==================== design 1
**Design 1: supply network**

Pins as bars on the die edge.
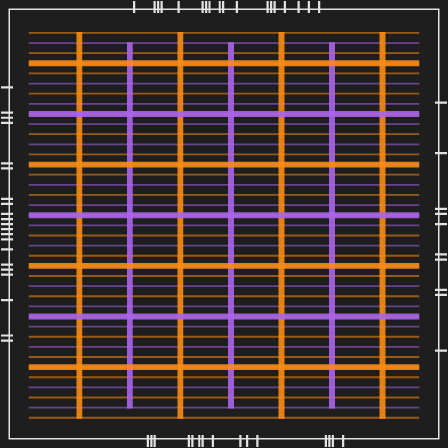

==> src/rtl/chroni_bitmap_expander.sv <==
// Expands one bitmap byte into up to eight colour-index writes to a line buffer,
// one pixel per clock, MSB first, with addresses wrapping at LINE_SIZE.
module chroni_bitmap_expander #(
    parameter int ADDR_W    = 11,
    parameter int LINE_SIZE = 1280
) (
    input  logic              sys_clk,
    input  logic              reset,
    input  logic              wr_en,
    input  logic [ADDR_W-1:0] wr_addr,
    input  logic [7:0]        wr_data,
    input  logic [7:0]        wr_bitmap_on,
    input  logic [7:0]        wr_bitmap_off,
    input  logic [3:0]        wr_bitmap_bits,
    output logic              wr_busy,
    output logic              buf_we,
    output logic [ADDR_W-1:0] buf_addr,
    output logic [7:0]        buf_data,
    output logic              overrun
);

    typedef enum logic {IDLE, EXPAND} state_t;

    localparam logic [ADDR_W:0] LINE_W = (ADDR_W+1)'(LINE_SIZE);

    state_t            state_q, state_d;
    logic [7:0]        data_q, data_d, on_q, on_d, off_q, off_d;
    logic [3:0]        cnt_q, cnt_d, idx_q, idx_d;
    logic [ADDR_W-1:0] addr_q, addr_d;
    logic              buf_we_q, buf_we_d;
    logic [ADDR_W-1:0] buf_addr_q, buf_addr_d;
    logic [7:0]        buf_data_q, buf_data_d;
    logic              overrun_q, overrun_d;

    logic              accept;
    logic [3:0]        bits_clamped;
    logic [3:0]        nxt_idx;
    logic [ADDR_W-1:0] addr_in_mod;
    logic [ADDR_W:0]   addr_sum;

    assign accept       = wr_en && (state_q == IDLE);
    assign bits_clamped = (wr_bitmap_bits > 4'd8) ? 4'd8 : wr_bitmap_bits;
    assign nxt_idx      = idx_q + 4'd1;
    // One subtraction is enough: LINE_SIZE covers more than half the address space.
    assign addr_in_mod  = ({1'b0, wr_addr} >= LINE_W) ? (wr_addr - LINE_W[ADDR_W-1:0]) : wr_addr;
    assign addr_sum     = {1'b0, addr_q} + {{(ADDR_W-3){1'b0}}, nxt_idx};

    always_ff @(posedge sys_clk) begin
        if (reset) begin
            state_q    <= IDLE;
            data_q     <= '0;
            on_q       <= '0;
            off_q      <= '0;
            cnt_q      <= '0;
            idx_q      <= '0;
            addr_q     <= '0;
            buf_we_q   <= 1'b0;
            buf_addr_q <= '0;
            buf_data_q <= '0;
            overrun_q  <= 1'b0;
        end else begin
            state_q    <= state_d;
            data_q     <= data_d;
            on_q       <= on_d;
            off_q      <= off_d;
            cnt_q      <= cnt_d;
            idx_q      <= idx_d;
            addr_q     <= addr_d;
            buf_we_q   <= buf_we_d;
            buf_addr_q <= buf_addr_d;
            buf_data_q <= buf_data_d;
            overrun_q  <= overrun_d;
        end
    end

    always_comb begin
        state_d = state_q;
        case (state_q)
            IDLE:    if (wr_en && (bits_clamped != 4'd0)) state_d = EXPAND;
            EXPAND:  if (nxt_idx >= cnt_q) state_d = IDLE;
            default: state_d = IDLE;
        endcase
    end

    // Pixel 0 is registered straight from the ports on the acceptance edge so
    // the write stream lines up exactly with the EXPAND state.
    always_comb begin
        data_d     = data_q;
        on_d       = on_q;
        off_d      = off_q;
        cnt_d      = cnt_q;
        idx_d      = idx_q;
        addr_d     = addr_q;
        buf_we_d   = 1'b0;
        buf_addr_d = buf_addr_q;
        buf_data_d = buf_data_q;
        overrun_d  = overrun_q | (wr_en && (state_q == EXPAND));
        if (accept) begin
            data_d = wr_data;
            on_d   = wr_bitmap_on;
            off_d  = wr_bitmap_off;
            cnt_d  = bits_clamped;
            idx_d  = 4'd0;
            addr_d = addr_in_mod;
            if (bits_clamped != 4'd0) begin
                buf_we_d   = 1'b1;
                buf_addr_d = addr_in_mod;
                buf_data_d = wr_data[7] ? wr_bitmap_on : wr_bitmap_off;
            end
        end else if ((state_q == EXPAND) && (nxt_idx < cnt_q)) begin
            idx_d      = nxt_idx;
            buf_we_d   = 1'b1;
            buf_addr_d = (addr_sum >= LINE_W) ? (addr_sum[ADDR_W-1:0] - LINE_W[ADDR_W-1:0])
                                              : addr_sum[ADDR_W-1:0];
            buf_data_d = data_q[3'(4'd7 - nxt_idx)] ? on_q : off_q;
        end
    end

    assign wr_busy  = (state_q == EXPAND);
    assign buf_we   = buf_we_q;
    assign buf_addr = buf_addr_q;
    assign buf_data = buf_data_q;
    assign overrun  = overrun_q;

endmodule

==> config.mk <==
export PLATFORM = sky130hd
export DESIGN_NAME = chroni_bitmap_expander
export DESIGN_NICKNAME = d
export VERILOG_FILES = /design/src/rtl/chroni_bitmap_expander.sv
export SDC_FILE = /design/constraint.sdc
export NUM_CORES = 1
export LEC_CHECK = 0
export CORE_MARGIN = 5
export CORE_UTILIZATION = 30
export DETAILED_ROUTE_END_ITERATION = 10
export PLACE_DENSITY_LB_ADDON = 0.3
export REMOVE_ABC_BUFFERS = 1
export SKIP_CTS_REPAIR_TIMING = 1
export SYNTH_ARGS = -nofsm -noshare
export SYNTH_HDL_FRONTEND = slang
export SYNTH_SLANG_ARGS = --single-unit
==> constraint.sdc <==
create_clock -name sys_clk -period 3.1 [get_ports sys_clk]
set_input_delay 0.62 -clock sys_clk [delete_from_list [all_inputs] [get_ports sys_clk]]
set_output_delay 0.62 -clock sys_clk [all_outputs]
set_load 0.02 [all_outputs]
==================== design 2
### src/rtl/prio_pkg.sv
// Shared definitions for the registered priority / round-robin arbiter.
package prio_pkg;

  // Raw encodings of the mode input.
  localparam logic [1:0] MODE_FIX_HI = 2'b00;
  localparam logic [1:0] MODE_FIX_LO = 2'b01;
  localparam logic [1:0] MODE_RR     = 2'b10;

  // Decoded arbitration policy.
  typedef enum logic [1:0] {
    PolFixHi,
    PolFixLo,
    PolRr
  } policy_e;

  // Map the raw mode input onto a policy; the spare code 11 behaves as MSB-first.
  function automatic policy_e decode_mode(input logic [1:0] mode);
    policy_e pol;
    case (mode)
      MODE_FIX_LO: pol = PolFixLo;
      MODE_RR:     pol = PolRr;
      default:     pol = PolFixHi;
    endcase
    return pol;
  endfunction

endpackage

### src/rtl/prio_enc_core.sv
// Combinational winner selection: fixed MSB-first, fixed LSB-first, or an upward
// rotating scan from a start pointer with wrap at N-1.
module prio_enc_core
  import prio_pkg::*;
#(
  parameter int unsigned N = 8,
  parameter int unsigned M = $clog2(N)
) (
  input  logic [N-1:0] req,
  input  logic [1:0]   mode,
  input  logic [M-1:0] start,
  output logic [M-1:0] idx,
  output logic         any
);

  logic [M-1:0] hi_idx;
  logic [M-1:0] lo_idx;
  logic [M-1:0] masked_idx;
  logic [M-1:0] rr_idx;
  logic [N-1:0] mask;
  logic [N-1:0] masked;
  logic         masked_any;

  // Highest set index: later iterations overwrite earlier ones.
  always_comb begin
    hi_idx = '0;
    for (int i = 0; i < int'(N); i++) begin
      if (req[i]) hi_idx = M'(i);
    end
  end

  // Lowest set index: scan downward so the lowest hit is written last.
  always_comb begin
    lo_idx = '0;
    for (int i = int'(N) - 1; i >= 0; i--) begin
      if (req[i]) lo_idx = M'(i);
    end
  end

  // Keep only requesters at or above the start pointer.
  always_comb begin
    mask = '0;
    for (int i = 0; i < int'(N); i++) begin
      mask[i] = (i >= int'(start));
    end
  end

  assign masked     = req & mask;
  assign masked_any = |masked;

  // Lowest set index among the masked requesters.
  always_comb begin
    masked_idx = '0;
    for (int i = int'(N) - 1; i >= 0; i--) begin
      if (masked[i]) masked_idx = M'(i);
    end
  end

  // Double search: masked hit first, otherwise wrap to the lowest unmasked requester.
  assign rr_idx = masked_any ? masked_idx : lo_idx;
  assign any    = |req;

  // Policy mux.
  always_comb begin
    idx = hi_idx;
    unique case (decode_mode(mode))
      PolFixLo: idx = lo_idx;
      PolRr:    idx = rr_idx;
      default:  idx = hi_idx;
    endcase
  end

endmodule

### src/rtl/prio_arbiter_rr.sv
// Registered N-way arbiter with a valid/ready grant output and round-robin pointer.
module prio_arbiter_rr
  import prio_pkg::*;
#(
  parameter int unsigned N = 8,
  parameter int unsigned M = $clog2(N)
) (
  input  logic         clk,
  input  logic         rst,
  input  logic [N-1:0] req,
  input  logic [1:0]   mode,
  output logic         grant_valid,
  output logic [M-1:0] grant_idx,
  output logic [N-1:0] grant_onehot,
  input  logic         grant_ready
);

  logic         valid_q, valid_d;
  logic [M-1:0] idx_q, idx_d;
  logic [N-1:0] onehot_q, onehot_d;
  logic [M-1:0] rr_ptr_q, rr_ptr_d;
  logic         load;
  logic         xfer;
  logic [M-1:0] win_idx;
  logic         win_any;

  assign xfer = valid_q & grant_ready;
  assign load = ~valid_q | grant_ready;

  // Pointer advances past the grant leaving this cycle, wrapping at N-1.
  always_comb begin
    rr_ptr_d = rr_ptr_q;
    if (xfer && (mode == MODE_RR)) begin
      rr_ptr_d = (idx_q == M'(N - 1)) ? '0 : idx_q + M'(1);
    end
  end

  // Selection uses the updated pointer so the departing grant is excluded.
  prio_enc_core #(
    .N(N),
    .M(M)
  ) u_enc (
    .req  (req),
    .mode (mode),
    .start(rr_ptr_d),
    .idx  (win_idx),
    .any  (win_any)
  );

  // Output register next state: load a new winner or go idle, otherwise hold.
  always_comb begin
    valid_d  = valid_q;
    idx_d    = idx_q;
    onehot_d = onehot_q;
    if (load) begin
      if (win_any) begin
        valid_d           = 1'b1;
        idx_d             = win_idx;
        onehot_d          = '0;
        onehot_d[win_idx] = 1'b1;
      end else begin
        valid_d  = 1'b0;
        onehot_d = '0;
      end
    end
  end

  // State registers; reset beats any same-cycle transfer.
  always_ff @(posedge clk) begin
    if (rst) begin
      valid_q  <= 1'b0;
      idx_q    <= '0;
      onehot_q <= '0;
      rr_ptr_q <= '0;
    end else begin
      valid_q  <= valid_d;
      idx_q    <= idx_d;
      onehot_q <= onehot_d;
      rr_ptr_q <= rr_ptr_d;
    end
  end

  assign grant_valid  = valid_q;
  assign grant_idx    = idx_q;
  assign grant_onehot = onehot_q;

endmodule

### config.mk
export PLATFORM = sky130hd
export DESIGN_NAME = prio_arbiter_rr
export DESIGN_NICKNAME = d
export VERILOG_FILES = /design/src/rtl/prio_pkg.sv /design/src/rtl/prio_enc_core.sv /design/src/rtl/prio_arbiter_rr.sv
export SDC_FILE = /design/constraint.sdc
export NUM_CORES = 1
export LEC_CHECK = 0
export CORE_MARGIN = 2
export CORE_UTILIZATION = 50
export CTS_BUF_LIST = sky130_fd_sc_hd__clkbuf_8
export CTS_CLUSTER_SIZE = 12
export DETAILED_ROUTE_END_ITERATION = 8
export GPL_TIMING_DRIVEN = 0
export PLACE_DENSITY = 0.74
export SLEW_MARGIN = 20
export SYNTH_ARGS = -nofsm -noshare
export SYNTH_HDL_FRONTEND = slang
export SYNTH_SLANG_ARGS = --single-unit
export TNS_END_PERCENT = 5
### constraint.sdc
create_clock -name clk -period 4.65 [get_ports clk]
set_input_delay 0.465 -clock clk [delete_from_list [all_inputs] [get_ports clk]]
set_output_delay 0.465 -clock clk [all_outputs]
set_load 0.02 [all_outputs]

## Gallery

Gate families picked out.
shot_01.png
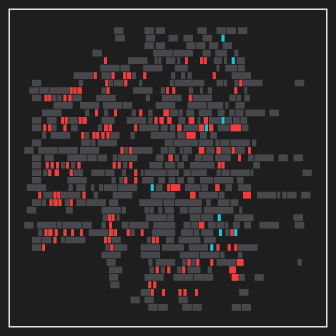
shot_02.png
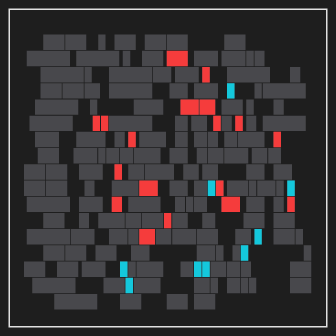
- most cells: shot_01.png
Design 1 is shot_01.png.
Design 2 is shot_02.png.

Key to shot_01.png:
family	color	cells
NAND gates	red	132
inverters	cyan	9

**Design 1: the clock network**

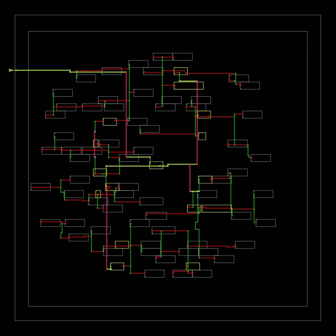
Late-Pin Clk Latency: 0.34 ns
Clock Skew: 0.00785 ns
clock sink count: 65
CLK BUF: 11
flip-flop and latch count: 65

About 'supply network' of design 1:
net	color
VDD	purple
VSS	orange
rows	38
met1 rails	39
signal pins	64
met5 straps	7
Die Ht: 115 um
Std-Cell Core Area: 0.0108 sq mm
Peak VDD IR: 0.240 mV
DIE WIDTH: 115 um

==> run_results.csv, design 1 <==
group,metric,value,unit
setup_path,cp_num_buf_inv,0,
route,wirelength,8690,um
final_timing,final_max_slew_viol_count,0,
global_routing,busiest_layer,"met2",
setup_path,critical_path_depth,15,
finish,fin_nets,539,
hold_path,worstHoldStart,"on_q[5]",
global_routing,grt_use_met2,22.8,%
run_status,outcome,"finished, final reports clean",
logic_synthesis,synthTopCellsByCount,"nand2_1 (104), dfxtp_1 (65), a21oi_1 (57)",
logic_synthesis,ys_ff,65,
setup_path,endpoint_kind,"flop",
power_and_ir_drop,pg_seq,931,uW
logic_synthesis,top_cell,"nand2_1",
global_routing,grt_max_degree,56,
finish,largest_class,"logic gates",
finish,layout.cells.most_common,"nand2_1",
[design 1: sequential cells by signal (all words and copies together) (netlist names), 4 cells and up]
signal / count
cnt_q: 4
buf_addr: 11
idx_q: 4
off_q: 8
buf_data: 8
addr_q: 11
data_q: 8
on_q: 8
[design 1: metal layers]
| metal | share of wire, % | wire length [um] |
|---|---|---|
| met1 | 45 | 3910 |
| met2 | 49 | 4260 |
| met3 | 4.6 | 401 |
| met4 | 1.4 | 121 |
| met5 | 0 | 0 |
**Design 2: sequential cells colored by netlist name**

Other sequential cells in the stronger gray, the rest of the logic in the fainter gray.
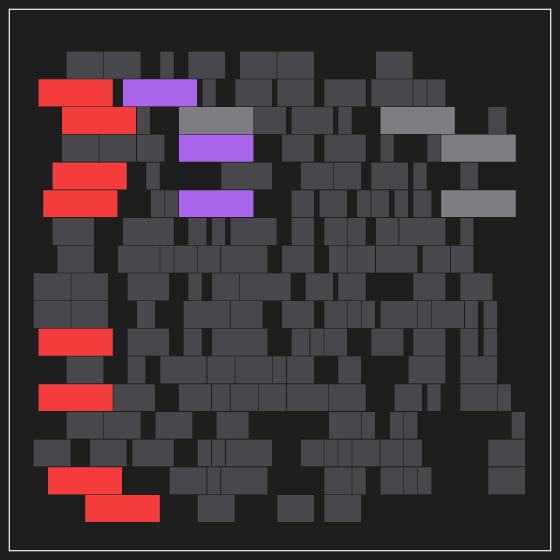
netlist name	color	flops
grant_onehot	red	8
grant_idx	purple	3
Reg area: 300 sq um
final core utilization: 66.8%
flop share of the area: 20.1%

==> run_results.csv, design 2 <==
group,metric,value,unit
global_routing,gr-usage-met3,5.37,%
final_timing,fin_tns_setup,0,ns
setup_path,r2r-end,"grant_onehot[4]",
job,tool_warnings,28,
setup_path,r2r_cells,8,
finish,logic_area,825,sq um
logic_synthesis,postSynthSeqShare,25.0,%
clocking,cts_setup_buffers,0,
power_and_ir_drop,p_int,248,uW
job,max-cap-violations,0,
hold_path,whs_endpoint,"grant_onehot[4]",
final_timing,setup_violations,0,
run_status,outcome,"finished, final reports clean",
clocking,h-tree-depth,1,
finish,design_area,0.00149,sq mm
final_timing,finalCritPeriodShare,63.9,%
final_timing,fin_ws,1.68,ns
placed_design,io_buffer_count,21,
logic_synthesis,synthTopCellsByCount,"dfxtp_1 (15), nor2_1 (15), nand2_1 (11)",
logic_synthesis,yosysTopAreaCellShare,25.0,%
## design 2: area by class of cell
type | instances | share of cell area (%)
well taps | 28 | 2.35
inverters | 9 | 2.26
repair buffers | 21 | 14.1
clock inverters | 1 | 0.335
plain buffers | 7 | 2.85
clock buffers | 3 | 2.77
flip-flops and latches | 15 | 20.1
multi-input cells | 112 | 55.2
## design 2: flip-flops by register name, summed over array words and instances (netlist names)
register,flops
grant_valid,1
grant_onehot,8
rr_ptr_q,3
grant_idx,3

==================== design 3
===== src/rtl/if_result_window_pkg.sv =====
// Shared types and helpers for the if_result_window stage: FSM state encoding and
// derivation of the window-sum width.
package if_result_pkg;

    typedef enum logic [1:0] {
        IDLE  = 2'd0,
        ACCUM = 2'd1,
        HOLD  = 2'd2
    } state_e;

    // The sum of WIN samples of DW bits needs $clog2(WIN) extra bits to never overflow.
    function automatic int sum_width(input int dw, input int win);
        return dw + $clog2(win);
    endfunction

endpackage


===== src/rtl/if_result_window_minmax_track.sv =====
// Running per-window minimum/maximum tracker used by if_result_window when
// IF_RESULT_MINMAX_EN is defined; exposes the post-accept values combinationally.
module if_minmax_track #(
    parameter int DW = 16
) (
    input  logic          clk,
    input  logic          rst_n,
    input  logic          clr,
    input  logic          load,
    input  logic          update,
    input  logic [DW-1:0] din,
    output logic [DW-1:0] min_nxt,
    output logic [DW-1:0] max_nxt
);

    logic [DW-1:0] min_q, min_d;
    logic [DW-1:0] max_q, max_d;

    always_comb begin
        min_nxt = min_q;
        max_nxt = max_q;
        if (load) begin
            min_nxt = din;
            max_nxt = din;
        end else if (update) begin
            min_nxt = (din < min_q) ? din : min_q;
            max_nxt = (din > max_q) ? din : max_q;
        end
    end

    always_comb begin
        min_d = clr ? '1 : min_nxt;
        max_d = clr ? '0 : max_nxt;
    end

    always_ff @(posedge clk or negedge rst_n) begin
        if (!rst_n) begin
            min_q <= '1;
            max_q <= '0;
        end else begin
            min_q <= min_d;
            max_q <= max_d;
        end
    end

endmodule


===== src/rtl/if_result_window.sv =====
// Groups WIN consecutive XOUT samples into a window and presents the window SUM
// (plus MIN/MAX when IF_RESULT_MINMAX_EN is defined) through a valid/ready register.
module if_result_window
    import if_result_pkg::*;
#(
    parameter  int DW  = 16,
    parameter  int WIN = 4,
    localparam int SW  = sum_width(DW, WIN)
) (
    input  logic          CLK,
    input  logic          RST_N,
    input  logic          CLR,
    input  logic          IN_VALID,
    output logic          IN_READY,
    input  logic [DW-1:0] XOUT,
    output logic          OUT_VALID,
    input  logic          OUT_READY,
`ifdef IF_RESULT_MINMAX_EN
    output logic [DW-1:0] MIN,
    output logic [DW-1:0] MAX,
`endif
    output logic [SW-1:0] SUM
);

    localparam int CW = $clog2(WIN);

    state_e        state_q, state_d;
    logic [CW-1:0] cnt_q, cnt_d;
    logic [SW-1:0] acc_q, acc_d;
    logic [SW-1:0] sum_q, sum_d;
    logic [SW-1:0] xz;
    logic          accept;
    logic          pop;
    logic          acc_first;
    logic          acc_last;

    // Reset gates IN_READY so an upstream valid is never taken while RST_N is low.
    assign IN_READY  = RST_N & ~CLR & ((state_q != HOLD) | OUT_READY);
    assign OUT_VALID = (state_q == HOLD);
    assign accept    = IN_VALID & IN_READY;
    assign pop       = OUT_VALID & OUT_READY;
    assign xz        = SW'(XOUT);
    assign acc_first = accept & (state_q != ACCUM);
    assign acc_last  = accept & (state_q == ACCUM) & (cnt_q == CW'(WIN - 1));
    assign SUM       = sum_q;

    always_comb begin
        state_d = state_q;
        cnt_d   = cnt_q;
        acc_d   = acc_q;
        sum_d   = sum_q;
        if (CLR) begin
            state_d = IDLE;
            cnt_d   = '0;
            acc_d   = '0;
        end else begin
            unique case (state_q)
                IDLE: begin
                    if (accept) begin
                        state_d = ACCUM;
                        acc_d   = xz;
                        cnt_d   = CW'(1);
                    end
                end
                ACCUM: begin
                    if (acc_last) begin
                        state_d = HOLD;
                        sum_d   = acc_q + xz;
                        acc_d   = '0;
                        cnt_d   = '0;
                    end else if (accept) begin
                        acc_d = acc_q + xz;
                        cnt_d = cnt_q + CW'(1);
                    end
                end
                HOLD: begin
                    // A sample is only accepted here alongside a pop, so the next window
                    // starts without a bubble.
                    if (pop) begin
                        if (accept) begin
                            state_d = ACCUM;
                            acc_d   = xz;
                            cnt_d   = CW'(1);
                        end else begin
                            state_d = IDLE;
                        end
                    end
                end
                default: state_d = IDLE;
            endcase
        end
    end

    always_ff @(posedge CLK or negedge RST_N) begin
        if (!RST_N) begin
            state_q <= IDLE;
            cnt_q   <= '0;
            acc_q   <= '0;
            sum_q   <= '0;
        end else begin
            state_q <= state_d;
            cnt_q   <= cnt_d;
            acc_q   <= acc_d;
            sum_q   <= sum_d;
        end
    end

`ifdef IF_RESULT_MINMAX_EN
    logic [DW-1:0] min_nxt, max_nxt;
    logic [DW-1:0] min_q, min_d;
    logic [DW-1:0] max_q, max_d;

    if_minmax_track #(
        .DW(DW)
    ) u_minmax (
        .clk    (CLK),
        .rst_n  (RST_N),
        .clr    (CLR),
        .load   (acc_first),
        .update (accept & ~acc_first),
        .din    (XOUT),
        .min_nxt(min_nxt),
        .max_nxt(max_nxt)
    );

    always_comb begin
        min_d = acc_last ? min_nxt : min_q;
        max_d = acc_last ? max_nxt : max_q;
    end

    always_ff @(posedge CLK or negedge RST_N) begin
        if (!RST_N) begin
            min_q <= '1;
            max_q <= '0;
        end else begin
            min_q <= min_d;
            max_q <= max_d;
        end
    end

    assign MIN = min_q;
    assign MAX = max_q;
`endif

endmodule


===== config.mk =====
export PLATFORM = sky130hd
export DESIGN_NAME = if_result_window
export DESIGN_NICKNAME = d
export VERILOG_FILES = /design/src/rtl/if_result_window_pkg.sv /design/src/rtl/if_result_window_minmax_track.sv /design/src/rtl/if_result_window.sv
export SDC_FILE = /design/constraint.sdc
export NUM_CORES = 1
export LEC_CHECK = 0
export CORE_MARGIN = 2
export CORE_UTILIZATION = 50
export DETAILED_ROUTE_END_ITERATION = 16
export PLACE_DENSITY = 0.75
export RECOVER_POWER = 50
export SYNTH_ARGS = -nofsm -noshare
export SYNTH_HDL_FRONTEND = slang
export SYNTH_SLANG_ARGS = --single-unit

===== constraint.sdc =====
create_clock -name CLK -period 4.3 [get_ports CLK]
set_input_delay 0.86 -clock CLK [delete_from_list [all_inputs] [get_ports CLK]]
set_output_delay 0.86 -clock CLK [all_outputs]
set_load 0.1 [all_outputs]

==================== design 4
File: config.mk
export PLATFORM = sky130hd
export DESIGN_NAME = fetch_unit
export DESIGN_NICKNAME = d
export VERILOG_FILES = /design/src/rtl/fetch_unit.sv
export SDC_FILE = /design/constraint.sdc
export NUM_CORES = 1
export LEC_CHECK = 0
export CAP_MARGIN = 20
export CORE_MARGIN = 8
export CORE_UTILIZATION = 40
export DETAILED_ROUTE_END_ITERATION = 12
export PLACE_DENSITY = 0.83
export SYNTH_ARGS = -nofsm -noshare
export SYNTH_HDL_FRONTEND = slang
export SYNTH_SLANG_ARGS = --single-unit
File: constraint.sdc
create_clock -name clock -period 2.8 [get_ports clock]
set_clock_uncertainty 0.15 [all_clocks]
set_input_delay 0.42 -clock clock [delete_from_list [all_inputs] [get_ports clock]]
set_output_delay 0.42 -clock clock [all_outputs]
set_load 0.005 [all_outputs]
File: src/rtl/fetch_unit.sv
// Instruction fetch stage: samples PC, runs a req/ack handshake with instruction memory
// and holds the returned instruction for decode under valid/ready, with flush and timeout.
module fetch_unit #(
  parameter int unsigned TIMEOUT = 16
) (
  input  logic        clock,
  input  logic        reset,
  input  logic [15:0] pc,
  input  logic        flush,
  output logic        imem_req,
  output logic [15:0] imem_addr,
  input  logic        imem_ack,
  input  logic [15:0] imem_rdata,
  output logic [15:0] instr,
  output logic        instr_valid,
  input  logic        instr_ready,
  output logic        pc_advance,
  output logic        fetch_err
);

  typedef enum logic [1:0] {IDLE, FETCH, DRAIN, HOLD} state_t;

  localparam logic [7:0] CNT_LAST = 8'(TIMEOUT - 1);

  state_t      state_q, state_d;
  logic [15:0] addr_q, addr_d;
  logic [15:0] instr_q, instr_d;
  logic        valid_q, valid_d;
  logic        err_q, err_d;
  logic [7:0]  cnt_q, cnt_d;
  logic        timeout_hit;

  assign timeout_hit = (cnt_q == CNT_LAST);

  always_ff @(posedge clock or negedge reset) begin
    if (!reset) begin
      state_q <= IDLE;
      addr_q  <= 16'h0000;
      instr_q <= 16'h0000;
      valid_q <= 1'b0;
      err_q   <= 1'b0;
      cnt_q   <= 8'd0;
    end else begin
      state_q <= state_d;
      addr_q  <= addr_d;
      instr_q <= instr_d;
      valid_q <= valid_d;
      err_q   <= err_d;
      cnt_q   <= cnt_d;
    end
  end

  always_comb begin
    state_d    = state_q;
    addr_d     = addr_q;
    instr_d    = instr_q;
    valid_d    = valid_q;
    err_d      = err_q;
    cnt_d      = cnt_q;
    imem_req   = 1'b0;
    pc_advance = 1'b0;
    case (state_q)
      IDLE: begin
        addr_d  = pc & 16'hFFFE;
        cnt_d   = 8'd0;
        state_d = FETCH;
      end
      FETCH: begin
        imem_req = 1'b1;
        if (imem_ack && !flush) begin
          instr_d = imem_rdata;
          valid_d = 1'b1;
          state_d = HOLD;
        end else if (imem_ack) begin
          state_d = IDLE;
        end else if (flush) begin
          // Request cannot be withdrawn; wait out the stale ack.
          state_d = DRAIN;
        end else if (timeout_hit) begin
          err_d   = 1'b1;
          state_d = IDLE;
        end else begin
          cnt_d = cnt_q + 8'd1;
        end
      end
      DRAIN: begin
        imem_req = 1'b1;
        if (imem_ack) begin
          state_d = IDLE;
        end else if (timeout_hit) begin
          err_d   = 1'b1;
          state_d = IDLE;
        end else begin
          cnt_d = cnt_q + 8'd1;
        end
      end
      HOLD: begin
        // Flush wins over ready: the held instruction is on the wrong path.
        pc_advance = valid_q & instr_ready & ~flush;
        if (flush || instr_ready) begin
          valid_d = 1'b0;
          state_d = IDLE;
        end
      end
      default: state_d = IDLE;
    endcase
  end

  assign imem_addr   = addr_q;
  assign instr       = instr_q;
  assign instr_valid = valid_q;
  assign fetch_err   = err_q;

endmodule

==================== design 5
## src/rtl/uart_rx_ctrl_pkg.sv

```systemverilog
`default_nettype none
// ============================================================================
//  Module      : uart_rx_ctrl_pkg
//  Description : Shared definitions for the UART receive controller:
//                configuration FSM state encoding, ERR_STATUS bit positions
//                and the error-counter width.
//  Revision    : 1.0 - initial release
// ============================================================================
package uart_rx_ctrl_pkg;

    // Configuration hand-shake FSM
    typedef enum logic [1:0] {
        CFG_IDLE  = 2'd0,
        CFG_WAIT  = 2'd1,
        CFG_APPLY = 2'd2
    } cfg_state_t;

    // ERR_STATUS layout: {drop, overrun, frame, parity}
    localparam int c_err_bit_parity  = 0;
    localparam int c_err_bit_frame   = 1;
    localparam int c_err_bit_overrun = 2;
    localparam int c_err_bit_drop    = 3;

    // Width of the optional saturating error counters
    localparam int c_err_cnt_w = 8;

endpackage : uart_rx_ctrl_pkg
`default_nettype wire

```

## src/rtl/uart_rx_fifo.sv

```systemverilog
`default_nettype none
// ============================================================================
//  Module      : uart_rx_fifo
//  Description : Small synchronous receive buffer with first-word fall-through
//                output. A pop on an empty buffer is ignored; a push while full
//                is accepted only when a pop frees a slot in the same cycle.
//  Ports       : clk, rst      - clock, asynchronous active-high reset
//                i_push, i_data - write request and word
//                i_pop          - read request (advances the head)
//                o_data         - head word
//                o_full/o_empty - occupancy flags
//                o_count        - occupancy, 0..FIFO_DEPTH
//  Revision    : 1.0 - initial release
// ============================================================================
module uart_rx_fifo #(
    parameter int DATA_WIDTH = 8,
    parameter int FIFO_DEPTH = 4
) (
    input  logic                          clk,
    input  logic                          rst,
    input  logic                          i_push,
    input  logic [DATA_WIDTH-1:0]         i_data,
    input  logic                          i_pop,
    output logic [DATA_WIDTH-1:0]         o_data,
    output logic                          o_full,
    output logic                          o_empty,
    output logic [$clog2(FIFO_DEPTH):0]   o_count
);

    localparam int c_ptr_w = $clog2(FIFO_DEPTH);
    localparam logic [c_ptr_w:0] c_full_count = (c_ptr_w+1)'(FIFO_DEPTH);

    logic [DATA_WIDTH-1:0] r_mem [FIFO_DEPTH];
    logic [c_ptr_w-1:0]    r_wr_ptr;
    logic [c_ptr_w-1:0]    r_rd_ptr;
    logic [c_ptr_w:0]      r_count;

    logic w_do_push;
    logic w_do_pop;

    assign o_empty = (r_count == '0);
    assign o_full  = (r_count == c_full_count);
    assign o_count = r_count;
    assign o_data  = r_mem[r_rd_ptr];

    // When full, the write slot equals the head slot; a concurrent pop frees it
    // at the same edge, so the write is safe.
    assign w_do_pop  = i_pop & ~o_empty;
    assign w_do_push = i_push & (~o_full | w_do_pop);

    always_ff @(posedge clk) begin
        if (w_do_push) begin
            r_mem[r_wr_ptr] <= i_data;
        end
    end

    // Depth is a power of two, so pointers wrap by natural overflow.
    always_ff @(posedge clk or posedge rst) begin
        if (rst) begin
            r_wr_ptr <= '0;
            r_rd_ptr <= '0;
            r_count  <= '0;
        end else begin
            if (w_do_push) begin
                r_wr_ptr <= r_wr_ptr + c_ptr_w'(1);
            end
            if (w_do_pop) begin
                r_rd_ptr <= r_rd_ptr + c_ptr_w'(1);
            end
            case ({w_do_push, w_do_pop})
                2'b10:   r_count <= r_count + (c_ptr_w+1)'(1);
                2'b01:   r_count <= r_count - (c_ptr_w+1)'(1);
                default: r_count <= r_count;
            endcase
        end
    end

endmodule : uart_rx_fifo
`default_nettype wire

```

## src/rtl/uart_rx_ctrl.sv

```systemverilog
`default_nettype none
// ============================================================================
//  Module      : uart_rx_ctrl
//  Description : UART receive-side controller. Buffers completed words in a
//                FIFO, collects sticky error status, and applies parity
//                configuration changes only while the receiver is idle.
//  Ports       : CLK/RESET                 - clock, async active-high reset
//                RX_DONE/RX_DATA_IN/RX_BUSY - receiver word/status inputs
//                *_ERROR_IN                 - receiver error flags
//                CFG_REQ/CFG_ACK/CFG_*      - configuration hand-shake
//                PARITY_EN/PARITY_MODE      - applied configuration
//                DATA_OUT/DATA_VALID/DATA_READY - consumer stream
//                FIFO_COUNT/FIFO_FULL/DROP  - buffer status
//                ERR_STATUS/ERR_CLR         - sticky {drop,overrun,frame,parity}
//                FRAME_ERR_CNT/PARITY_ERR_CNT - saturating counters
//  Options     : define UART_RX_CTRL_ERR_CNT_EN to include the error counters.
//  Revision    : 1.0 - initial release
// ============================================================================
module uart_rx_ctrl
    import uart_rx_ctrl_pkg::*;
#(
    parameter int DATA_WIDTH = 8,
    parameter int FIFO_DEPTH = 4
) (
    input  logic                          CLK,
    input  logic                          RESET,
    input  logic                          RX_DONE,
    input  logic [DATA_WIDTH-1:0]         RX_DATA_IN,
    input  logic                          RX_BUSY,
    input  logic                          PARITY_ERROR_IN,
    input  logic                          FRAME_ERROR_IN,
    input  logic                          OVERRUN_ERROR_IN,
    input  logic                          CFG_REQ,
    input  logic                          CFG_PARITY_EN,
    input  logic                          CFG_PARITY_MODE,
    output logic                          CFG_ACK,
    output logic                          PARITY_EN,
    output logic                          PARITY_MODE,
    output logic [DATA_WIDTH-1:0]         DATA_OUT,
    output logic                          DATA_VALID,
    input  logic                          DATA_READY,
    output logic [$clog2(FIFO_DEPTH):0]   FIFO_COUNT,
    output logic                          FIFO_FULL,
    output logic                          DROP,
    output logic [3:0]                    ERR_STATUS,
    input  logic                          ERR_CLR
`ifdef UART_RX_CTRL_ERR_CNT_EN
    ,
    output logic [c_err_cnt_w-1:0]        FRAME_ERR_CNT,
    output logic [c_err_cnt_w-1:0]        PARITY_ERR_CNT
`endif
);

    // Edge-detect history
    logic r_rx_done_d;
    logic r_frame_d;
    logic r_parity_d;
    logic r_overrun_d;
    logic r_rx_busy_d;

    logic w_push;
    logic w_pop;
    logic w_empty;
    logic w_full;
    logic w_drop_evt;
    logic w_frame_rise;
    logic w_parity_rise;
    logic w_overrun_rise;
    logic [3:0] w_err_set;

    logic       r_drop;
    logic [3:0] r_err_status;
    cfg_state_t r_cfg_state;
    logic       r_cfg_ack;
    logic       r_parity_en;
    logic       r_parity_mode;

    assign w_push         = RX_DONE & ~r_rx_done_d;
    assign w_pop          = DATA_READY & ~w_empty;
    assign w_drop_evt     = w_push & w_full & ~w_pop;
    assign w_frame_rise   = FRAME_ERROR_IN & ~r_frame_d;
    assign w_parity_rise  = PARITY_ERROR_IN & ~r_parity_d;
    assign w_overrun_rise = OVERRUN_ERROR_IN & ~r_overrun_d;

    always_comb begin
        w_err_set                   = '0;
        w_err_set[c_err_bit_parity]  = w_parity_rise;
        w_err_set[c_err_bit_frame]   = w_frame_rise;
        w_err_set[c_err_bit_overrun] = w_overrun_rise;
        w_err_set[c_err_bit_drop]    = w_drop_evt;
    end

    uart_rx_fifo #(
        .DATA_WIDTH (DATA_WIDTH),
        .FIFO_DEPTH (FIFO_DEPTH)
    ) u_fifo (
        .clk     (CLK),
        .rst     (RESET),
        .i_push  (w_push),
        .i_data  (RX_DATA_IN),
        .i_pop   (w_pop),
        .o_data  (DATA_OUT),
        .o_full  (w_full),
        .o_empty (w_empty),
        .o_count (FIFO_COUNT)
    );

    assign DATA_VALID  = ~w_empty;
    assign FIFO_FULL   = w_full;
    assign DROP        = r_drop;
    assign ERR_STATUS  = r_err_status;
    assign CFG_ACK     = r_cfg_ack;
    assign PARITY_EN   = r_parity_en;
    assign PARITY_MODE = r_parity_mode;

    // Status, edge detection and drop pulse. A set event beats ERR_CLR.
    always_ff @(posedge CLK or posedge RESET) begin
        if (RESET) begin
            r_rx_done_d  <= 1'b0;
            r_frame_d    <= 1'b0;
            r_parity_d   <= 1'b0;
            r_overrun_d  <= 1'b0;
            r_rx_busy_d  <= 1'b0;
            r_drop       <= 1'b0;
            r_err_status <= '0;
        end else begin
            r_rx_done_d  <= RX_DONE;
            r_frame_d    <= FRAME_ERROR_IN;
            r_parity_d   <= PARITY_ERROR_IN;
            r_overrun_d  <= OVERRUN_ERROR_IN;
            r_rx_busy_d  <= RX_BUSY;
            r_drop       <= w_drop_evt;
            r_err_status <= (ERR_CLR ? 4'b0000 : r_err_status) | w_err_set;
        end
    end

    // Configuration hand-shake. The receiver must be idle in this cycle and
    // the previous one, so a configuration is never committed on the edge
    // that closes a frame; the new values and the ACK pulse are registered
    // together on entry to CFG_APPLY.
    always_ff @(posedge CLK or posedge RESET) begin
        if (RESET) begin
            r_cfg_state   <= CFG_IDLE;
            r_cfg_ack     <= 1'b0;
            r_parity_en   <= 1'b0;
            r_parity_mode <= 1'b0;
        end else begin
            r_cfg_ack <= 1'b0;
            case (r_cfg_state)
                CFG_IDLE: begin
                    if (CFG_REQ) begin
                        r_cfg_state <= CFG_WAIT;
                    end
                end
                CFG_WAIT: begin
                    if (!CFG_REQ) begin
                        r_cfg_state <= CFG_IDLE;
                    end else if (!RX_BUSY && !r_rx_busy_d && !RX_DONE && !w_push) begin
                        r_cfg_state   <= CFG_APPLY;
                        r_cfg_ack     <= 1'b1;
                        r_parity_en   <= CFG_PARITY_EN;
                        r_parity_mode <= CFG_PARITY_MODE;
                    end
                end
                CFG_APPLY: begin
                    r_cfg_state <= CFG_IDLE;
                end
                default: begin
                    r_cfg_state <= CFG_IDLE;
                end
            endcase
        end
    end

`ifdef UART_RX_CTRL_ERR_CNT_EN
    logic [c_err_cnt_w-1:0] r_frame_cnt;
    logic [c_err_cnt_w-1:0] r_parity_cnt;

    assign FRAME_ERR_CNT  = r_frame_cnt;
    assign PARITY_ERR_CNT = r_parity_cnt;

    // Saturating counters; an error edge coinciding with ERR_CLR counts as 1.
    always_ff @(posedge CLK or posedge RESET) begin
        if (RESET) begin
            r_frame_cnt  <= '0;
            r_parity_cnt <= '0;
        end else begin
            if (ERR_CLR) begin
                r_frame_cnt  <= c_err_cnt_w'(w_frame_rise);
                r_parity_cnt <= c_err_cnt_w'(w_parity_rise);
            end else begin
                if (w_frame_rise && (r_frame_cnt != '1)) begin
                    r_frame_cnt <= r_frame_cnt + c_err_cnt_w'(1);
                end
                if (w_parity_rise && (r_parity_cnt != '1)) begin
                    r_parity_cnt <= r_parity_cnt + c_err_cnt_w'(1);
                end
            end
        end
    end
`endif

endmodule : uart_rx_ctrl
`default_nettype wire

```

## config.mk

```make
export PLATFORM = sky130hd
export DESIGN_NAME = uart_rx_ctrl
export DESIGN_NICKNAME = d
export VERILOG_FILES = /design/src/rtl/uart_rx_ctrl_pkg.sv /design/src/rtl/uart_rx_fifo.sv /design/src/rtl/uart_rx_ctrl.sv
export SDC_FILE = /design/constraint.sdc
export NUM_CORES = 1
export LEC_CHECK = 0
export CAP_MARGIN = 15
export CELL_PAD_IN_SITES_DETAIL_PLACEMENT = 1
export CELL_PAD_IN_SITES_GLOBAL_PLACEMENT = 1
export CORE_ASPECT_RATIO = 0.7
export CORE_MARGIN = 2
export CORE_UTILIZATION = 42
export CTS_CLUSTER_SIZE = 14
export DETAILED_ROUTE_END_ITERATION = 10
export PLACE_DENSITY = 0.8
export RECOVER_POWER = 25
export SKIP_CTS_REPAIR_TIMING = 1
export SLEW_MARGIN = 20
export SYNTH_ARGS = -nofsm -noshare
export SYNTH_HDL_FRONTEND = slang
export SYNTH_SLANG_ARGS = --single-unit
```

## constraint.sdc

```tcl
create_clock -name CLK -period 2.85 [get_ports CLK]
set_input_delay 0.7125 -clock CLK [delete_from_list [all_inputs] [get_ports CLK]]
set_output_delay 0.7125 -clock CLK [all_outputs]
set_load 0.01 [all_outputs]
```

**Design 3: metal 1**

Supply wires on this layer in gray.
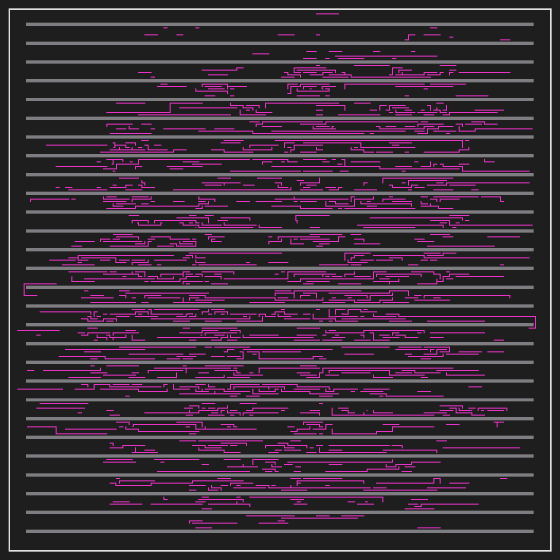
longest straight run	27.1 um
share of all routed wire	45%
wire length on this layer	3090 um
main direction	horizontal
Total Routed Length: 6800 um
GR Util met1: 31.3%
vias: 2507

==> run_results.csv, design 3 <==
group,metric,value,unit
power_and_ir_drop,seqPwrFrac,42.0,%
placed_design,io_buffer_count,40,
logic_synthesis,ff_type,"dfrtp_1",
setup_path,setup.worst_path.start,"CLR",
setup_path,cp_top_family,"buffers and inverters",
clocking,cts_tree,"built",
clocking,h-tree-depth,2,
global_routing,gr-usage-met3,4.48,%
final_timing,finalHoldViolations,0,
global_routing,grt_pass1_wl,11300,um
logic_synthesis,ys_area,0.00276,sq mm
final_timing,relSlewSlack,-40.0,%
job,max-cap-violations,1,
power_and_ir_drop,powerComb,249,uW
route,viasPerCell,5.88,
logic_synthesis,top_cell,"nand2_1",
final_timing,final_max_slew_viol_count,40,
setup_path,critPathSlowestCell,"clkbuf_1",
setup_path,crit_chain,"dlygate4sd3_1 -> nand3b_1 -> nor2_1 -> nand2_1 -> clkbuf_1 -> nand2_1 -> a2bb2oi_1 -> a21oi_1",
placed_design,placed_area,0.00322,sq mm
route,wl_per_cell,16.0,um
logic_synthesis,ys_ff,40,
route,drt_iter0_markers,145,
run_status,outcome,"finished with violations",
route,wl_met1,3090,um
final_timing,clock_skew,0.0118,ns
run_status,violations,"max-capacitance violations, max-slew violations",
power_and_ir_drop,clkPwrFrac,32.3,%
final_timing,finalCritPeriodShare,78.6,%
finish,area_delta_synth_final,19.2,%
clocking,clockBufferDepth,2,
finish,antenna_cells,0,
-- design 3: kinds of logic after synthesis --
group	count (synthesis)	share of synthesized area, %
simple gates	115	20.8
mux	7	2.86
xor+xnor	9	2.86
buf+inv	20	3.59
fa+ha+maj	18	8.44
flops	40	36.3
compound gates	103	25.1
-- design 3: final cells by class --
cell class	instances	area, sq um
Clock buffer	6	72.6
Timing Repair Buffer	46	425
Inverter	8	30.0
Sequential cell	40	1000
Fill cell	476	2120
Tap cell	72	90.1
Multi-Input combinational cell	252	1630
Clock inverter	2	35.0
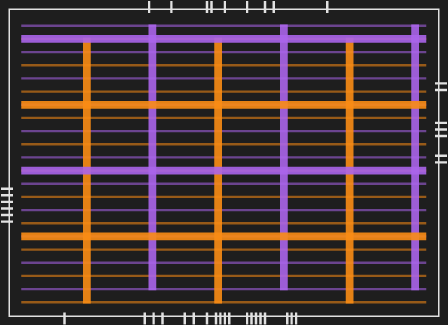
**Above:** design 5 (supply network).
Pins as bars on the die edge.
net	color
VDD	purple
VSS	orange
rows	21
met1 rails	22
met5 straps	4
signal pins	41
DIE WIDTH: 88.4 um
Std-Cell Core Area: 0.00478 sq mm
Peak VDD IR: 0.400 mV

==> run_results.csv, design 5 <==
group,metric,value,unit
run_status,outcome,"finished, final reports clean",
final_timing,setup_violations,0,
logic_synthesis,synth_cells,115,
global_routing,use_met1,21.4,%
final_timing,max_freq,378,MHz
floorplan,dieArea,0.00558,sq mm
setup_path,cp_top_family,"buffers and inverters",
route,ant_nets,0,
finish,inv_count,14,
finish,area_delta_synth_final,28.3,%
finish,buffer_area_share,16.0,%
setup_path,crit_chain,"buf_4 -> mux4_2 -> clkdlybuf4s50_1",
route,vias,1108,
logic_synthesis,yosysTopAreaCell,"edfxtp_1",
logic_synthesis,xor_area_share,2.51,%
logic_synthesis,ys_sh_aoi,1.67,%
setup_path,critPathMaxStageDelay,0.55,ns
logic_synthesis,fa_ha_area_share,3.94,%
global_routing,busiest_layer,"met2",
final_timing,relSlewSlack,42.6,%
## design 5: where the power goes
group	internal, mW	switching, mW	total (mW)
sequential	0.952	0.104	1.06
combinational	0.449	0.317	0.766
clock	0.168	0.245	0.413
## design 5: flip-flops by register name (all words and copies together) (netlist names)
name	count
r_rx_busy_d	1
ERR_STATUS	4
r_rx_done_d	1
r_overrun_d	1
u_fifo.o_count	3
CFG_ACK	1
DROP	1
u_fifo.r_mem	32
r_frame_d	1
r_cfg_state	2
u_fifo.r_wr_ptr	2
r_parity_d	1
u_fifo.r_rd_ptr	2
PARITY_EN	1
PARITY_MODE	1
**Design 4: metal 1**

Supply wires on this layer in gray.
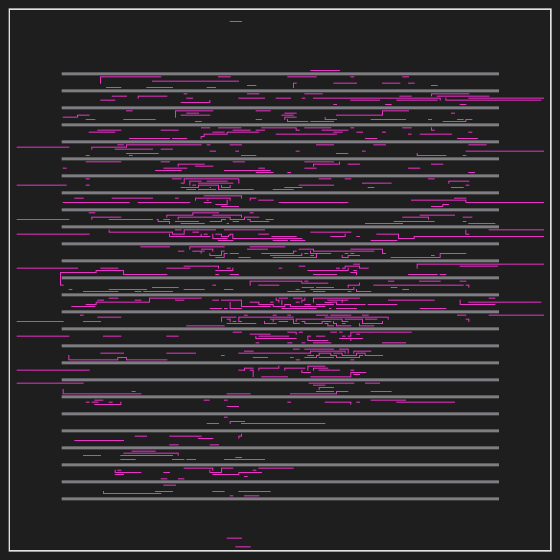
share of all routed wire	40%
wire length on this layer	1770 um
longest straight run	20.7 um
Total Routed Length: 4420 um
vias: 1535
GR Util met1: 13.1%

**Design 4: supply network**

Pins as bars on the die edge.
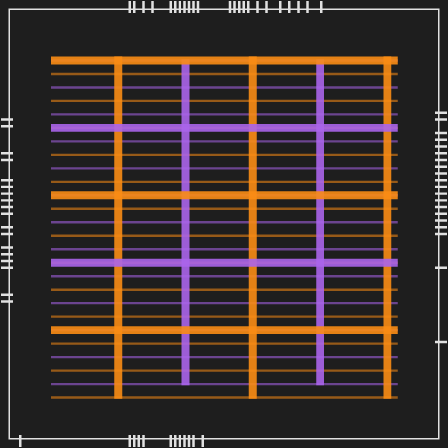
net	color
VDD	purple
VSS	orange
met4 straps	5
signal pins	73
Std-Cell Core Area: 0.00475 sq mm
DIE WIDTH: 86.3 um

==> run_results.csv, design 4 <==
group,metric,value,unit
run_status,outcome,"finished, final reports clean",
final_timing,finalHoldViolations,0,
setup_path,setup.worst_path.start,"state_q[0]",
finish,fillers,396,
finish,antenna_cells,0,
finish,largest_reg_flops,16,
power_and_ir_drop,vdd_drop_max,0.422,mV
final_timing,fin_tns_setup,0,ns
placed_design,placed_area,0.00271,sq mm
logic_synthesis,ys_warn_count,0,
route,met2_wirelength,2190,um
finish,stdcell_count,299,
placed_design,dp_slack,0.465,ns
global_routing,busiest_layer,"met2",
floorplan,initial_core_util,41.6,%
floorplan,io_pins,73,
logic_synthesis,muxShareOfSynthArea,17.6,%
global_routing,grt_pass1_wl,7280,um
clocking,clock_sinks,43,
setup_path,endpoint,"imem_req",
logic_synthesis,simple_gate_share,12.4,%
setup_path,r2r_slack,0.79,ns
finish,largest_class,"registers",
power_and_ir_drop,clkPwrFrac,18.0,%
placed_design,placedCellCount,291,
setup_path,path_max_fanout,12,
logic_synthesis,ys_sh_aoi,8.22,%
route,dr.pass1.iters,4,
setup_path,crit_chain,"inv_1 -> ha_1 -> clkdlybuf4s50_1",
global_routing,grt_pass1_vias,1573,
logic_synthesis,synthDistinctLibCells,37,
power_and_ir_drop,powerComb,1.25,mW
global_routing,gr-total-overflow,0,
finish,logic_area,836,sq um
logic_synthesis,xor_area_share,0,%
global_routing,grt_max_degree,44,
final_timing,setup_violations,0,
logic_synthesis,ys_ff,43,
route,drt_iter0_markers,94,
global_routing,grt_use_met2,20.8,%
==> design 4: cell families (layout without fill, tap and decap cells) <==
kind of cell | count (synthesis) | after routing
AND-OR/OR-AND | 26 | 26
adder cells (fa/ha/maj) | 6 | 6
buffers and inverters | 12 | 83
flip-flops | 43 | 43
multiplexers | 31 | 31
other | 1 | 1
AND/OR/NAND/NOR | 42 | 42
==> design 4: worst max-delay path, delay by kind of cell (launching register included) <==
family / cells / cell delay (ns)
flip-flops: 1 / 0.41
adder cells (fa/ha/maj): 1 / 0.51
buffers and inverters: 2 / 0.68

==================== design 6
**Design 6: sequential cells colored by netlist name**

Other sequential cells in the stronger gray, the rest of the logic in the fainter gray.
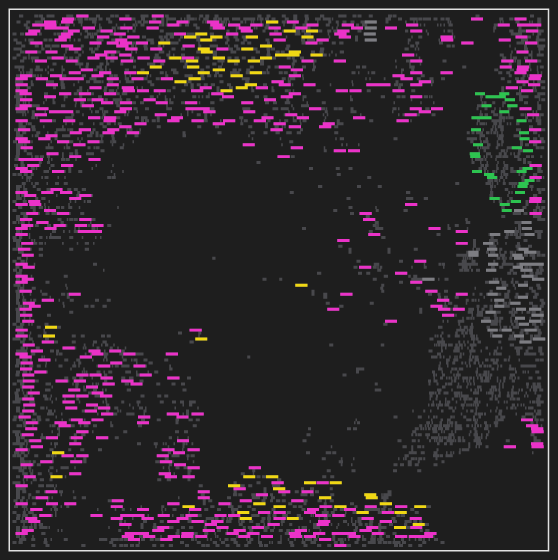

--- config.mk ---
export PLATFORM = sky130hd
export DESIGN_NAME = kv_resp_joiner
export DESIGN_NICKNAME = d
export VERILOG_FILES = /design/src/rtl/kv_resp_joiner.sv
export SDC_FILE = /design/constraint.sdc
export NUM_CORES = 1
export LEC_CHECK = 0
export ABC_AREA = 1
export CORE_AREA = 2 2 487 489
export CTS_BUF_LIST = sky130_fd_sc_hd__clkbuf_4
export DETAILED_ROUTE_END_ITERATION = 12
export DIE_AREA = 0 0 489 491
export GPL_ROUTABILITY_DRIVEN = 0
export PLACE_DENSITY = 0.4
export RECOVER_POWER = 25
export REMOVE_ABC_BUFFERS = 1
export SKIP_LAST_GASP = 1
export SLEW_MARGIN = 20
export SYNTH_ARGS = -nofsm -noshare
export SYNTH_HDL_FRONTEND = slang
export SYNTH_SLANG_ARGS = --single-unit
--- constraint.sdc ---
create_clock -name clk -period 26.6 [get_ports clk]
set_clock_uncertainty 0.2 [all_clocks]
set_input_delay 5.32 -clock clk [delete_from_list [all_inputs] [get_ports clk]]
set_output_delay 5.32 -clock clk [all_outputs]
set_load 0.05 [all_outputs]
--- src/rtl/kv_resp_joiner.sv ---
// Joins a lookup-meta stream with a RAM read-data stream into a response:
// one header beat, followed by one value beat on a hit with nonzero length.
module kv_resp_joiner #(
    parameter int CNT_W = 32
) (
    input  logic             clk,
    input  logic             rst_n,
    input  logic             s_axis_meta_valid,
    output logic             s_axis_meta_ready,
    input  logic [63:0]      s_axis_meta_key,
    input  logic             s_axis_meta_hit,
    input  logic             s_axis_ram_valid,
    output logic             s_axis_ram_ready,
    input  logic [15:0]      s_axis_ram_lenth,
    input  logic [511:0]     s_axis_ram_data,
    output logic             m_axis_resp_valid,
    input  logic             m_axis_resp_ready,
    output logic [511:0]     m_axis_resp_data,
    output logic [63:0]      m_axis_resp_keep,
    output logic             m_axis_resp_last,
    output logic [CNT_W-1:0] hit_cnt,
    output logic [CNT_W-1:0] miss_cnt,
    output logic             len_err
);

    typedef enum logic [1:0] {IDLE, HDR, DATA} state_t;

    state_t         state, state_nxt;
    logic [63:0]    key_q;
    logic           hit_q;
    logic [15:0]    len_q;
    logic [511:0]   payload_q;
    logic           join_ok;
    logic           hdr_last;
    logic [63:0]    data_keep;

    // Gating with rst_n keeps both upstream readies low while reset is held.
    assign join_ok  = (state == IDLE) && s_axis_meta_valid && s_axis_ram_valid && rst_n;
    assign len_err  = join_ok && s_axis_meta_hit && (s_axis_ram_lenth > 16'd64);
    assign hdr_last = !hit_q || (len_q == 16'd0);
    assign data_keep = (len_q >= 16'd64) ? '1 : ((64'd1 << len_q[5:0]) - 64'd1);

    // NOTE: sequential state uses non-blocking assignments so every flop
    // samples pre-edge values regardless of statement order.
    always_ff @(posedge clk or negedge rst_n) begin
        if (!rst_n) begin
            state <= IDLE;
        end else begin
            state <= state_nxt;
        end
    end

    // NOTE: the captured transaction is not reset; outputs are forced to zero
    // in IDLE, so stale contents are never visible.
    always_ff @(posedge clk) begin
        if (join_ok) begin
            key_q     <= s_axis_meta_key;
            hit_q     <= s_axis_meta_hit;
            len_q     <= s_axis_ram_lenth;
            payload_q <= s_axis_ram_data;
        end
    end

    always_ff @(posedge clk or negedge rst_n) begin
        if (!rst_n) begin
            hit_cnt  <= '0;
            miss_cnt <= '0;
        end else if (state == HDR && m_axis_resp_ready) begin
            if (!hit_q) begin
                miss_cnt <= miss_cnt + 1'b1;
            end else if (hdr_last) begin
                hit_cnt <= hit_cnt + 1'b1;
            end
        end else if (state == DATA && m_axis_resp_ready) begin
            hit_cnt <= hit_cnt + 1'b1;
        end
    end

    // NOTE: every output of this block gets a default first, so no path
    // through the case can infer a latch.
    always_comb begin
        state_nxt         = state;
        s_axis_meta_ready = 1'b0;
        s_axis_ram_ready  = 1'b0;
        m_axis_resp_valid = 1'b0;
        m_axis_resp_data  = '0;
        m_axis_resp_keep  = '0;
        m_axis_resp_last  = 1'b0;
        case (state)
            IDLE: begin
                if (join_ok) begin
                    s_axis_meta_ready = 1'b1;
                    s_axis_ram_ready  = 1'b1;
                    state_nxt         = HDR;
                end
            end
            HDR: begin
                m_axis_resp_valid = 1'b1;
                m_axis_resp_data  = {431'd0, hit_q, (hit_q ? len_q : 16'd0), key_q};
                m_axis_resp_keep  = 64'h7FF;
                m_axis_resp_last  = hdr_last;
                if (m_axis_resp_ready) begin
                    state_nxt = hdr_last ? IDLE : DATA;
                end
            end
            DATA: begin
                m_axis_resp_valid = 1'b1;
                m_axis_resp_data  = payload_q;
                m_axis_resp_keep  = data_keep;
                m_axis_resp_last  = 1'b1;
                if (m_axis_resp_ready) begin
                    state_nxt = IDLE;
                end
            end
            default: state_nxt = IDLE;
        endcase
    end

endmodule

==================== design 7
## src/rtl/nervous_pulse_transmitter.sv

```systemverilog
// nervous_pulse_transmitter
//   Queues 2-bit abnormality codes in a small FIFO and serialises each one
//   as a framed pulse train for the shock detector:
//     start '1', code[1], code[0], parity (code[1]^code[0]), GUARD_BITS x '0'
//   Each accepted code is sent REPEAT times back-to-back. Consecutive frames
//   are contiguous, with no idle bit between them. The idle line level is '0'.
//
// Ports
//   clock       in   rising-edge system clock
//   resetn      in   asynchronous active-low reset (aborts any frame, flushes FIFO)
//   code_valid  in   code_in holds a code to queue
//   code_in     in   [1:0] code: 00 normal, 01 mild, 10 severe, 11 shock
//   code_ready  out  FIFO not full (registered occupancy only)
//   inputdata   out  registered serial line, one bit per clock
//   busy        out  FSM not idle or FIFO non-empty
//   frame_done  out  one-cycle pulse aligned with the last guard bit on the line
module nervous_pulse_transmitter #(
    parameter int GUARD_BITS = 2,   // 1..15
    parameter int REPEAT     = 1,   // 1..7
    parameter int FIFO_DEPTH = 4    // power of two, 2..16
) (
    input  logic       clock,
    input  logic       resetn,
    input  logic       code_valid,
    input  logic [1:0] code_in,
    output logic       code_ready,
    output logic       inputdata,
    output logic       busy,
    output logic       frame_done
);

    localparam int AW = $clog2(FIFO_DEPTH);
    localparam int CW = AW + 1;
    localparam logic [CW-1:0] FULL_CNT = CW'(FIFO_DEPTH);
    localparam logic [3:0]    GLAST    = 4'(GUARD_BITS - 1);
    localparam logic [2:0]    REP_INIT = 3'(REPEAT - 1);

    typedef enum logic [2:0] {IDLE, START, DATA1, DATA0, PARITY, GUARD} state_t;

    // ---------------------------------------------------------------- FIFO
    logic [1:0]    mem_q [FIFO_DEPTH];
    logic [AW-1:0] wptr_q, rptr_q;
    logic [CW-1:0] cnt_q;
    logic          push, pop;
    logic          fifo_nempty;
    logic [1:0]    head;

    assign code_ready  = (cnt_q != FULL_CNT);
    assign push        = code_valid && code_ready;
    assign fifo_nempty = (cnt_q != '0);
    assign head        = mem_q[rptr_q];

    // Pointers wrap naturally because FIFO_DEPTH is a power of two.
    always_ff @(posedge clock or negedge resetn) begin
        if (!resetn) begin
            for (int i = 0; i < FIFO_DEPTH; i++) mem_q[i] <= '0;
            wptr_q <= '0;
            rptr_q <= '0;
            cnt_q  <= '0;
        end else begin
            if (push) begin
                mem_q[wptr_q] <= code_in;
                wptr_q        <= wptr_q + 1'b1;
            end
            if (pop) rptr_q <= rptr_q + 1'b1;
            case ({push, pop})
                2'b10:   cnt_q <= cnt_q + 1'b1;
                2'b01:   cnt_q <= cnt_q - 1'b1;
                default: cnt_q <= cnt_q;
            endcase
        end
    end

    // ---------------------------------------------------------------- FSM
    state_t     state_q, state_d;
    logic [1:0] code_q, code_d;
    logic [2:0] rep_q, rep_d;
    logic [3:0] gcnt_q, gcnt_d;
    logic       bit_d, fd_d;
    logic       inputdata_q, frame_done_q;

    always_ff @(posedge clock or negedge resetn) begin
        if (!resetn) begin
            state_q      <= IDLE;
            code_q       <= '0;
            rep_q        <= '0;
            gcnt_q       <= '0;
            inputdata_q  <= 1'b0;
            frame_done_q <= 1'b0;
        end else begin
            state_q      <= state_d;
            code_q       <= code_d;
            rep_q        <= rep_d;
            gcnt_q       <= gcnt_d;
            inputdata_q  <= bit_d;
            frame_done_q <= fd_d;
        end
    end

    // bit_d / fd_d describe the current state; they reach the pins one clock
    // later through the output registers, so frame_done lines up with the
    // last guard bit actually on the wire.
    always_comb begin
        state_d = state_q;
        code_d  = code_q;
        rep_d   = rep_q;
        gcnt_d  = gcnt_q;
        pop     = 1'b0;
        bit_d   = 1'b0;
        fd_d    = 1'b0;
        case (state_q)
            IDLE: begin
                if (fifo_nempty) begin
                    pop     = 1'b1;
                    code_d  = head;
                    rep_d   = REP_INIT;
                    state_d = START;
                end
            end
            START: begin
                bit_d   = 1'b1;
                state_d = DATA1;
            end
            DATA1: begin
                bit_d   = code_q[1];
                state_d = DATA0;
            end
            DATA0: begin
                bit_d   = code_q[0];
                state_d = PARITY;
            end
            PARITY: begin
                bit_d   = code_q[1] ^ code_q[0];
                gcnt_d  = '0;
                state_d = GUARD;
            end
            GUARD: begin
                if (gcnt_q == GLAST) begin
                    fd_d   = 1'b1;
                    gcnt_d = '0;
                    if (rep_q != 3'd0) begin
                        // Resend the same code; rep_q never wraps below zero.
                        rep_d   = rep_q - 3'd1;
                        state_d = START;
                    end else if (fifo_nempty) begin
                        pop     = 1'b1;
                        code_d  = head;
                        rep_d   = REP_INIT;
                        state_d = START;
                    end else begin
                        state_d = IDLE;
                    end
                end else begin
                    gcnt_d = gcnt_q + 4'd1;
                end
            end
            default: state_d = IDLE;
        endcase
    end

    assign inputdata  = inputdata_q;
    assign frame_done = frame_done_q;
    assign busy       = (state_q != IDLE) || fifo_nempty;

endmodule
```

## config.mk

```make
export PLATFORM = sky130hd
export DESIGN_NAME = nervous_pulse_transmitter
export DESIGN_NICKNAME = d
export VERILOG_FILES = /design/src/rtl/nervous_pulse_transmitter.sv
export SDC_FILE = /design/constraint.sdc
export NUM_CORES = 1
export LEC_CHECK = 0
export ABC_AREA = 1
export CAP_MARGIN = 20
export CORE_MARGIN = 3
export CORE_UTILIZATION = 25
export CTS_CLUSTER_SIZE = 8
export DETAILED_ROUTE_END_ITERATION = 6
export PLACE_DENSITY = 0.46
export SYNTH_ARGS = -nofsm -noshare
export SYNTH_HDL_FRONTEND = slang
export SYNTH_SLANG_ARGS = --single-unit
```

## constraint.sdc

```tcl
create_clock -name clock -period 3.9 [get_ports clock]
set_clock_uncertainty 0.2 [all_clocks]
set_input_delay 0.585 -clock clock [delete_from_list [all_inputs] [get_ports clock]]
set_output_delay 0.585 -clock clock [all_outputs]
set_load 0.01 [all_outputs]
```

==================== design 8
$ cat src/rtl/data_dispatcher_pkg.sv
// Shared definitions for the data_dispatcher slice: destination encodings and
// pointer sizing helpers used by the top level and its per-sink FIFOs.
package data_dispatcher_pkg;

  typedef enum logic [1:0] {
    DEST_A   = 2'd0,
    DEST_B   = 2'd1,
    DEST_C   = 2'd2,
    DEST_ALL = 2'd3
  } dest_e;

  localparam int DEFAULT_DEPTH = 8;
  localparam int DEFAULT_WIDTH = 64;
  localparam int PTR_W         = $clog2(DEFAULT_DEPTH);

  // Pointer width for an arbitrary FIFO depth; count needs one extra bit.
  function automatic int ptr_width(input int depth);
    return $clog2(depth);
  endfunction

endpackage

$ cat src/rtl/dispatch_fifo.sv
// Synchronous first-word-fall-through FIFO used once per sink. Head reads as
// zero while empty; a push into an empty FIFO becomes visible the next cycle.
module dispatch_fifo
  import data_dispatcher_pkg::*;
#(
  parameter int WIDTH = DEFAULT_WIDTH,
  parameter int DEPTH = DEFAULT_DEPTH
) (
  input  logic                      clk,
  input  logic                      rst,
  input  logic                      push,
  input  logic                      pop,
  input  logic [WIDTH-1:0]          din,
  output logic                      full,
  output logic                      empty,
  output logic [ptr_width(DEPTH):0] count,
  output logic [WIDTH-1:0]          head
);

  localparam int          AW         = ptr_width(DEPTH);
  localparam logic [AW:0] FULL_COUNT = (AW + 1)'(DEPTH);

  logic [WIDTH-1:0] mem [DEPTH];
  logic [AW-1:0]    wr_ptr;
  logic [AW-1:0]    rd_ptr;
  logic             do_push;
  logic             do_pop;

  assign full  = (count == FULL_COUNT);
  assign empty = (count == '0);

  // Refusal uses the pre-pop count, so a full FIFO never writes through a pop.
  assign do_push = push && !full;
  assign do_pop  = pop && !empty;

  always_ff @(posedge clk) begin
    if (rst) begin
      wr_ptr <= '0;
      rd_ptr <= '0;
      count  <= '0;
    end else begin
      if (do_push) wr_ptr <= wr_ptr + 1'b1;
      if (do_pop)  rd_ptr <= rd_ptr + 1'b1;
      case ({do_push, do_pop})
        2'b10:   count <= count + 1'b1;
        2'b01:   count <= count - 1'b1;
        default: count <= count;
      endcase
    end
  end

  // Storage carries no reset; stale entries are unreachable once count is 0.
  always_ff @(posedge clk) begin
    if (!rst && do_push) mem[wr_ptr] <= din;
  end

  assign head = empty ? '0 : mem[rd_ptr];

  count_in_range: assert property (@(posedge clk) disable iff (rst)
    count <= FULL_COUNT);

  pointers_consistent: assert property (@(posedge clk) disable iff (rst)
    (count == '0 || count == FULL_COUNT) |-> (wr_ptr == rd_ptr));

endmodule

$ cat src/rtl/data_dispatcher.sv
// One producer steered into three sink FIFOs (A/B/C) or all three at once.
// Handshake: a transfer happens on any edge where valid && grant are both high;
// the sender holds data/valid (and DestSel) until then, grant never looks at valid.
module data_dispatcher
  import data_dispatcher_pkg::*;
#(
  parameter int FIFO_DEPTH = DEFAULT_DEPTH,
  parameter int WIDTH      = DEFAULT_WIDTH
) (
  input  logic                                      CLK,
  input  logic                                      Reset,
  input  logic                                      i_DataValid_S,
  input  logic [WIDTH-1:0]                          i_DataIn_S,
  input  logic [1:0]                                i_DestSel_S,
  output logic                                      o_DataGrant_S,
  input  logic                                      i_DataGrant_A,
  input  logic                                      i_DataGrant_B,
  input  logic                                      i_DataGrant_C,
  output logic                                      o_DataValid_A,
  output logic                                      o_DataValid_B,
  output logic                                      o_DataValid_C,
  output logic [WIDTH-1:0]                          o_DataOut_A,
  output logic [WIDTH-1:0]                          o_DataOut_B,
  output logic [WIDTH-1:0]                          o_DataOut_C,
  output logic [3*(ptr_width(FIFO_DEPTH)+1)-1:0]    dbg_count
);

  localparam int CW = ptr_width(FIFO_DEPTH) + 1;

  logic          sel_a, sel_b, sel_c;
  logic          grant;
  logic          accept;
  logic          full_a, full_b, full_c;
  logic          empty_a, empty_b, empty_c;
  logic [CW-1:0] count_a, count_b, count_c;

  // Broadcast is all-or-nothing: it waits until every sink has room.
  always_comb begin
    sel_a = 1'b0;
    sel_b = 1'b0;
    sel_c = 1'b0;
    grant = 1'b0;
    case (dest_e'(i_DestSel_S))
      DEST_A: begin
        sel_a = 1'b1;
        grant = !full_a;
      end
      DEST_B: begin
        sel_b = 1'b1;
        grant = !full_b;
      end
      DEST_C: begin
        sel_c = 1'b1;
        grant = !full_c;
      end
      DEST_ALL: begin
        sel_a = 1'b1;
        sel_b = 1'b1;
        sel_c = 1'b1;
        grant = !full_a && !full_b && !full_c;
      end
      default: grant = 1'b0;
    endcase
  end

  assign o_DataGrant_S = grant;
  assign accept        = i_DataValid_S && grant;

  dispatch_fifo #(.WIDTH(WIDTH), .DEPTH(FIFO_DEPTH)) u_fifo_a (
    .clk   (CLK),
    .rst   (Reset),
    .push  (accept && sel_a),
    .pop   (i_DataGrant_A),
    .din   (i_DataIn_S),
    .full  (full_a),
    .empty (empty_a),
    .count (count_a),
    .head  (o_DataOut_A)
  );

  dispatch_fifo #(.WIDTH(WIDTH), .DEPTH(FIFO_DEPTH)) u_fifo_b (
    .clk   (CLK),
    .rst   (Reset),
    .push  (accept && sel_b),
    .pop   (i_DataGrant_B),
    .din   (i_DataIn_S),
    .full  (full_b),
    .empty (empty_b),
    .count (count_b),
    .head  (o_DataOut_B)
  );

  dispatch_fifo #(.WIDTH(WIDTH), .DEPTH(FIFO_DEPTH)) u_fifo_c (
    .clk   (CLK),
    .rst   (Reset),
    .push  (accept && sel_c),
    .pop   (i_DataGrant_C),
    .din   (i_DataIn_S),
    .full  (full_c),
    .empty (empty_c),
    .count (count_c),
    .head  (o_DataOut_C)
  );

  assign o_DataValid_A = !empty_a;
  assign o_DataValid_B = !empty_b;
  assign o_DataValid_C = !empty_c;

  // Occupancy observation, packed {C, B, A}.
  assign dbg_count = {count_c, count_b, count_a};

endmodule

$ cat config.mk
export PLATFORM = sky130hd
export DESIGN_NAME = data_dispatcher
export DESIGN_NICKNAME = d
export VERILOG_FILES = /design/src/rtl/data_dispatcher_pkg.sv /design/src/rtl/dispatch_fifo.sv /design/src/rtl/data_dispatcher.sv
export SDC_FILE = /design/constraint.sdc
export NUM_CORES = 1
export LEC_CHECK = 0
export CORE_UTILIZATION = 29
export CTS_BUF_LIST = sky130_fd_sc_hd__clkbuf_8
export CTS_CLUSTER_DIAMETER = 50
export DETAILED_ROUTE_END_ITERATION = 6
export PLACE_DENSITY = 0.47
export SETUP_SLACK_MARGIN = 0.5
export SLEW_MARGIN = 15
export SYNTH_ARGS = -nofsm -noshare
export SYNTH_HDL_FRONTEND = slang
export SYNTH_SLANG_ARGS = --single-unit
$ cat constraint.sdc
create_clock -name CLK -period 12.39 [get_ports CLK]
set_clock_uncertainty 0.05 [all_clocks]
set_input_delay 2.478 -clock CLK [delete_from_list [all_inputs] [get_ports CLK]]
set_output_delay 2.478 -clock CLK [all_outputs]
set_load 0.02 [all_outputs]
==================== design 9
<file path="src/rtl/clock_divider.sv">
// clock_divider: programmable square-wave generator.
//
// Derives clk_out from clk at the rate given in hertz on freq. The half-period
// count half = max(1, floor(CLK_HZ / (2*freq))) is produced by a 32-step
// restoring shift-subtract divider, one step per clock. A new count is only
// applied at a toggle boundary, so rate changes never glitch clk_out.
//
// Parameters:
//   CLK_HZ   frequency of clk in Hz
// Ports:
//   clk      system clock, rising-edge active
//   reset    asynchronous, active-high reset
//   freq     requested output frequency in Hz (0 stops the output)
//   clk_out  divided clock, registered, 50 % duty
//   locked   (CLOCK_DIVIDER_LOCKED_EN only) high once the active count matches freq
//
// Build option: define CLOCK_DIVIDER_LOCKED_EN to add the locked output.

module clock_divider #(
  parameter int unsigned CLK_HZ = 100_000_000
) (
  input  logic        clk,
  input  logic        reset,
  input  logic [26:0] freq,
`ifdef CLOCK_DIVIDER_LOCKED_EN
  output logic        locked,
`endif
  output logic        clk_out
);

  typedef enum logic [1:0] {StIdle, StDiv, StDone} div_state_e;

  div_state_e  state_q, state_d;
  logic [26:0] freq_lat_q;
  logic [4:0]  iter_q;
  logic [31:0] quo_q;
  logic [27:0] rem_q;
  logic [31:0] half_act_q, half_act_d;
  logic [31:0] half_pend_q, half_pend_d;
  logic        pend_valid_q, pend_valid_d;
  logic [31:0] cnt_q, cnt_d;
  logic        clk_out_q, clk_out_d;

  logic        busy, freq_change, stop, start;
  logic [27:0] divisor;
  logic [28:0] trial;
  logic [27:0] diff;
  logic        ge;
  logic [31:0] half_new;

  assign busy        = (state_q != StIdle);
  assign freq_change = !busy && (freq != freq_lat_q);
  assign stop        = freq_change && (freq == 27'd0);
  assign start       = freq_change && (freq != 27'd0);

  // Remainder always stays below divisor (< 2^28), so 28 bits hold it and the
  // low 28 bits of the subtraction are exact whenever ge is set.
  assign divisor  = {freq_lat_q, 1'b0};
  assign trial    = {rem_q, quo_q[31]};
  assign ge       = (trial >= {1'b0, divisor});
  assign diff     = trial[27:0] - divisor;
  assign half_new = (quo_q == 32'd0) ? 32'd1 : quo_q;

  // Divider sequencing
  always_comb begin
    state_d = state_q;
    unique case (state_q)
      StIdle:  if (start) state_d = StDiv;
      StDiv:   if (iter_q == 5'd31) state_d = StDone;
      StDone:  state_d = StIdle;
      default: state_d = StIdle;
    endcase
  end

  // Output counter and pending-count handoff
  always_comb begin
    cnt_d        = cnt_q;
    clk_out_d    = clk_out_q;
    half_act_d   = half_act_q;
    half_pend_d  = half_pend_q;
    pend_valid_d = pend_valid_q;
    if (stop) begin
      clk_out_d    = 1'b0;
      cnt_d        = 32'd0;
      half_act_d   = 32'd0;
      pend_valid_d = 1'b0;
    end else if (half_act_q != 32'd0) begin
      if (cnt_q == half_act_q - 32'd1) begin
        clk_out_d = ~clk_out_q;
        cnt_d     = 32'd0;
        if (pend_valid_q) begin
          half_act_d   = half_pend_q;
          pend_valid_d = 1'b0;
        end
      end else begin
        cnt_d = cnt_q + 32'd1;
      end
    end else if (pend_valid_q) begin
      half_act_d   = half_pend_q;
      cnt_d        = 32'd0;
      pend_valid_d = 1'b0;
    end
    // Completion cannot coincide with stop (stop needs an idle divider).
    if (state_q == StDone) begin
      half_pend_d  = half_new;
      pend_valid_d = 1'b1;
    end
  end

  always_ff @(posedge clk or posedge reset) begin
    if (reset) begin
      state_q      <= StIdle;
      freq_lat_q   <= 27'd0;
      iter_q       <= 5'd0;
      quo_q        <= 32'd0;
      rem_q        <= 28'd0;
      half_act_q   <= 32'd0;
      half_pend_q  <= 32'd0;
      pend_valid_q <= 1'b0;
      cnt_q        <= 32'd0;
      clk_out_q    <= 1'b0;
    end else begin
      state_q      <= state_d;
      half_act_q   <= half_act_d;
      half_pend_q  <= half_pend_d;
      pend_valid_q <= pend_valid_d;
      cnt_q        <= cnt_d;
      clk_out_q    <= clk_out_d;
      if (freq_change) freq_lat_q <= freq;
      if (start) begin
        iter_q <= 5'd0;
        rem_q  <= 28'd0;
        quo_q  <= CLK_HZ;
      end else if (state_q == StDiv) begin
        iter_q <= iter_q + 5'd1;
        rem_q  <= ge ? diff : trial[27:0];
        quo_q  <= {quo_q[30:0], ge};
      end
    end
  end

  assign clk_out = clk_out_q;

`ifdef CLOCK_DIVIDER_LOCKED_EN
  logic locked_q, locked_d;
  logic load;

  // Same condition under which the counter block takes half_pend into half_act.
  assign load = !stop && pend_valid_q &&
                ((half_act_q == 32'd0) || (cnt_q == half_act_q - 32'd1));

  always_comb begin
    locked_d = locked_q;
    if (freq_change || (freq_lat_q == 27'd0)) begin
      locked_d = 1'b0;
    end else if (load && (freq_lat_q == freq) && !busy) begin
      locked_d = 1'b1;
    end
  end

  always_ff @(posedge clk or posedge reset) begin
    if (reset) locked_q <= 1'b0;
    else       locked_q <= locked_d;
  end

  assign locked = locked_q;
`endif

endmodule

</file>
<file path="config.mk">
export PLATFORM = sky130hd
export DESIGN_NAME = clock_divider
export DESIGN_NICKNAME = d
export VERILOG_FILES = /design/src/rtl/clock_divider.sv
export SDC_FILE = /design/constraint.sdc
export NUM_CORES = 1
export LEC_CHECK = 0
export CORE_MARGIN = 1.5
export CORE_UTILIZATION = 46
export CTS_CLUSTER_DIAMETER = 60
export DETAILED_ROUTE_END_ITERATION = 6
export DONT_BUFFER_PORTS = 1
export HOLD_SLACK_MARGIN = 0.12
export PLACE_DENSITY = 0.6
export SETUP_SLACK_MARGIN = 0.1
export SLEW_MARGIN = 25
export SYNTH_ARGS = -nofsm -noshare
export SYNTH_HDL_FRONTEND = slang
export SYNTH_SLANG_ARGS = --single-unit
</file>
<file path="constraint.sdc">
create_clock -name clk -period 7.5 [get_ports clk]
set_clock_uncertainty 0.05 [all_clocks]
set_input_delay 1.5 -clock clk [delete_from_list [all_inputs] [get_ports clk]]
set_output_delay 1.5 -clock clk [all_outputs]
set_load 0.01 [all_outputs]
</file>
**Design 6: the clock network**

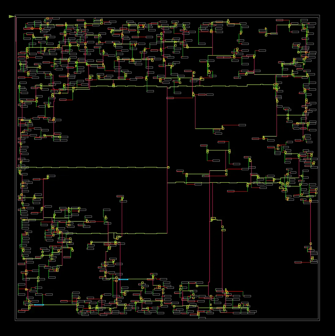
flip-flop and latch count: 659
CTS buffer count: 208

**Design 6: supply network**

Pins as bars on the die edge.
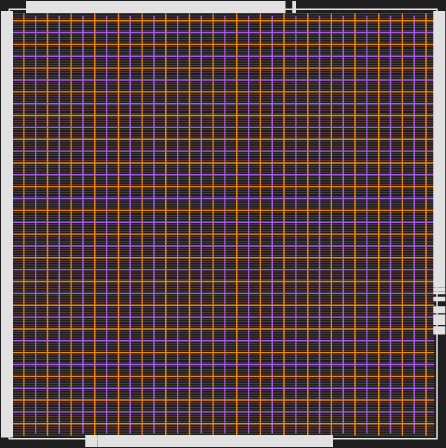
net	color
VDD	purple
VSS	orange
met5 straps	35
signal pins	1243
met1 rails	179
Die Ht: 491 um
Peak VDD IR: 0.0436 mV
Std-Cell Core Area: 0.235 sq mm

Notes on 'sequential cells colored by netlist name' of design 6 above:
netlist name	color	flops
payload_q	magenta	512
hit_cnt	green	32
key_q	yellow	64
flop share of the area: 40.7%
Seq group: 1.26 mW

==> run_results.csv, design 6 <==
group,metric,value,unit
run_status,outcome,"finished, final reports clean",
logic_synthesis,ff_type,"edfxtp_1",
setup_path,required,21.08,ns
placed_design,io_buffer_count,1242,
route,drc_errors,0,
finish,fillers,25956,
hold_path,whs_endpoint,"miss_cnt[31]",
clocking,cts_resized,0,
final_timing,worst_slew_pin_slew,1.10,ns
final_timing,fin_ws,12.66,ns
finish,logic_gates,1414,
clocking,clkTransAtPathRegs,0.06,ns
floorplan,dieArea,0.240,sq mm
finish,inv_count,568,
final_timing,finalHoldViolations,0,
clocking,cts_tree,"built",
finish,buffer_area_share,26.4,%
setup_path,crit_type,"primary input to output pin",
setup_path,cp_num_buf_inv,4,
finish,layout.cells.most_common,"clkdlybuf4s50_1",
route,dr.pass1.iters,6,
finish,stdcell_count,7489,
finish,num-clock-buffers,294,
finish,largest_class,"registers",
setup_path,critical_path_depth,7,
finish,area_delta_synth_final,65.6,%
finish,comb_share,14.3,%
logic_synthesis,ys_sh_aoi,4.26,%
[design 6: flip-flops by register name (all words and copies together) (netlist names)]
| name | count |
|---|---|
| payload_q | 512 |
| key_q | 64 |
| hit_cnt | 32 |
| miss_cnt | 32 |
| len_q | 16 |
| state | 2 |
| hit_q | 1 |
[design 6: per-layer routing]
layer / up-vias / track usage (%)
met5: - / 0
met4: 74 / 3.62
met3: 535 / 7.76
met2: 1560 / 26.8
met1: 12722 / 16.4
li1: 11893 / -
[design 6: power by group]
part	internal, mW	switching [mW]	leakage [nW]
registers	1.22	0.0442	6.26
clock network	0.519	0.545	1.56
logic	0.372	0.946	11.4
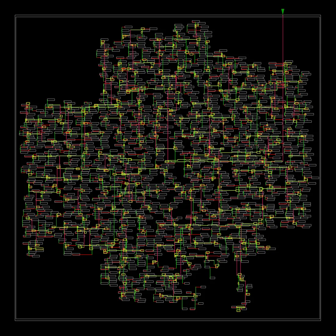
**Above:** design 8 (the clock network).
clk pwr: 4.41 mW
clock sink count: 1575
Late-Pin Clk Latency: 0.95 ns
flip-flop and latch count: 1575

==> run_results.csv, design 8 <==
group,metric,value,unit
placed_design,hpwlAfterDp,91400,um
finish,area_delta_synth_final,19.0,%
final_timing,fin_tns_setup,0,ns
route,wl_met1,71300,um
logic_synthesis,ff_type,"edfxtp_1",
final_timing,fin_ws,5.29,ns
power_and_ir_drop,powerComb,3.61,mW
logic_synthesis,ys_ff,1575,
logic_synthesis,ys_sh_aoi,0.269,%
run_status,outcome,"finished, final reports clean",
logic_synthesis,yosysTopAreaCell,"edfxtp_1",
floorplan,die_width,457,um
clocking,root_buffer,"clkbuf_8",
finish,logic_area,0.0127,sq mm
logic_synthesis,ys_warn_count,0,
route,drt_iter0_markers,1991,
==> design 8: through the flow <==
stage / util [%] / cells
6_report: 34.8 / 6072
5_1_grt: 34.8 / 6068
4_1_cts: 34.8 / 6065
3_5_place_dp: 32.4 / 5577
3_3_place_gp: 32.4 / 5577
2_1_floorplan: - / 2671
==> design 8: final timing paths <==
check / from / end / slack [ns] / cells past startpoint
max: flop / o_DataOut_B[5] / 5.29 / 5
min: u_fifo_c.rd_ptr[2] / flop / 0.46 / 2
max reg2reg: u_fifo_a.count[1] / u_fifo_b.mem[5][23] / 8.47 / 8
min reg2reg: u_fifo_c.rd_ptr[2] / flop / 0.46 / 2
**Design 9: the clock network**

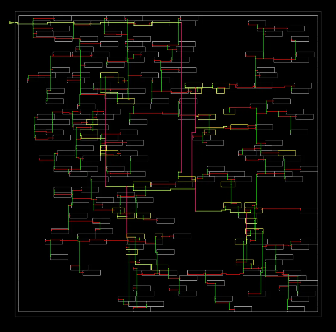
Late-Pin Clk Latency: 0.46 ns
CTS buffer count: 17
flip-flop and latch count: 192
clock sink count: 192

==> run_results.csv, design 9 <==
group,metric,value,unit
floorplan,initial_core_util,46.8,%
power_and_ir_drop,p_int,2.26,mW
logic_synthesis,synthDistinctLibCells,75,
logic_synthesis,async_reset_ff_share,100,%
logic_synthesis,ys_sh_aoi,12.0,%
final_timing,fin_tns_setup,0,ns
floorplan,die_width,160,um
logic_synthesis,yosysTopAreaCellShare,42.4,%
clocking,root_buffer,"clkbuf_16",
placed_design,placedCellCount,1480,
setup_path,critPathMaxStageDelay,0.79,ns
finish,stdcell_count,1512,
logic_synthesis,ys_ff,192,
global_routing,grt_use_total,22.0,%
power_and_ir_drop,clkPwrFrac,26.8,%
setup_path,r2r-end,"cnt_q[31]",
logic_synthesis,synth_nets,1262,
setup_path,endpoint,"cnt_q[31]",
logic_synthesis,yosysTopAreaCell,"dfrtp_1",
route,viasPerCell,5.67,
logic_synthesis,synthTopCellsByCount,"dfrtp_1 (192), nand2_1 (192), o21ai_0 (78)",
logic_synthesis,ys_warn_count,0,
setup_path,path_max_fanout,27,
power_and_ir_drop,p_leak,5.53,nW
run_status,outcome,"finished, final reports clean",
clocking,clockBufferDepth,2,
clocking,cts_resized,0,
placed_design,dp_slack,2.95,ns
## design 9: cell type report
cell class                 count  area [sq um]
clock buffer                  17           425
clock inverter                15           226
fill                        2299         12000
inverter                      48           193
multi-input combinational    903          6130
sequential                   192          4800
tap                          324           405
timing repair buffer          13           110
## design 9: metal layers
layer  part of all wire [%]  vias to the layer above
met1                     53                     4160
met5                      0                        -
met4                    1.2                        0
met3                    3.9                       24
met2                     42                      143
li1                       -                     4240
**Design 7: supply network**

Pins as bars on the die edge.
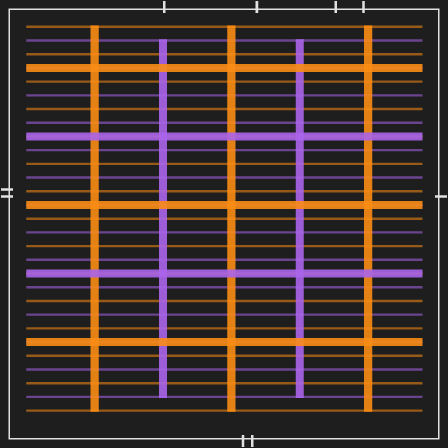
net	color
VSS	orange
VDD	purple
rows	28
met4 straps	5
met5 straps	5
met1 rails	29
Peak VDD IR: 0.213 mV
Std-Cell Core Area: 0.00599 sq mm
Die Ht: 84.9 um

==> run_results.csv, design 7 <==
group,metric,value,unit
run_status,outcome,"finished, final reports clean",
power_and_ir_drop,power.density,756,mW/mm^2
finish,clkCellAreaFrac,6.29,%
finish,area_delta_synth_final,18.8,%
logic_synthesis,simple_gate_share,24.7,%
route,dr.pass1.iters,4,
route,wirelength,2740,um
route,met2_wirelength,1190,um
setup_path,crit_type,"flop to output pin",
finish,inv_count,29,
finish,seq_cell_count,29,
finish,seq_share,39.2,%
floorplan,dieArea,0.00721,sq mm
floorplan,die_width,84.9,um
final_timing,max_freq,397,MHz
global_routing,antenna_found_initial,0,
setup_path,critPathSlowestCell,"clkdlybuf4s50_1",
route,drt_iter0_markers,46,
power_and_ir_drop,powerComb,547,uW
clocking,cts_setup_buffers,0,
logic_synthesis,synth_cells,181,
global_routing,busiest_layer,"met2",
power_and_ir_drop,seqPwrFrac,37.9,%
setup_path,critical_path_depth,5,
finish,num-clock-buffers,7,
finish,logic_area,717,sq um
floorplan,initial_core_util,26.0,%
placed_design,placedCellCount,264,
logic_synthesis,ys_cells,181,
final_timing,relSlewSlack,74.4,%
logic_synthesis,syn_area,0.00156,sq mm
final_timing,finalCritPeriodShare,64.5,%
finish,buffer_area_share,4.73,%
placed_design,dp_slack,1.39,ns
floorplan,row_count,28,
floorplan,n_tap_cell,75,
## design 7: synthesized netlist by cell type, drive strengths merged (2+ instances only)
| library cell | instances | area share [%] |
|---|---|---|
| ha | 9 | 7.2 |
| o22ai | 2 | 0.80 |
| o21ai | 16 | 5.1 |
| nand3 | 15 | 5.5 |
| nand4 | 3 | 1.2 |
| dfrtp | 29 | 47 |
| o211ai | 2 | 0.96 |
| a21oi | 4 | 2.0 |
| xnor2 | 2 | 1.1 |
| nor2 | 7 | 1.8 |
| xor2 | 5 | 2.8 |
| nand2 | 54 | 15 |
| inv | 28 | 6.7 |

==> layout pictures side by side <==
Metal 1.
Supply wires on this layer in gray.
(a)
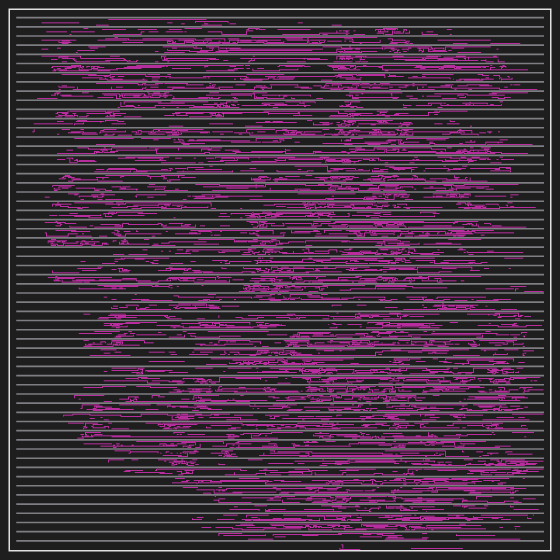
(b)
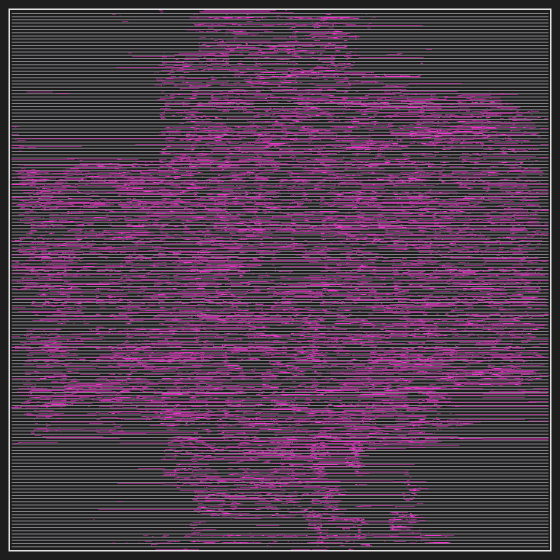
(c)
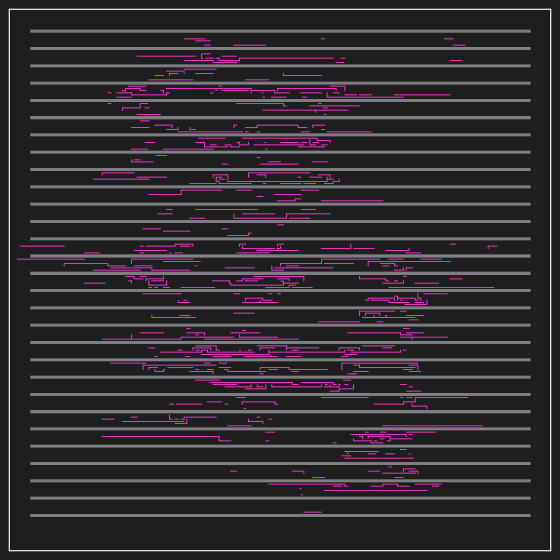
(d)
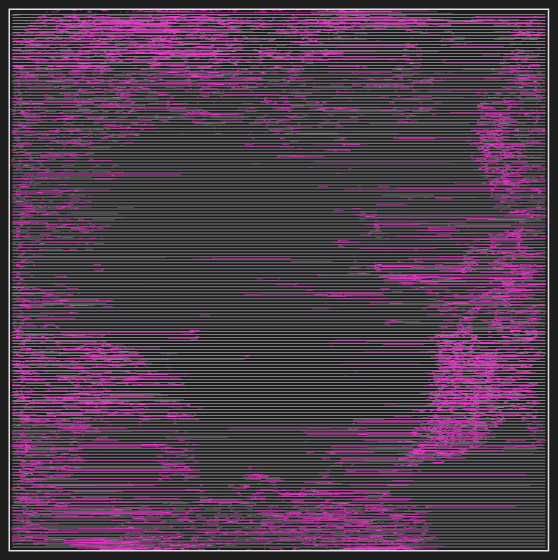
(a) comes from design 9.
(d) comes from design 6.
(c) comes from design 7.
(b) comes from design 8.


==================== design 10
**Design 10: metal 1**

Supply wires on this layer in gray.
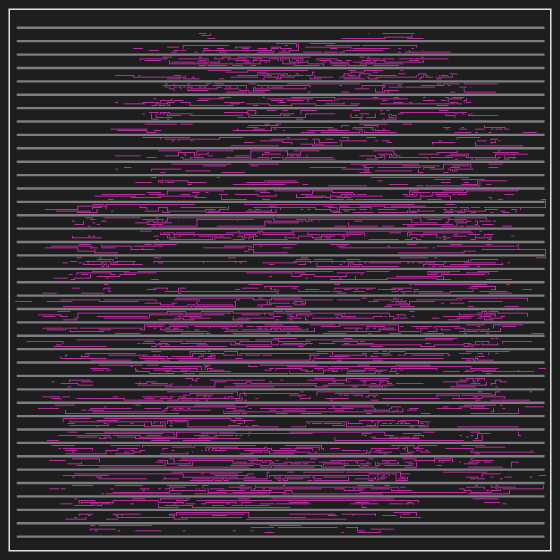

## src/rtl/acc_alu_sequencer.sv

```systemverilog
// ---------------------------------------------------------------------------
// acc_alu_sequencer
//
// Execution stage sitting in front of the accumulator register. It combines
// the accumulator's current value (acc_in) with a second operand (operand_b)
// according to op_code, drives the result onto acc_data and raises acc_we for
// exactly one cycle so the accumulator captures it. Most operations finish
// in one cycle; MUL is an iterative shift-add taking WIDTH cycles. A Z/C/N
// flag register is kept for the control unit.
//
// Ports:
//   reg_clk    in   clock, rising edge
//   reg_rst    in   synchronous active-high reset
//   op_start   in   request to run op_code (taken only while op_ready=1)
//   op_code    in   [3:0] operation select
//   acc_in     in   [WIDTH-1:0] operand A (accumulator output)
//   operand_b  in   [WIDTH-1:0] operand B
//   op_ready   out  idle and able to take a new op
//   acc_data   out  [WIDTH-1:0] result towards accumulator data_in
//   acc_we     out  one-cycle write strobe towards accumulator reg_en
//   flag_z     out  result is zero
//   flag_c     out  carry / borrow / shifted-out bit / MUL overflow
//   flag_n     out  result MSB
// ---------------------------------------------------------------------------
module acc_alu_sequencer #(
    parameter int WIDTH = 8
) (
    input  logic             reg_clk,
    input  logic             reg_rst,
    input  logic             op_start,
    input  logic [3:0]       op_code,
    input  logic [WIDTH-1:0] acc_in,
    input  logic [WIDTH-1:0] operand_b,
    output logic             op_ready,
    output logic [WIDTH-1:0] acc_data,
    output logic             acc_we,
    output logic             flag_z,
    output logic             flag_c,
    output logic             flag_n
);

    localparam int CW = (WIDTH > 1) ? $clog2(WIDTH) : 1;

    localparam logic [3:0] OP_LOAD = 4'h0;
    localparam logic [3:0] OP_ADD  = 4'h1;
    localparam logic [3:0] OP_ADC  = 4'h2;
    localparam logic [3:0] OP_SUB  = 4'h3;
    localparam logic [3:0] OP_AND  = 4'h4;
    localparam logic [3:0] OP_OR   = 4'h5;
    localparam logic [3:0] OP_XOR  = 4'h6;
    localparam logic [3:0] OP_NOT  = 4'h7;
    localparam logic [3:0] OP_SHL  = 4'h8;
    localparam logic [3:0] OP_SHR  = 4'h9;
    localparam logic [3:0] OP_MUL  = 4'hA;

    typedef enum logic [1:0] {
        IDLE = 2'd0,
        MUL  = 2'd1,
        WB   = 2'd2
    } state_t;

    state_t state;
    state_t state_next;

    logic             accept;
    logic             is_alu_op;
    logic             is_mul_op;

    logic [WIDTH-1:0] alu_result;
    logic             alu_carry;
    logic [WIDTH:0]   add_ext;
    logic [WIDTH:0]   sub_ext;
    logic             add_cin;

    logic [2*WIDTH-1:0] mul_mcand;
    logic [WIDTH-1:0]   mul_mplier;
    logic [2*WIDTH-1:0] mul_prod;
    logic [2*WIDTH-1:0] mul_prod_next;
    logic [CW-1:0]      mul_count;
    logic               mul_last;

    // Opcodes 0..9 finish in one cycle, 0xA is the multiplier, and anything
    // above is a NOP that is accepted but leaves the FSM in IDLE.
    assign is_alu_op = (op_code <= OP_SHR);
    assign is_mul_op = (op_code == OP_MUL);
    assign accept    = op_start && op_ready;
    assign mul_last  = (mul_count == CW'(WIDTH - 1));

    // State register; reset pulls the FSM back to IDLE and silently drops
    // any multiply in progress.
    always_ff @(posedge reg_clk) begin
        if (reg_rst) begin
            state <= IDLE;
        end else begin
            state <= state_next;
        end
    end

    // Next-state and handshake outputs. op_ready is only offered in IDLE and
    // the write strobe only exists in WB, so each op yields at most one pulse.
    always_comb begin
        state_next = state;
        op_ready   = 1'b0;
        acc_we     = 1'b0;
        case (state)
            IDLE: begin
                op_ready = 1'b1;
                if (op_start) begin
                    if (is_mul_op) begin
                        state_next = MUL;
                    end else if (is_alu_op) begin
                        state_next = WB;
                    end
                end
            end
            MUL: begin
                if (mul_last) begin
                    state_next = WB;
                end
            end
            WB: begin
                acc_we     = 1'b1;
                state_next = IDLE;
            end
            default: begin
                state_next = IDLE;
            end
        endcase
    end

    // Carry-in for ADC is the flag as it stands in the acceptance cycle.
    assign add_cin = (op_code == OP_ADC) ? flag_c : 1'b0;
    assign add_ext = {1'b0, acc_in} + {1'b0, operand_b} + {{WIDTH{1'b0}}, add_cin};
    assign sub_ext = {1'b0, acc_in} - {1'b0, operand_b};

    // Single-cycle result and carry. LOAD keeps the old carry; the logic ops
    // clear it; SUB reports the borrow, which is the wrapped top bit of the
    // extended difference.
    always_comb begin
        alu_result = '0;
        alu_carry  = flag_c;
        case (op_code)
            OP_LOAD: begin
                alu_result = operand_b;
            end
            OP_ADD, OP_ADC: begin
                alu_result = add_ext[WIDTH-1:0];
                alu_carry  = add_ext[WIDTH];
            end
            OP_SUB: begin
                alu_result = sub_ext[WIDTH-1:0];
                alu_carry  = sub_ext[WIDTH];
            end
            OP_AND: begin
                alu_result = acc_in & operand_b;
                alu_carry  = 1'b0;
            end
            OP_OR: begin
                alu_result = acc_in | operand_b;
                alu_carry  = 1'b0;
            end
            OP_XOR: begin
                alu_result = acc_in ^ operand_b;
                alu_carry  = 1'b0;
            end
            OP_NOT: begin
                alu_result = ~acc_in;
                alu_carry  = 1'b0;
            end
            OP_SHL: begin
                alu_result = acc_in << 1;
                alu_carry  = acc_in[WIDTH-1];
            end
            OP_SHR: begin
                alu_result = acc_in >> 1;
                alu_carry  = acc_in[0];
            end
            default: begin
                alu_result = '0;
                alu_carry  = flag_c;
            end
        endcase
    end

    // One shift-add step: add the shifted multiplicand when the current
    // multiplier LSB is set. The final step's sum feeds the result directly.
    assign mul_prod_next = mul_prod + (mul_mplier[0] ? mul_mcand : '0);

    // Result, flags and multiplier working registers. acc_data and the flags
    // are only touched when a result is produced, so they hold across MUL
    // iterations and between ops.
    always_ff @(posedge reg_clk) begin
        if (reg_rst) begin
            acc_data   <= '0;
            flag_z     <= 1'b0;
            flag_c     <= 1'b0;
            flag_n     <= 1'b0;
            mul_mcand  <= '0;
            mul_mplier <= '0;
            mul_prod   <= '0;
            mul_count  <= '0;
        end else begin
            if (accept && is_alu_op) begin
                acc_data <= alu_result;
                flag_z   <= (alu_result == '0);
                flag_n   <= alu_result[WIDTH-1];
                flag_c   <= alu_carry;
            end
            if (accept && is_mul_op) begin
                mul_mcand  <= {{WIDTH{1'b0}}, acc_in};
                mul_mplier <= operand_b;
                mul_prod   <= '0;
                mul_count  <= '0;
            end
            if (state == MUL) begin
                mul_prod   <= mul_prod_next;
                mul_mcand  <= mul_mcand << 1;
                mul_mplier <= mul_mplier >> 1;
                mul_count  <= mul_count + CW'(1);
                if (mul_last) begin
                    acc_data <= mul_prod_next[WIDTH-1:0];
                    flag_z   <= (mul_prod_next[WIDTH-1:0] == '0);
                    flag_n   <= mul_prod_next[WIDTH-1];
                    flag_c   <= |mul_prod_next[2*WIDTH-1:WIDTH];
                end
            end
        end
    end

endmodule

```

## config.mk

```make
export PLATFORM = sky130hd
export DESIGN_NAME = acc_alu_sequencer
export DESIGN_NICKNAME = d
export VERILOG_FILES = /design/src/rtl/acc_alu_sequencer.sv
export SDC_FILE = /design/constraint.sdc
export NUM_CORES = 1
export LEC_CHECK = 0
export CAP_MARGIN = 10
export CORE_UTILIZATION = 40
export DETAILED_ROUTE_END_ITERATION = 8
export PLACE_DENSITY_LB_ADDON = 0.2
export SLEW_MARGIN = 25
export SYNTH_ARGS = -nofsm -noshare
export SYNTH_HDL_FRONTEND = slang
export SYNTH_SLANG_ARGS = --single-unit
```

## constraint.sdc

```tcl
create_clock -name reg_clk -period 3.6 [get_ports reg_clk]
set_input_delay 1.08 -clock reg_clk [delete_from_list [all_inputs] [get_ports reg_clk]]
set_output_delay 1.08 -clock reg_clk [all_outputs]
set_load 0.1 [all_outputs]
```

==================== design 11
<file path="src/rtl/wr_arb_pkg.sv">
// Shared types and helpers for the register-bank write-port arbiter.
package wr_arb_pkg;

  localparam int unsigned STAT_W  = 16;
  localparam int unsigned MAX_REQ = 8;

  typedef enum logic {
    IDLE = 1'b0,
    LOCK = 1'b1
  } state_e;

  // One-hot vector with bit idx set, sized for the largest supported requester count.
  function automatic logic [MAX_REQ-1:0] onehot(input int unsigned idx);
    logic [MAX_REQ-1:0] v;
    v = '0;
    v[idx[2:0]] = 1'b1;
    return v;
  endfunction

endpackage

</file>
<file path="src/rtl/rr_pick.sv">
// Combinational round-robin picker: first set request at or after ptr, wrapping to 0.
module rr_pick
  import wr_arb_pkg::*;
#(
  parameter int unsigned N  = 3,
  parameter int unsigned PW = 2
) (
  input  logic [N-1:0]  req,
  input  logic [PW-1:0] ptr,
  output logic [N-1:0]  gnt,
  output logic [PW-1:0] idx,
  output logic          any
);

  int unsigned j;

  always_comb begin
    gnt = '0;
    idx = '0;
    any = 1'b0;
    j   = 0;
    for (int unsigned k = 0; k < N; k++) begin
      j = (32'(ptr) + k) % N;
      if (!any && req[j]) begin
        any    = 1'b1;
        gnt[j] = 1'b1;
        idx    = PW'(j);
      end
    end
  end

endmodule

</file>
<file path="src/rtl/regfile_wr_arbiter.sv">
// Round-robin arbiter with optional ownership lock for the shared register-bank write port.
// Optional per-requester transfer counters are built when WR_ARB_STATS_EN is defined.
module regfile_wr_arbiter
  import wr_arb_pkg::*;
#(
  parameter int unsigned N_REQ     = 3,
  parameter int unsigned AW        = 5,
  parameter int unsigned DW        = 32,
  parameter bit          ZERO_DROP = 1'b1
) (
  input  logic                    clock,
  input  logic                    reset,
  input  logic [N_REQ-1:0]        req_valid,
  input  logic [N_REQ-1:0]        req_lock,
  input  logic [N_REQ*AW-1:0]     req_addr,
  input  logic [N_REQ*DW-1:0]     req_data,
  output logic [N_REQ-1:0]        req_ready,
  input  logic                    wr_stall,
  output logic                    wr_en,
  output logic [AW-1:0]           wr_addr,
  output logic [DW-1:0]           wr_data,
`ifdef WR_ARB_STATS_EN
  output logic [N_REQ*STAT_W-1:0] grant_cnt,
`endif
  output logic [N_REQ-1:0]        owner
);

  localparam int unsigned PW = $clog2(N_REQ);

  state_e            state_q, state_d;
  logic [PW-1:0]     ptr_q, ptr_d, ptr_inc, gnt_idx;
  logic [N_REQ-1:0]  pick_req, gnt, owner_d;
  logic              gnt_any, xfer, own_valid, own_lock;
  logic [AW-1:0]     g_addr, wr_addr_d;
  logic [DW-1:0]     g_data, wr_data_d;
  logic              wr_en_d;

  // While locked only the owner competes, so the picker can only return the owner.
  assign pick_req = (state_q == LOCK) ? (req_valid & owner) : req_valid;

  rr_pick #(.N(N_REQ), .PW(PW)) u_pick (
    .req (pick_req),
    .ptr (ptr_q),
    .gnt (gnt),
    .idx (gnt_idx),
    .any (gnt_any)
  );

  assign req_ready = wr_stall ? '0 : gnt;
  assign xfer      = gnt_any & ~wr_stall;
  assign g_addr    = req_addr[32'(gnt_idx) * AW +: AW];
  assign g_data    = req_data[32'(gnt_idx) * DW +: DW];
  assign ptr_inc   = (gnt_idx == PW'(N_REQ - 1)) ? '0 : PW'(gnt_idx + 1'b1);
  assign own_valid = |(req_valid & owner);
  assign own_lock  = |(req_lock & owner);

  // Next-state, pointer, ownership and write-port values.
  always_comb begin
    state_d   = state_q;
    ptr_d     = ptr_q;
    owner_d   = owner;
    wr_en_d   = 1'b0;
    wr_addr_d = wr_addr;
    wr_data_d = wr_data;
    if (xfer) begin
      ptr_d     = ptr_inc;
      wr_en_d   = !(ZERO_DROP && (g_addr == '0));
      wr_addr_d = g_addr;
      wr_data_d = g_data;
    end
    case (state_q)
      IDLE: begin
        if (xfer && req_lock[gnt_idx]) begin
          state_d = LOCK;
          owner_d = N_REQ'(onehot(32'(gnt_idx)));
        end
      end
      LOCK: begin
        if (xfer) begin
          if (!req_lock[gnt_idx]) begin
            state_d = IDLE;
            owner_d = '0;
          end
        end else if (!wr_stall && !own_valid && !own_lock) begin
          state_d = IDLE;
          owner_d = '0;
        end
      end
      default: begin
        state_d = IDLE;
        owner_d = '0;
      end
    endcase
  end

  always_ff @(posedge clock or negedge reset) begin
    if (!reset) begin
      state_q <= IDLE;
      ptr_q   <= '0;
      owner   <= '0;
      wr_en   <= 1'b0;
      wr_addr <= '0;
      wr_data <= '0;
    end else begin
      state_q <= state_d;
      ptr_q   <= ptr_d;
      owner   <= owner_d;
      wr_en   <= wr_en_d;
      wr_addr <= wr_addr_d;
      wr_data <= wr_data_d;
    end
  end

`ifdef WR_ARB_STATS_EN
  // Saturating accepted-transfer counters, dropped zero-register writes included.
  for (genvar i = 0; i < N_REQ; i++) begin : g_stat
    logic [STAT_W-1:0] cnt_q;
    always_ff @(posedge clock or negedge reset) begin
      if (!reset) begin
        cnt_q <= '0;
      end else if (req_valid[i] && req_ready[i] && (cnt_q != '1)) begin
        cnt_q <= cnt_q + 1'b1;
      end
    end
    assign grant_cnt[i*STAT_W +: STAT_W] = cnt_q;
  end
`endif

endmodule

</file>
<file path="config.mk">
export PLATFORM = sky130hd
export DESIGN_NAME = regfile_wr_arbiter
export DESIGN_NICKNAME = d
export VERILOG_FILES = /design/src/rtl/wr_arb_pkg.sv /design/src/rtl/rr_pick.sv /design/src/rtl/regfile_wr_arbiter.sv
export SDC_FILE = /design/constraint.sdc
export NUM_CORES = 1
export LEC_CHECK = 0
export CAP_MARGIN = 25
export CORE_AREA = 2 2 92 94
export DETAILED_ROUTE_END_ITERATION = 12
export DIE_AREA = 0 0 94 96
export PLACE_DENSITY_LB_ADDON = 0.05
export REMOVE_ABC_BUFFERS = 1
export SLEW_MARGIN = 30
export SYNTH_ARGS = -nofsm -noshare
export SYNTH_HDL_FRONTEND = slang
export SYNTH_SLANG_ARGS = --single-unit
</file>
<file path="constraint.sdc">
create_clock -name clock -period 2.5 [get_ports clock]
set_input_delay 0.5 -clock clock [delete_from_list [all_inputs] [get_ports clock]]
set_output_delay 0.5 -clock clock [all_outputs]
set_load 0.1 [all_outputs]
</file>
==================== design 12
$ cat config.mk
export PLATFORM = sky130hd
export DESIGN_NAME = gray_codec
export DESIGN_NICKNAME = d
export VERILOG_FILES = /design/src/rtl/gray_codec_pkg.sv /design/src/rtl/gray_pipe_stage.sv /design/src/rtl/gray_codec.sv
export SDC_FILE = /design/constraint.sdc
export NUM_CORES = 1
export LEC_CHECK = 0
export CAP_MARGIN = 20
export CORE_ASPECT_RATIO = 1.1
export CORE_MARGIN = 2
export CORE_UTILIZATION = 40
export CTS_CLUSTER_DIAMETER = 150
export DETAILED_ROUTE_END_ITERATION = 8
export GPL_TIMING_DRIVEN = 0
export PLACE_DENSITY = 0.66
export SLEW_MARGIN = 20
export SYNTH_ARGS = -nofsm -noshare
export SYNTH_HDL_FRONTEND = slang
export SYNTH_HIERARCHICAL = 1
export SYNTH_SLANG_ARGS = --single-unit
$ cat constraint.sdc
create_clock -name clk -period 3.7 [get_ports clk]
set_clock_uncertainty 0.2 [all_clocks]
set_input_delay 1.11 -clock clk [delete_from_list [all_inputs] [get_ports clk]]
set_output_delay 1.11 -clock clk [all_outputs]
set_load 0.01 [all_outputs]
$ cat src/rtl/gray_codec_pkg.sv
// Shared mode constants and width-parametrised Gray conversion helpers for gray_codec.
package gray_codec_pkg;

   localparam logic MODE_B2G = 1'b0;
   localparam logic MODE_G2B = 1'b1;

   localparam int unsigned MAX_W = 32;

   function automatic logic [MAX_W-1:0] width_mask(input int unsigned width);
      logic [MAX_W-1:0] m;
      m = '0;
      for (int unsigned k = 0; k < MAX_W; k++) begin
         if (k < width) m[k] = 1'b1;
      end
      return m;
   endfunction

   function automatic logic [MAX_W-1:0] bin2gray(input logic [MAX_W-1:0] b,
                                                 input int unsigned     width);
      logic [MAX_W-1:0] m;
      m = b & width_mask(width);
      return m ^ (m >> 1);
   endfunction

   // Each binary bit is the XOR of all Gray bits at or above it within the word.
   function automatic logic [MAX_W-1:0] gray2bin(input logic [MAX_W-1:0] g,
                                                 input int unsigned     width);
      logic [MAX_W-1:0] m;
      logic [MAX_W-1:0] b;
      m = g & width_mask(width);
      b = '0;
      for (int unsigned k = 0; k < MAX_W; k++) begin
         b[k] = ^(m >> k);
      end
      return b;
   endfunction

endpackage

$ cat src/rtl/gray_pipe_stage.sv
// Single valid/ready register slice; loads when empty or when its contents leave.
module gray_pipe_stage #(
   parameter int unsigned WIDTH = 8
) (
   input  logic             clk,
   input  logic             rst_n,
   input  logic             in_valid,
   output logic             in_ready,
   input  logic [WIDTH-1:0] in_data,
   output logic             out_valid,
   input  logic             out_ready,
   output logic [WIDTH-1:0] out_data
);

   logic             valid;
   logic [WIDTH-1:0] data;

   assign in_ready  = !valid || out_ready;
   assign out_valid = valid;
   assign out_data  = data;

   always_ff @(posedge clk or negedge rst_n) begin
      if (!rst_n) begin
         valid <= 1'b0;
         data  <= '0;
      end else if (in_ready) begin
         valid <= in_valid;
         if (in_valid) data <= in_data;
      end
   end

endmodule

$ cat src/rtl/gray_codec.sv
// Two-stage binary<->Gray converter with valid/ready handshaking.
// Optional Gray adjacency checker enabled by defining GRAY_CODEC_ADJ_CHECK_EN.
module gray_codec
   import gray_codec_pkg::*;
#(
   parameter int unsigned WIDTH = 8
) (
   input  logic             clk,
   input  logic             rst_n,
   input  logic             in_valid,
   output logic             in_ready,
   input  logic             in_mode,
   input  logic [WIDTH-1:0] in_data,
   output logic             out_valid,
   input  logic             out_ready,
   output logic [WIDTH-1:0] out_data,
   output logic             adj_err
);

`ifdef GRAY_CODEC_ADJ_CHECK_EN
   localparam int unsigned S2_W = WIDTH + 1;
`else
   localparam int unsigned S2_W = WIDTH;
`endif

   logic             s1_in_ready;
   logic             s1_valid;
   logic             s2_in_ready;
   logic [WIDTH:0]   s1_out;
   logic             s1_mode;
   logic [WIDTH-1:0] s1_word;
   logic [WIDTH-1:0] result;
   logic [S2_W-1:0]  s2_in;
   logic [S2_W-1:0]  s2_out;

   assign in_ready = rst_n && s1_in_ready;

   gray_pipe_stage #(.WIDTH(WIDTH + 1)) u_stage1 (
      .clk       (clk),
      .rst_n     (rst_n),
      .in_valid  (in_valid),
      .in_ready  (s1_in_ready),
      .in_data   ({in_mode, in_data}),
      .out_valid (s1_valid),
      .out_ready (s2_in_ready),
      .out_data  (s1_out)
   );

   assign {s1_mode, s1_word} = s1_out;

   always_comb begin
      result = '0;
      if (s1_mode == MODE_G2B) result = WIDTH'(gray2bin(MAX_W'(s1_word), WIDTH));
      else                     result = WIDTH'(bin2gray(MAX_W'(s1_word), WIDTH));
   end

`ifdef GRAY_CODEC_ADJ_CHECK_EN
   logic             hist_valid;
   logic [WIDTH-1:0] hist;
   logic [WIDTH-1:0] diff;
   logic             adj_flag;
   logic             s1_xfer;

   // History is tracked at the stage-1 exit; order is identical to acceptance order.
   assign s1_xfer  = s1_valid && s2_in_ready;
   assign diff     = s1_word ^ hist;
   assign adj_flag = (s1_mode == MODE_G2B) && hist_valid &&
                     (|(diff & (diff - WIDTH'(1))));

   always_ff @(posedge clk or negedge rst_n) begin
      if (!rst_n) begin
         hist_valid <= 1'b0;
         hist       <= '0;
      end else if (s1_xfer && (s1_mode == MODE_G2B)) begin
         hist_valid <= 1'b1;
         hist       <= s1_word;
      end
   end

   assign s2_in    = {adj_flag, result};
   assign out_data = s2_out[WIDTH-1:0];
   assign adj_err  = s2_out[WIDTH];
`else
   assign s2_in    = result;
   assign out_data = s2_out;
   assign adj_err  = 1'b0;
`endif

   gray_pipe_stage #(.WIDTH(S2_W)) u_stage2 (
      .clk       (clk),
      .rst_n     (rst_n),
      .in_valid  (s1_valid),
      .in_ready  (s2_in_ready),
      .in_data   (s2_in),
      .out_valid (out_valid),
      .out_ready (out_ready),
      .out_data  (s2_out)
   );

endmodule

==> gallery <==
Gate families picked out.
image #1
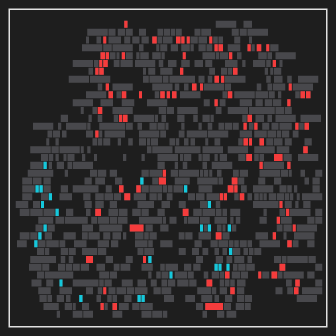
image #2
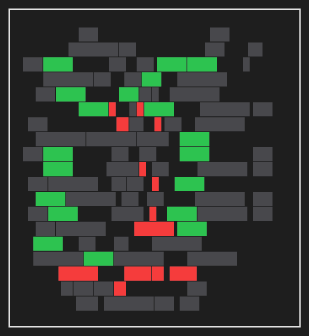
image #3
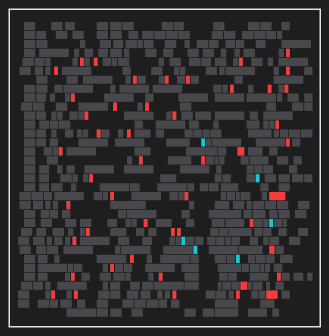
Image #3 is design 11.
Image #1 is design 10.
Image #2 is design 12.

Key to image #1:
family	color	cells
inverters	cyan	25
NAND gates	red	93

**Design 12: sequential cells colored by netlist name**

Other sequential cells in the stronger gray, the rest of the logic in the fainter gray.
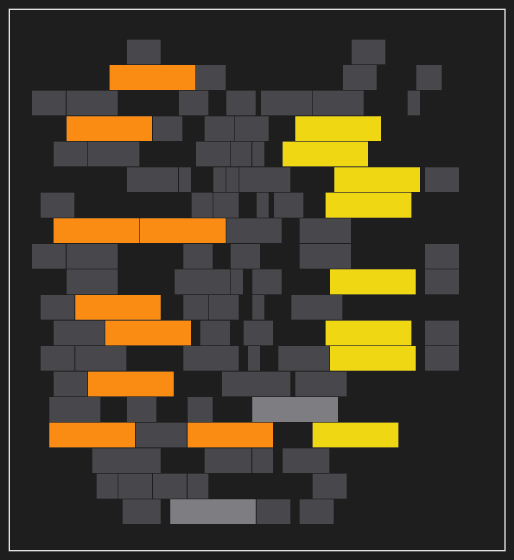
netlist name	color	flops
u_stage2/out_data	yellow	8
u_stage1/out_data	orange	9
flop share of the area: 35.8%
final core utilization: 53.1%
Reg area: 475 sq um

==> run_results.csv, design 12 <==
group,metric,value,unit
run_status,outcome,"finished, final reports clean",
final_timing,fin_hold_ws,0.320,ns
final_timing,finalCritPeriodShare,97.6,%
clocking,numCtsBuffers,3,
logic_synthesis,ys_cells,71,
floorplan,initial_core_util,41.7,%
floorplan,core_area,0.00250,sq mm
logic_synthesis,area_leaders,"dfrtp_1 (46%), mux2_4 (25%), xnor2_1 (6.7%)",
clocking,root_buffer,"clkbuf_4",
route,wl_met3,58,um
finish,layout.cells.most_common,"clkdlybuf4s50_1",
hold_path,min_path_cells,1,
job,max-cap-violations,0,
route,drt_iter0_markers,0,
route,top_layer_used,"met4",
logic_synthesis,yosysTopAreaCellShare,45.7,%
logic_synthesis,ys_ff,19,
logic_synthesis,ys_warn_count,6,
route,ant_nets,0,
finish,antenna_cells,0,
clocking,clock_sinks,19,
logic_synthesis,ys_area,0.00104,sq mm
finish,lay_top_cells,"clkdlybuf4s50_1 (20), dfrtp_1 (19), mux2_4 (17)",
clocking,cts_tree,"built",
setup_path,critPathLaunchType,"primary input",
final_timing,final_max_slew_viol_count,0,
final_timing,grt_setup_unrepaired,"false",
route,drc_errors,0,
## design 12: area by class of cell
type | instances | area [sq um]
Fill cell | 218 | 1170
Multi-Input combinational cell | 50 | 554
Sequential cell | 19 | 475
Timing Repair Buffer | 22 | 220
Tap cell | 31 | 38.8
Clock buffer | 4 | 26.3
Buffer | 1 | 7.51
Inverter | 1 | 3.75
## design 12: cells by family (layout without fill, tap and decap cells)
family,after synthesis,after routing,share of synthesized area (%)
multiplexers,19,19,26.4
flip-flops,19,19,45.7
buffers and inverters,2,28,1.08
AND/OR/NAND/NOR,15,15,11.7
other,1,1,0.360
XOR/XNOR,15,15,14.8
**Design 11: the clock network**

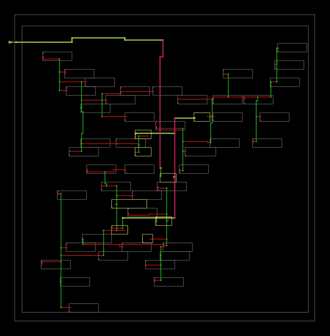
CLK BUF: 6
flip-flop and latch count: 44

**Design 11: metal 1**

Supply wires on this layer in gray.
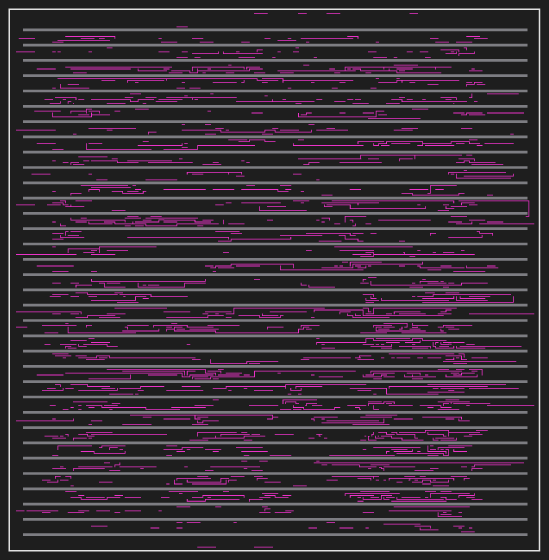
wire length on this layer	3580 um
share of all routed wire	41%
vias: 2968
Total Routed Length: 8770 um
GR Util met1: 23.0%

==> run_results.csv, design 11 <==
group,metric,value,unit
setup_path,reg2reg_from,"ptr_q[1]",
job,tool_warnings,30,
route,viasPerCell,4.95,
final_timing,fin_tns_setup,-0.758,ns
final_timing,setup_violations,3,
run_status,outcome,"finished with violations",
finish,seq_share,22.8,%
clocking,cts_setup_buffers,2,
setup_path,crit_arrival,2.28,ns
finish,fillers,739,
finish,design_area,0.00483,sq mm
final_timing,fin_ws,-0.278,ns
finish,logic_gates,228,
finish,inv_count,6,
logic_synthesis,postSynthSeqShare,41.1,%
run_status,violations,"negative setup slack",
placed_design,placedCellCount,589,
logic_synthesis,synthDistinctLibCells,45,
design 11: state kept, by name (all words and copies together), names as in the netlist:
name,flops
owner,3
ptr_q,2
state_q,1
wr_addr,5
wr_data,32
wr_en,1
design 11: metal layers:
metal / vias to the layer above / global-route usage [%] / wire, um
met3: 8 / 5.09 / 575
li1: 1503 / - / -
met1: 1363 / 23.0 / 3580
met4: 0 / 4.35 / 94
met2: 94 / 33.6 / 4520
met5: - / 0 / 0
**Design 10: the clock network**

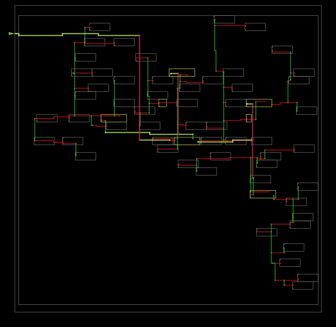
Late-Pin Clk Latency: 0.30 ns
Clock Skew: 0.00745 ns
CTS buffer count: 5
flip-flop and latch count: 56

**Design 10: sequential cells colored by netlist name**

Other sequential cells in the stronger gray, the rest of the logic in the fainter gray.
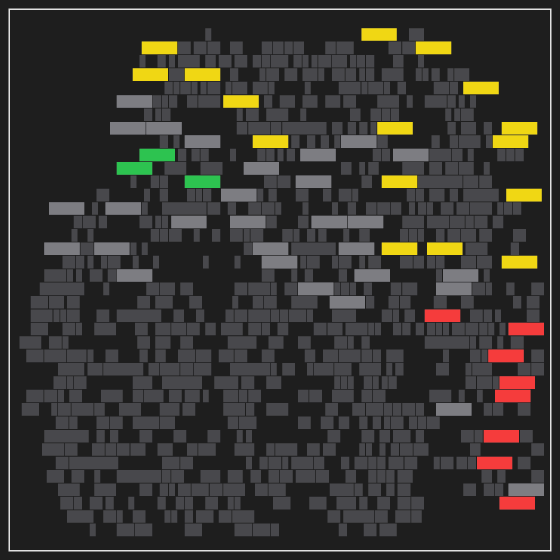
netlist name	color	flops
mul_count	green	3
mul_prod	yellow	16
acc_data	red	8
not colored	29
final core utilization: 52.9%
flop share of the area: 19.1%
Reg area: 0.00112 sq mm

Notes on 'metal 1' of design 10 above:
share of all routed wire	49%
wire length on this layer	7220 um
longest straight run	45.1 um
main direction	horizontal
GR Util met1: 37.2%
vias: 4853
Total Routed Length: 14800 um

==> run_results.csv, design 10 <==
group,metric,value,unit
run_status,outcome,"finished, final reports clean",
logic_synthesis,synth_nets,680,
route,viasPerCell,5.80,
finish,lay_top_cells,"buf_4 (95), nor2_1 (66), a21oi_1 (64)",
finish,num-clock-buffers,5,
global_routing,grt_use_met2,39.0,%
global_routing,grt_max_degree,45,
logic_synthesis,ys_area,0.00464,sq mm
logic_synthesis,ys_cells,612,
logic_synthesis,async_reset_ff_share,0,%
job,max-cap-violations,0,
finish,stdcell_count,837,
clocking,ctsHoldBuffers,0,
finish,area_delta_synth_final,26.3,%
logic_synthesis,syn_area,0.00464,sq mm
finish,clkCellAreaFrac,2.35,%
global_routing,gr-total-overflow,0,
hold_path,min_path_type,"flop to flop",
final_timing,fin_ws,0.108,ns
global_routing,busiest_layer,"met2",
setup_path,crit_type,"primary input to flop",
final_timing,relSlewSlack,62.3,%
logic_synthesis,yosysTopAreaCellShare,24.2,%
finish,design_area,0.00586,sq mm
finish,largest_class,"logic gates",
clocking,root_buffer,"clkbuf_16",
setup_path,endpoint_kind,"flop",
clocking,cts_resized,12,
placed_design,io_buffer_count,35,
floorplan,core_area,0.0111,sq mm
logic_synthesis,simple_gate_share,24.3,%
finish,comb_share,58.4,%
final_timing,worst_slew_pin_slew,0.565,ns
clocking,cts_tree,"built",
floorplan,initial_core_util,41.9,%
logic_synthesis,yosysTopAreaCell,"dfxtp_1",
logic_synthesis,ys_ff,56,
floorplan,die_width,110,um
finish,logic_area,0.00342,sq mm
-- design 10: critical path, cell delays in order --
cell and delay (ns):
clkbuf_2 0.12, nor2b_4 0.14, nand3_4 0.10, fa_2 0.43, fa_2 0.37, xor2_1 0.17, o32ai_2 0.11, a211oi_2 0.29
nand4_1 0.13, or4_4 0.56, o31ai_2 0.23
-- design 10: registers in the layout, indices dropped and copies added, names as in the netlist --
name        cells
acc_data        8
flag_c          1
flag_n          1
flag_z          1
mul_count       3
mul_mcand      16
mul_mplier      8
mul_prod       16
state           2


==> screenshots <==
Sequential cells colored by netlist name.
Other sequential cells in the stronger gray, the rest of the logic in the fainter gray.
panel A
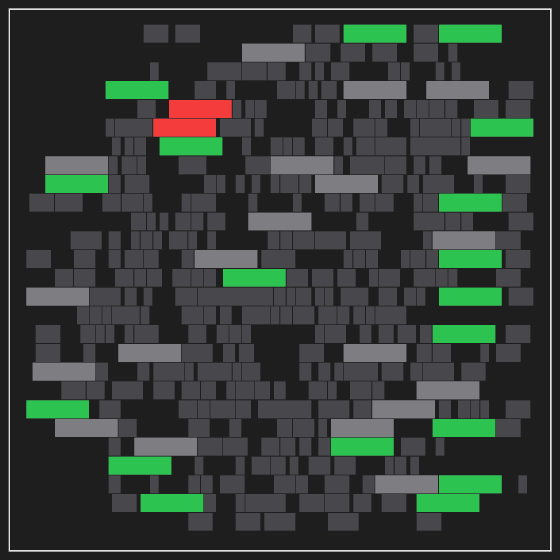
panel B
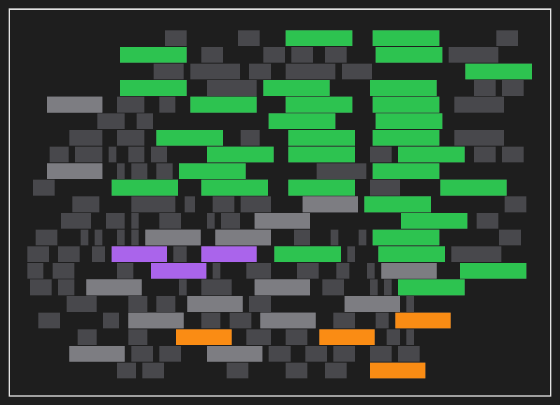
panel C
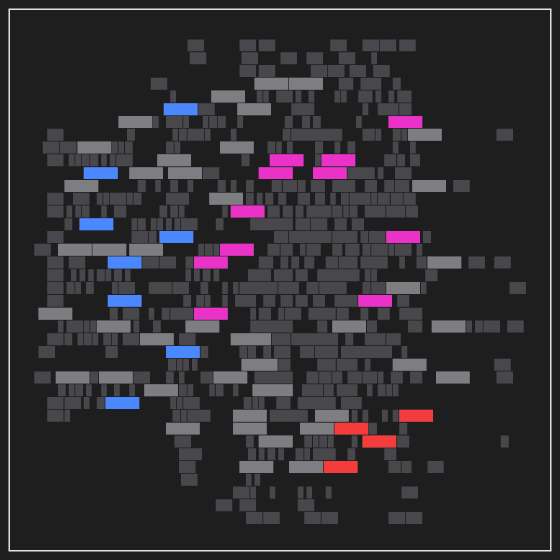
panel D
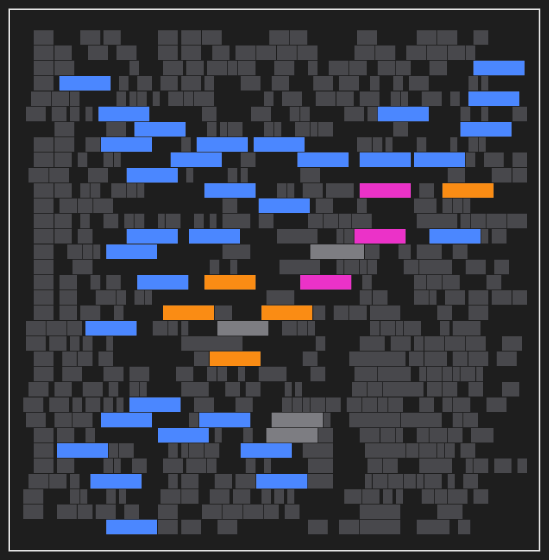
panel E
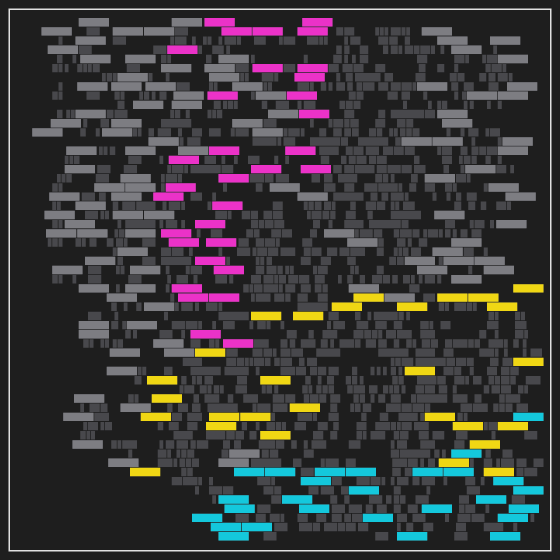
panel F
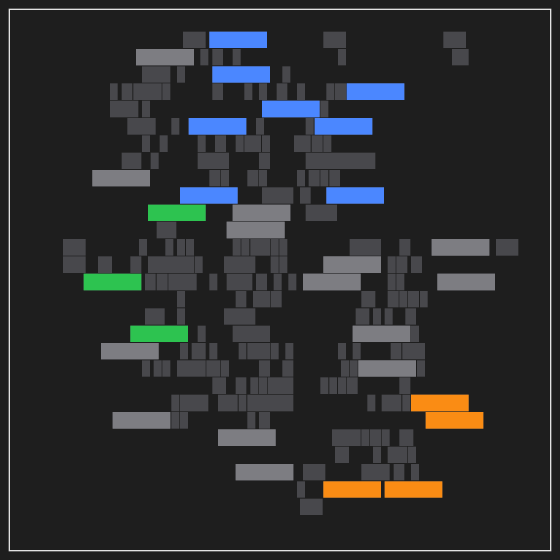
| from | picture |
|---|---|
| design 1 | panel C |
| design 11 | panel D |
| design 9 | panel E |
| design 5 | panel B |
| design 3 | panel A |
| design 7 | panel F |
- most cells: panel E
- fewest cells: panel B


==> screenshots <==
Metal 1.
Supply wires on this layer in gray.
picture 1
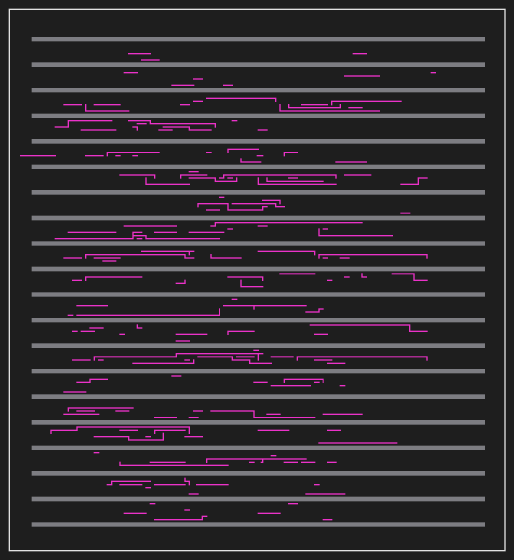
picture 2
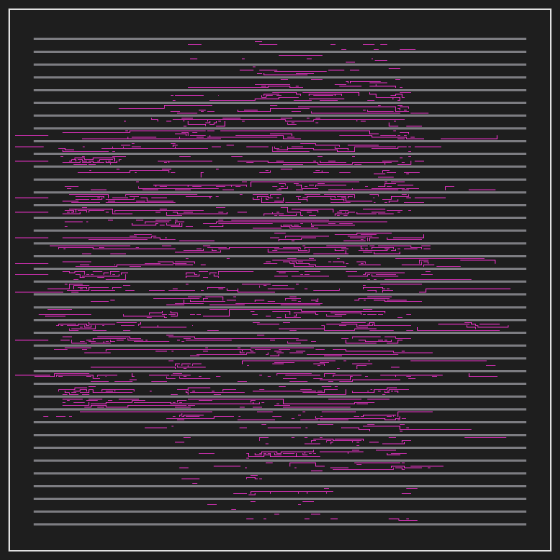
picture 3
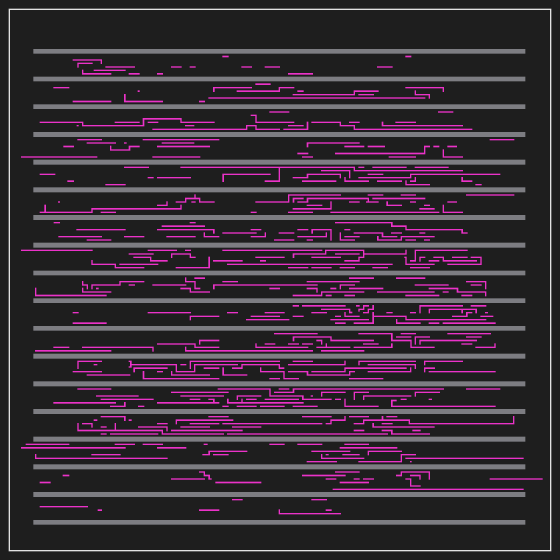
picture 4
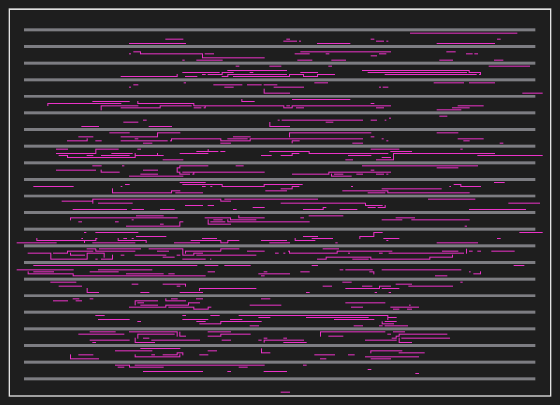
- design 12 = picture 1
- design 5 = picture 4
- design 2 = picture 3
- design 1 = picture 2

Power and IR drop assume default switching activity.
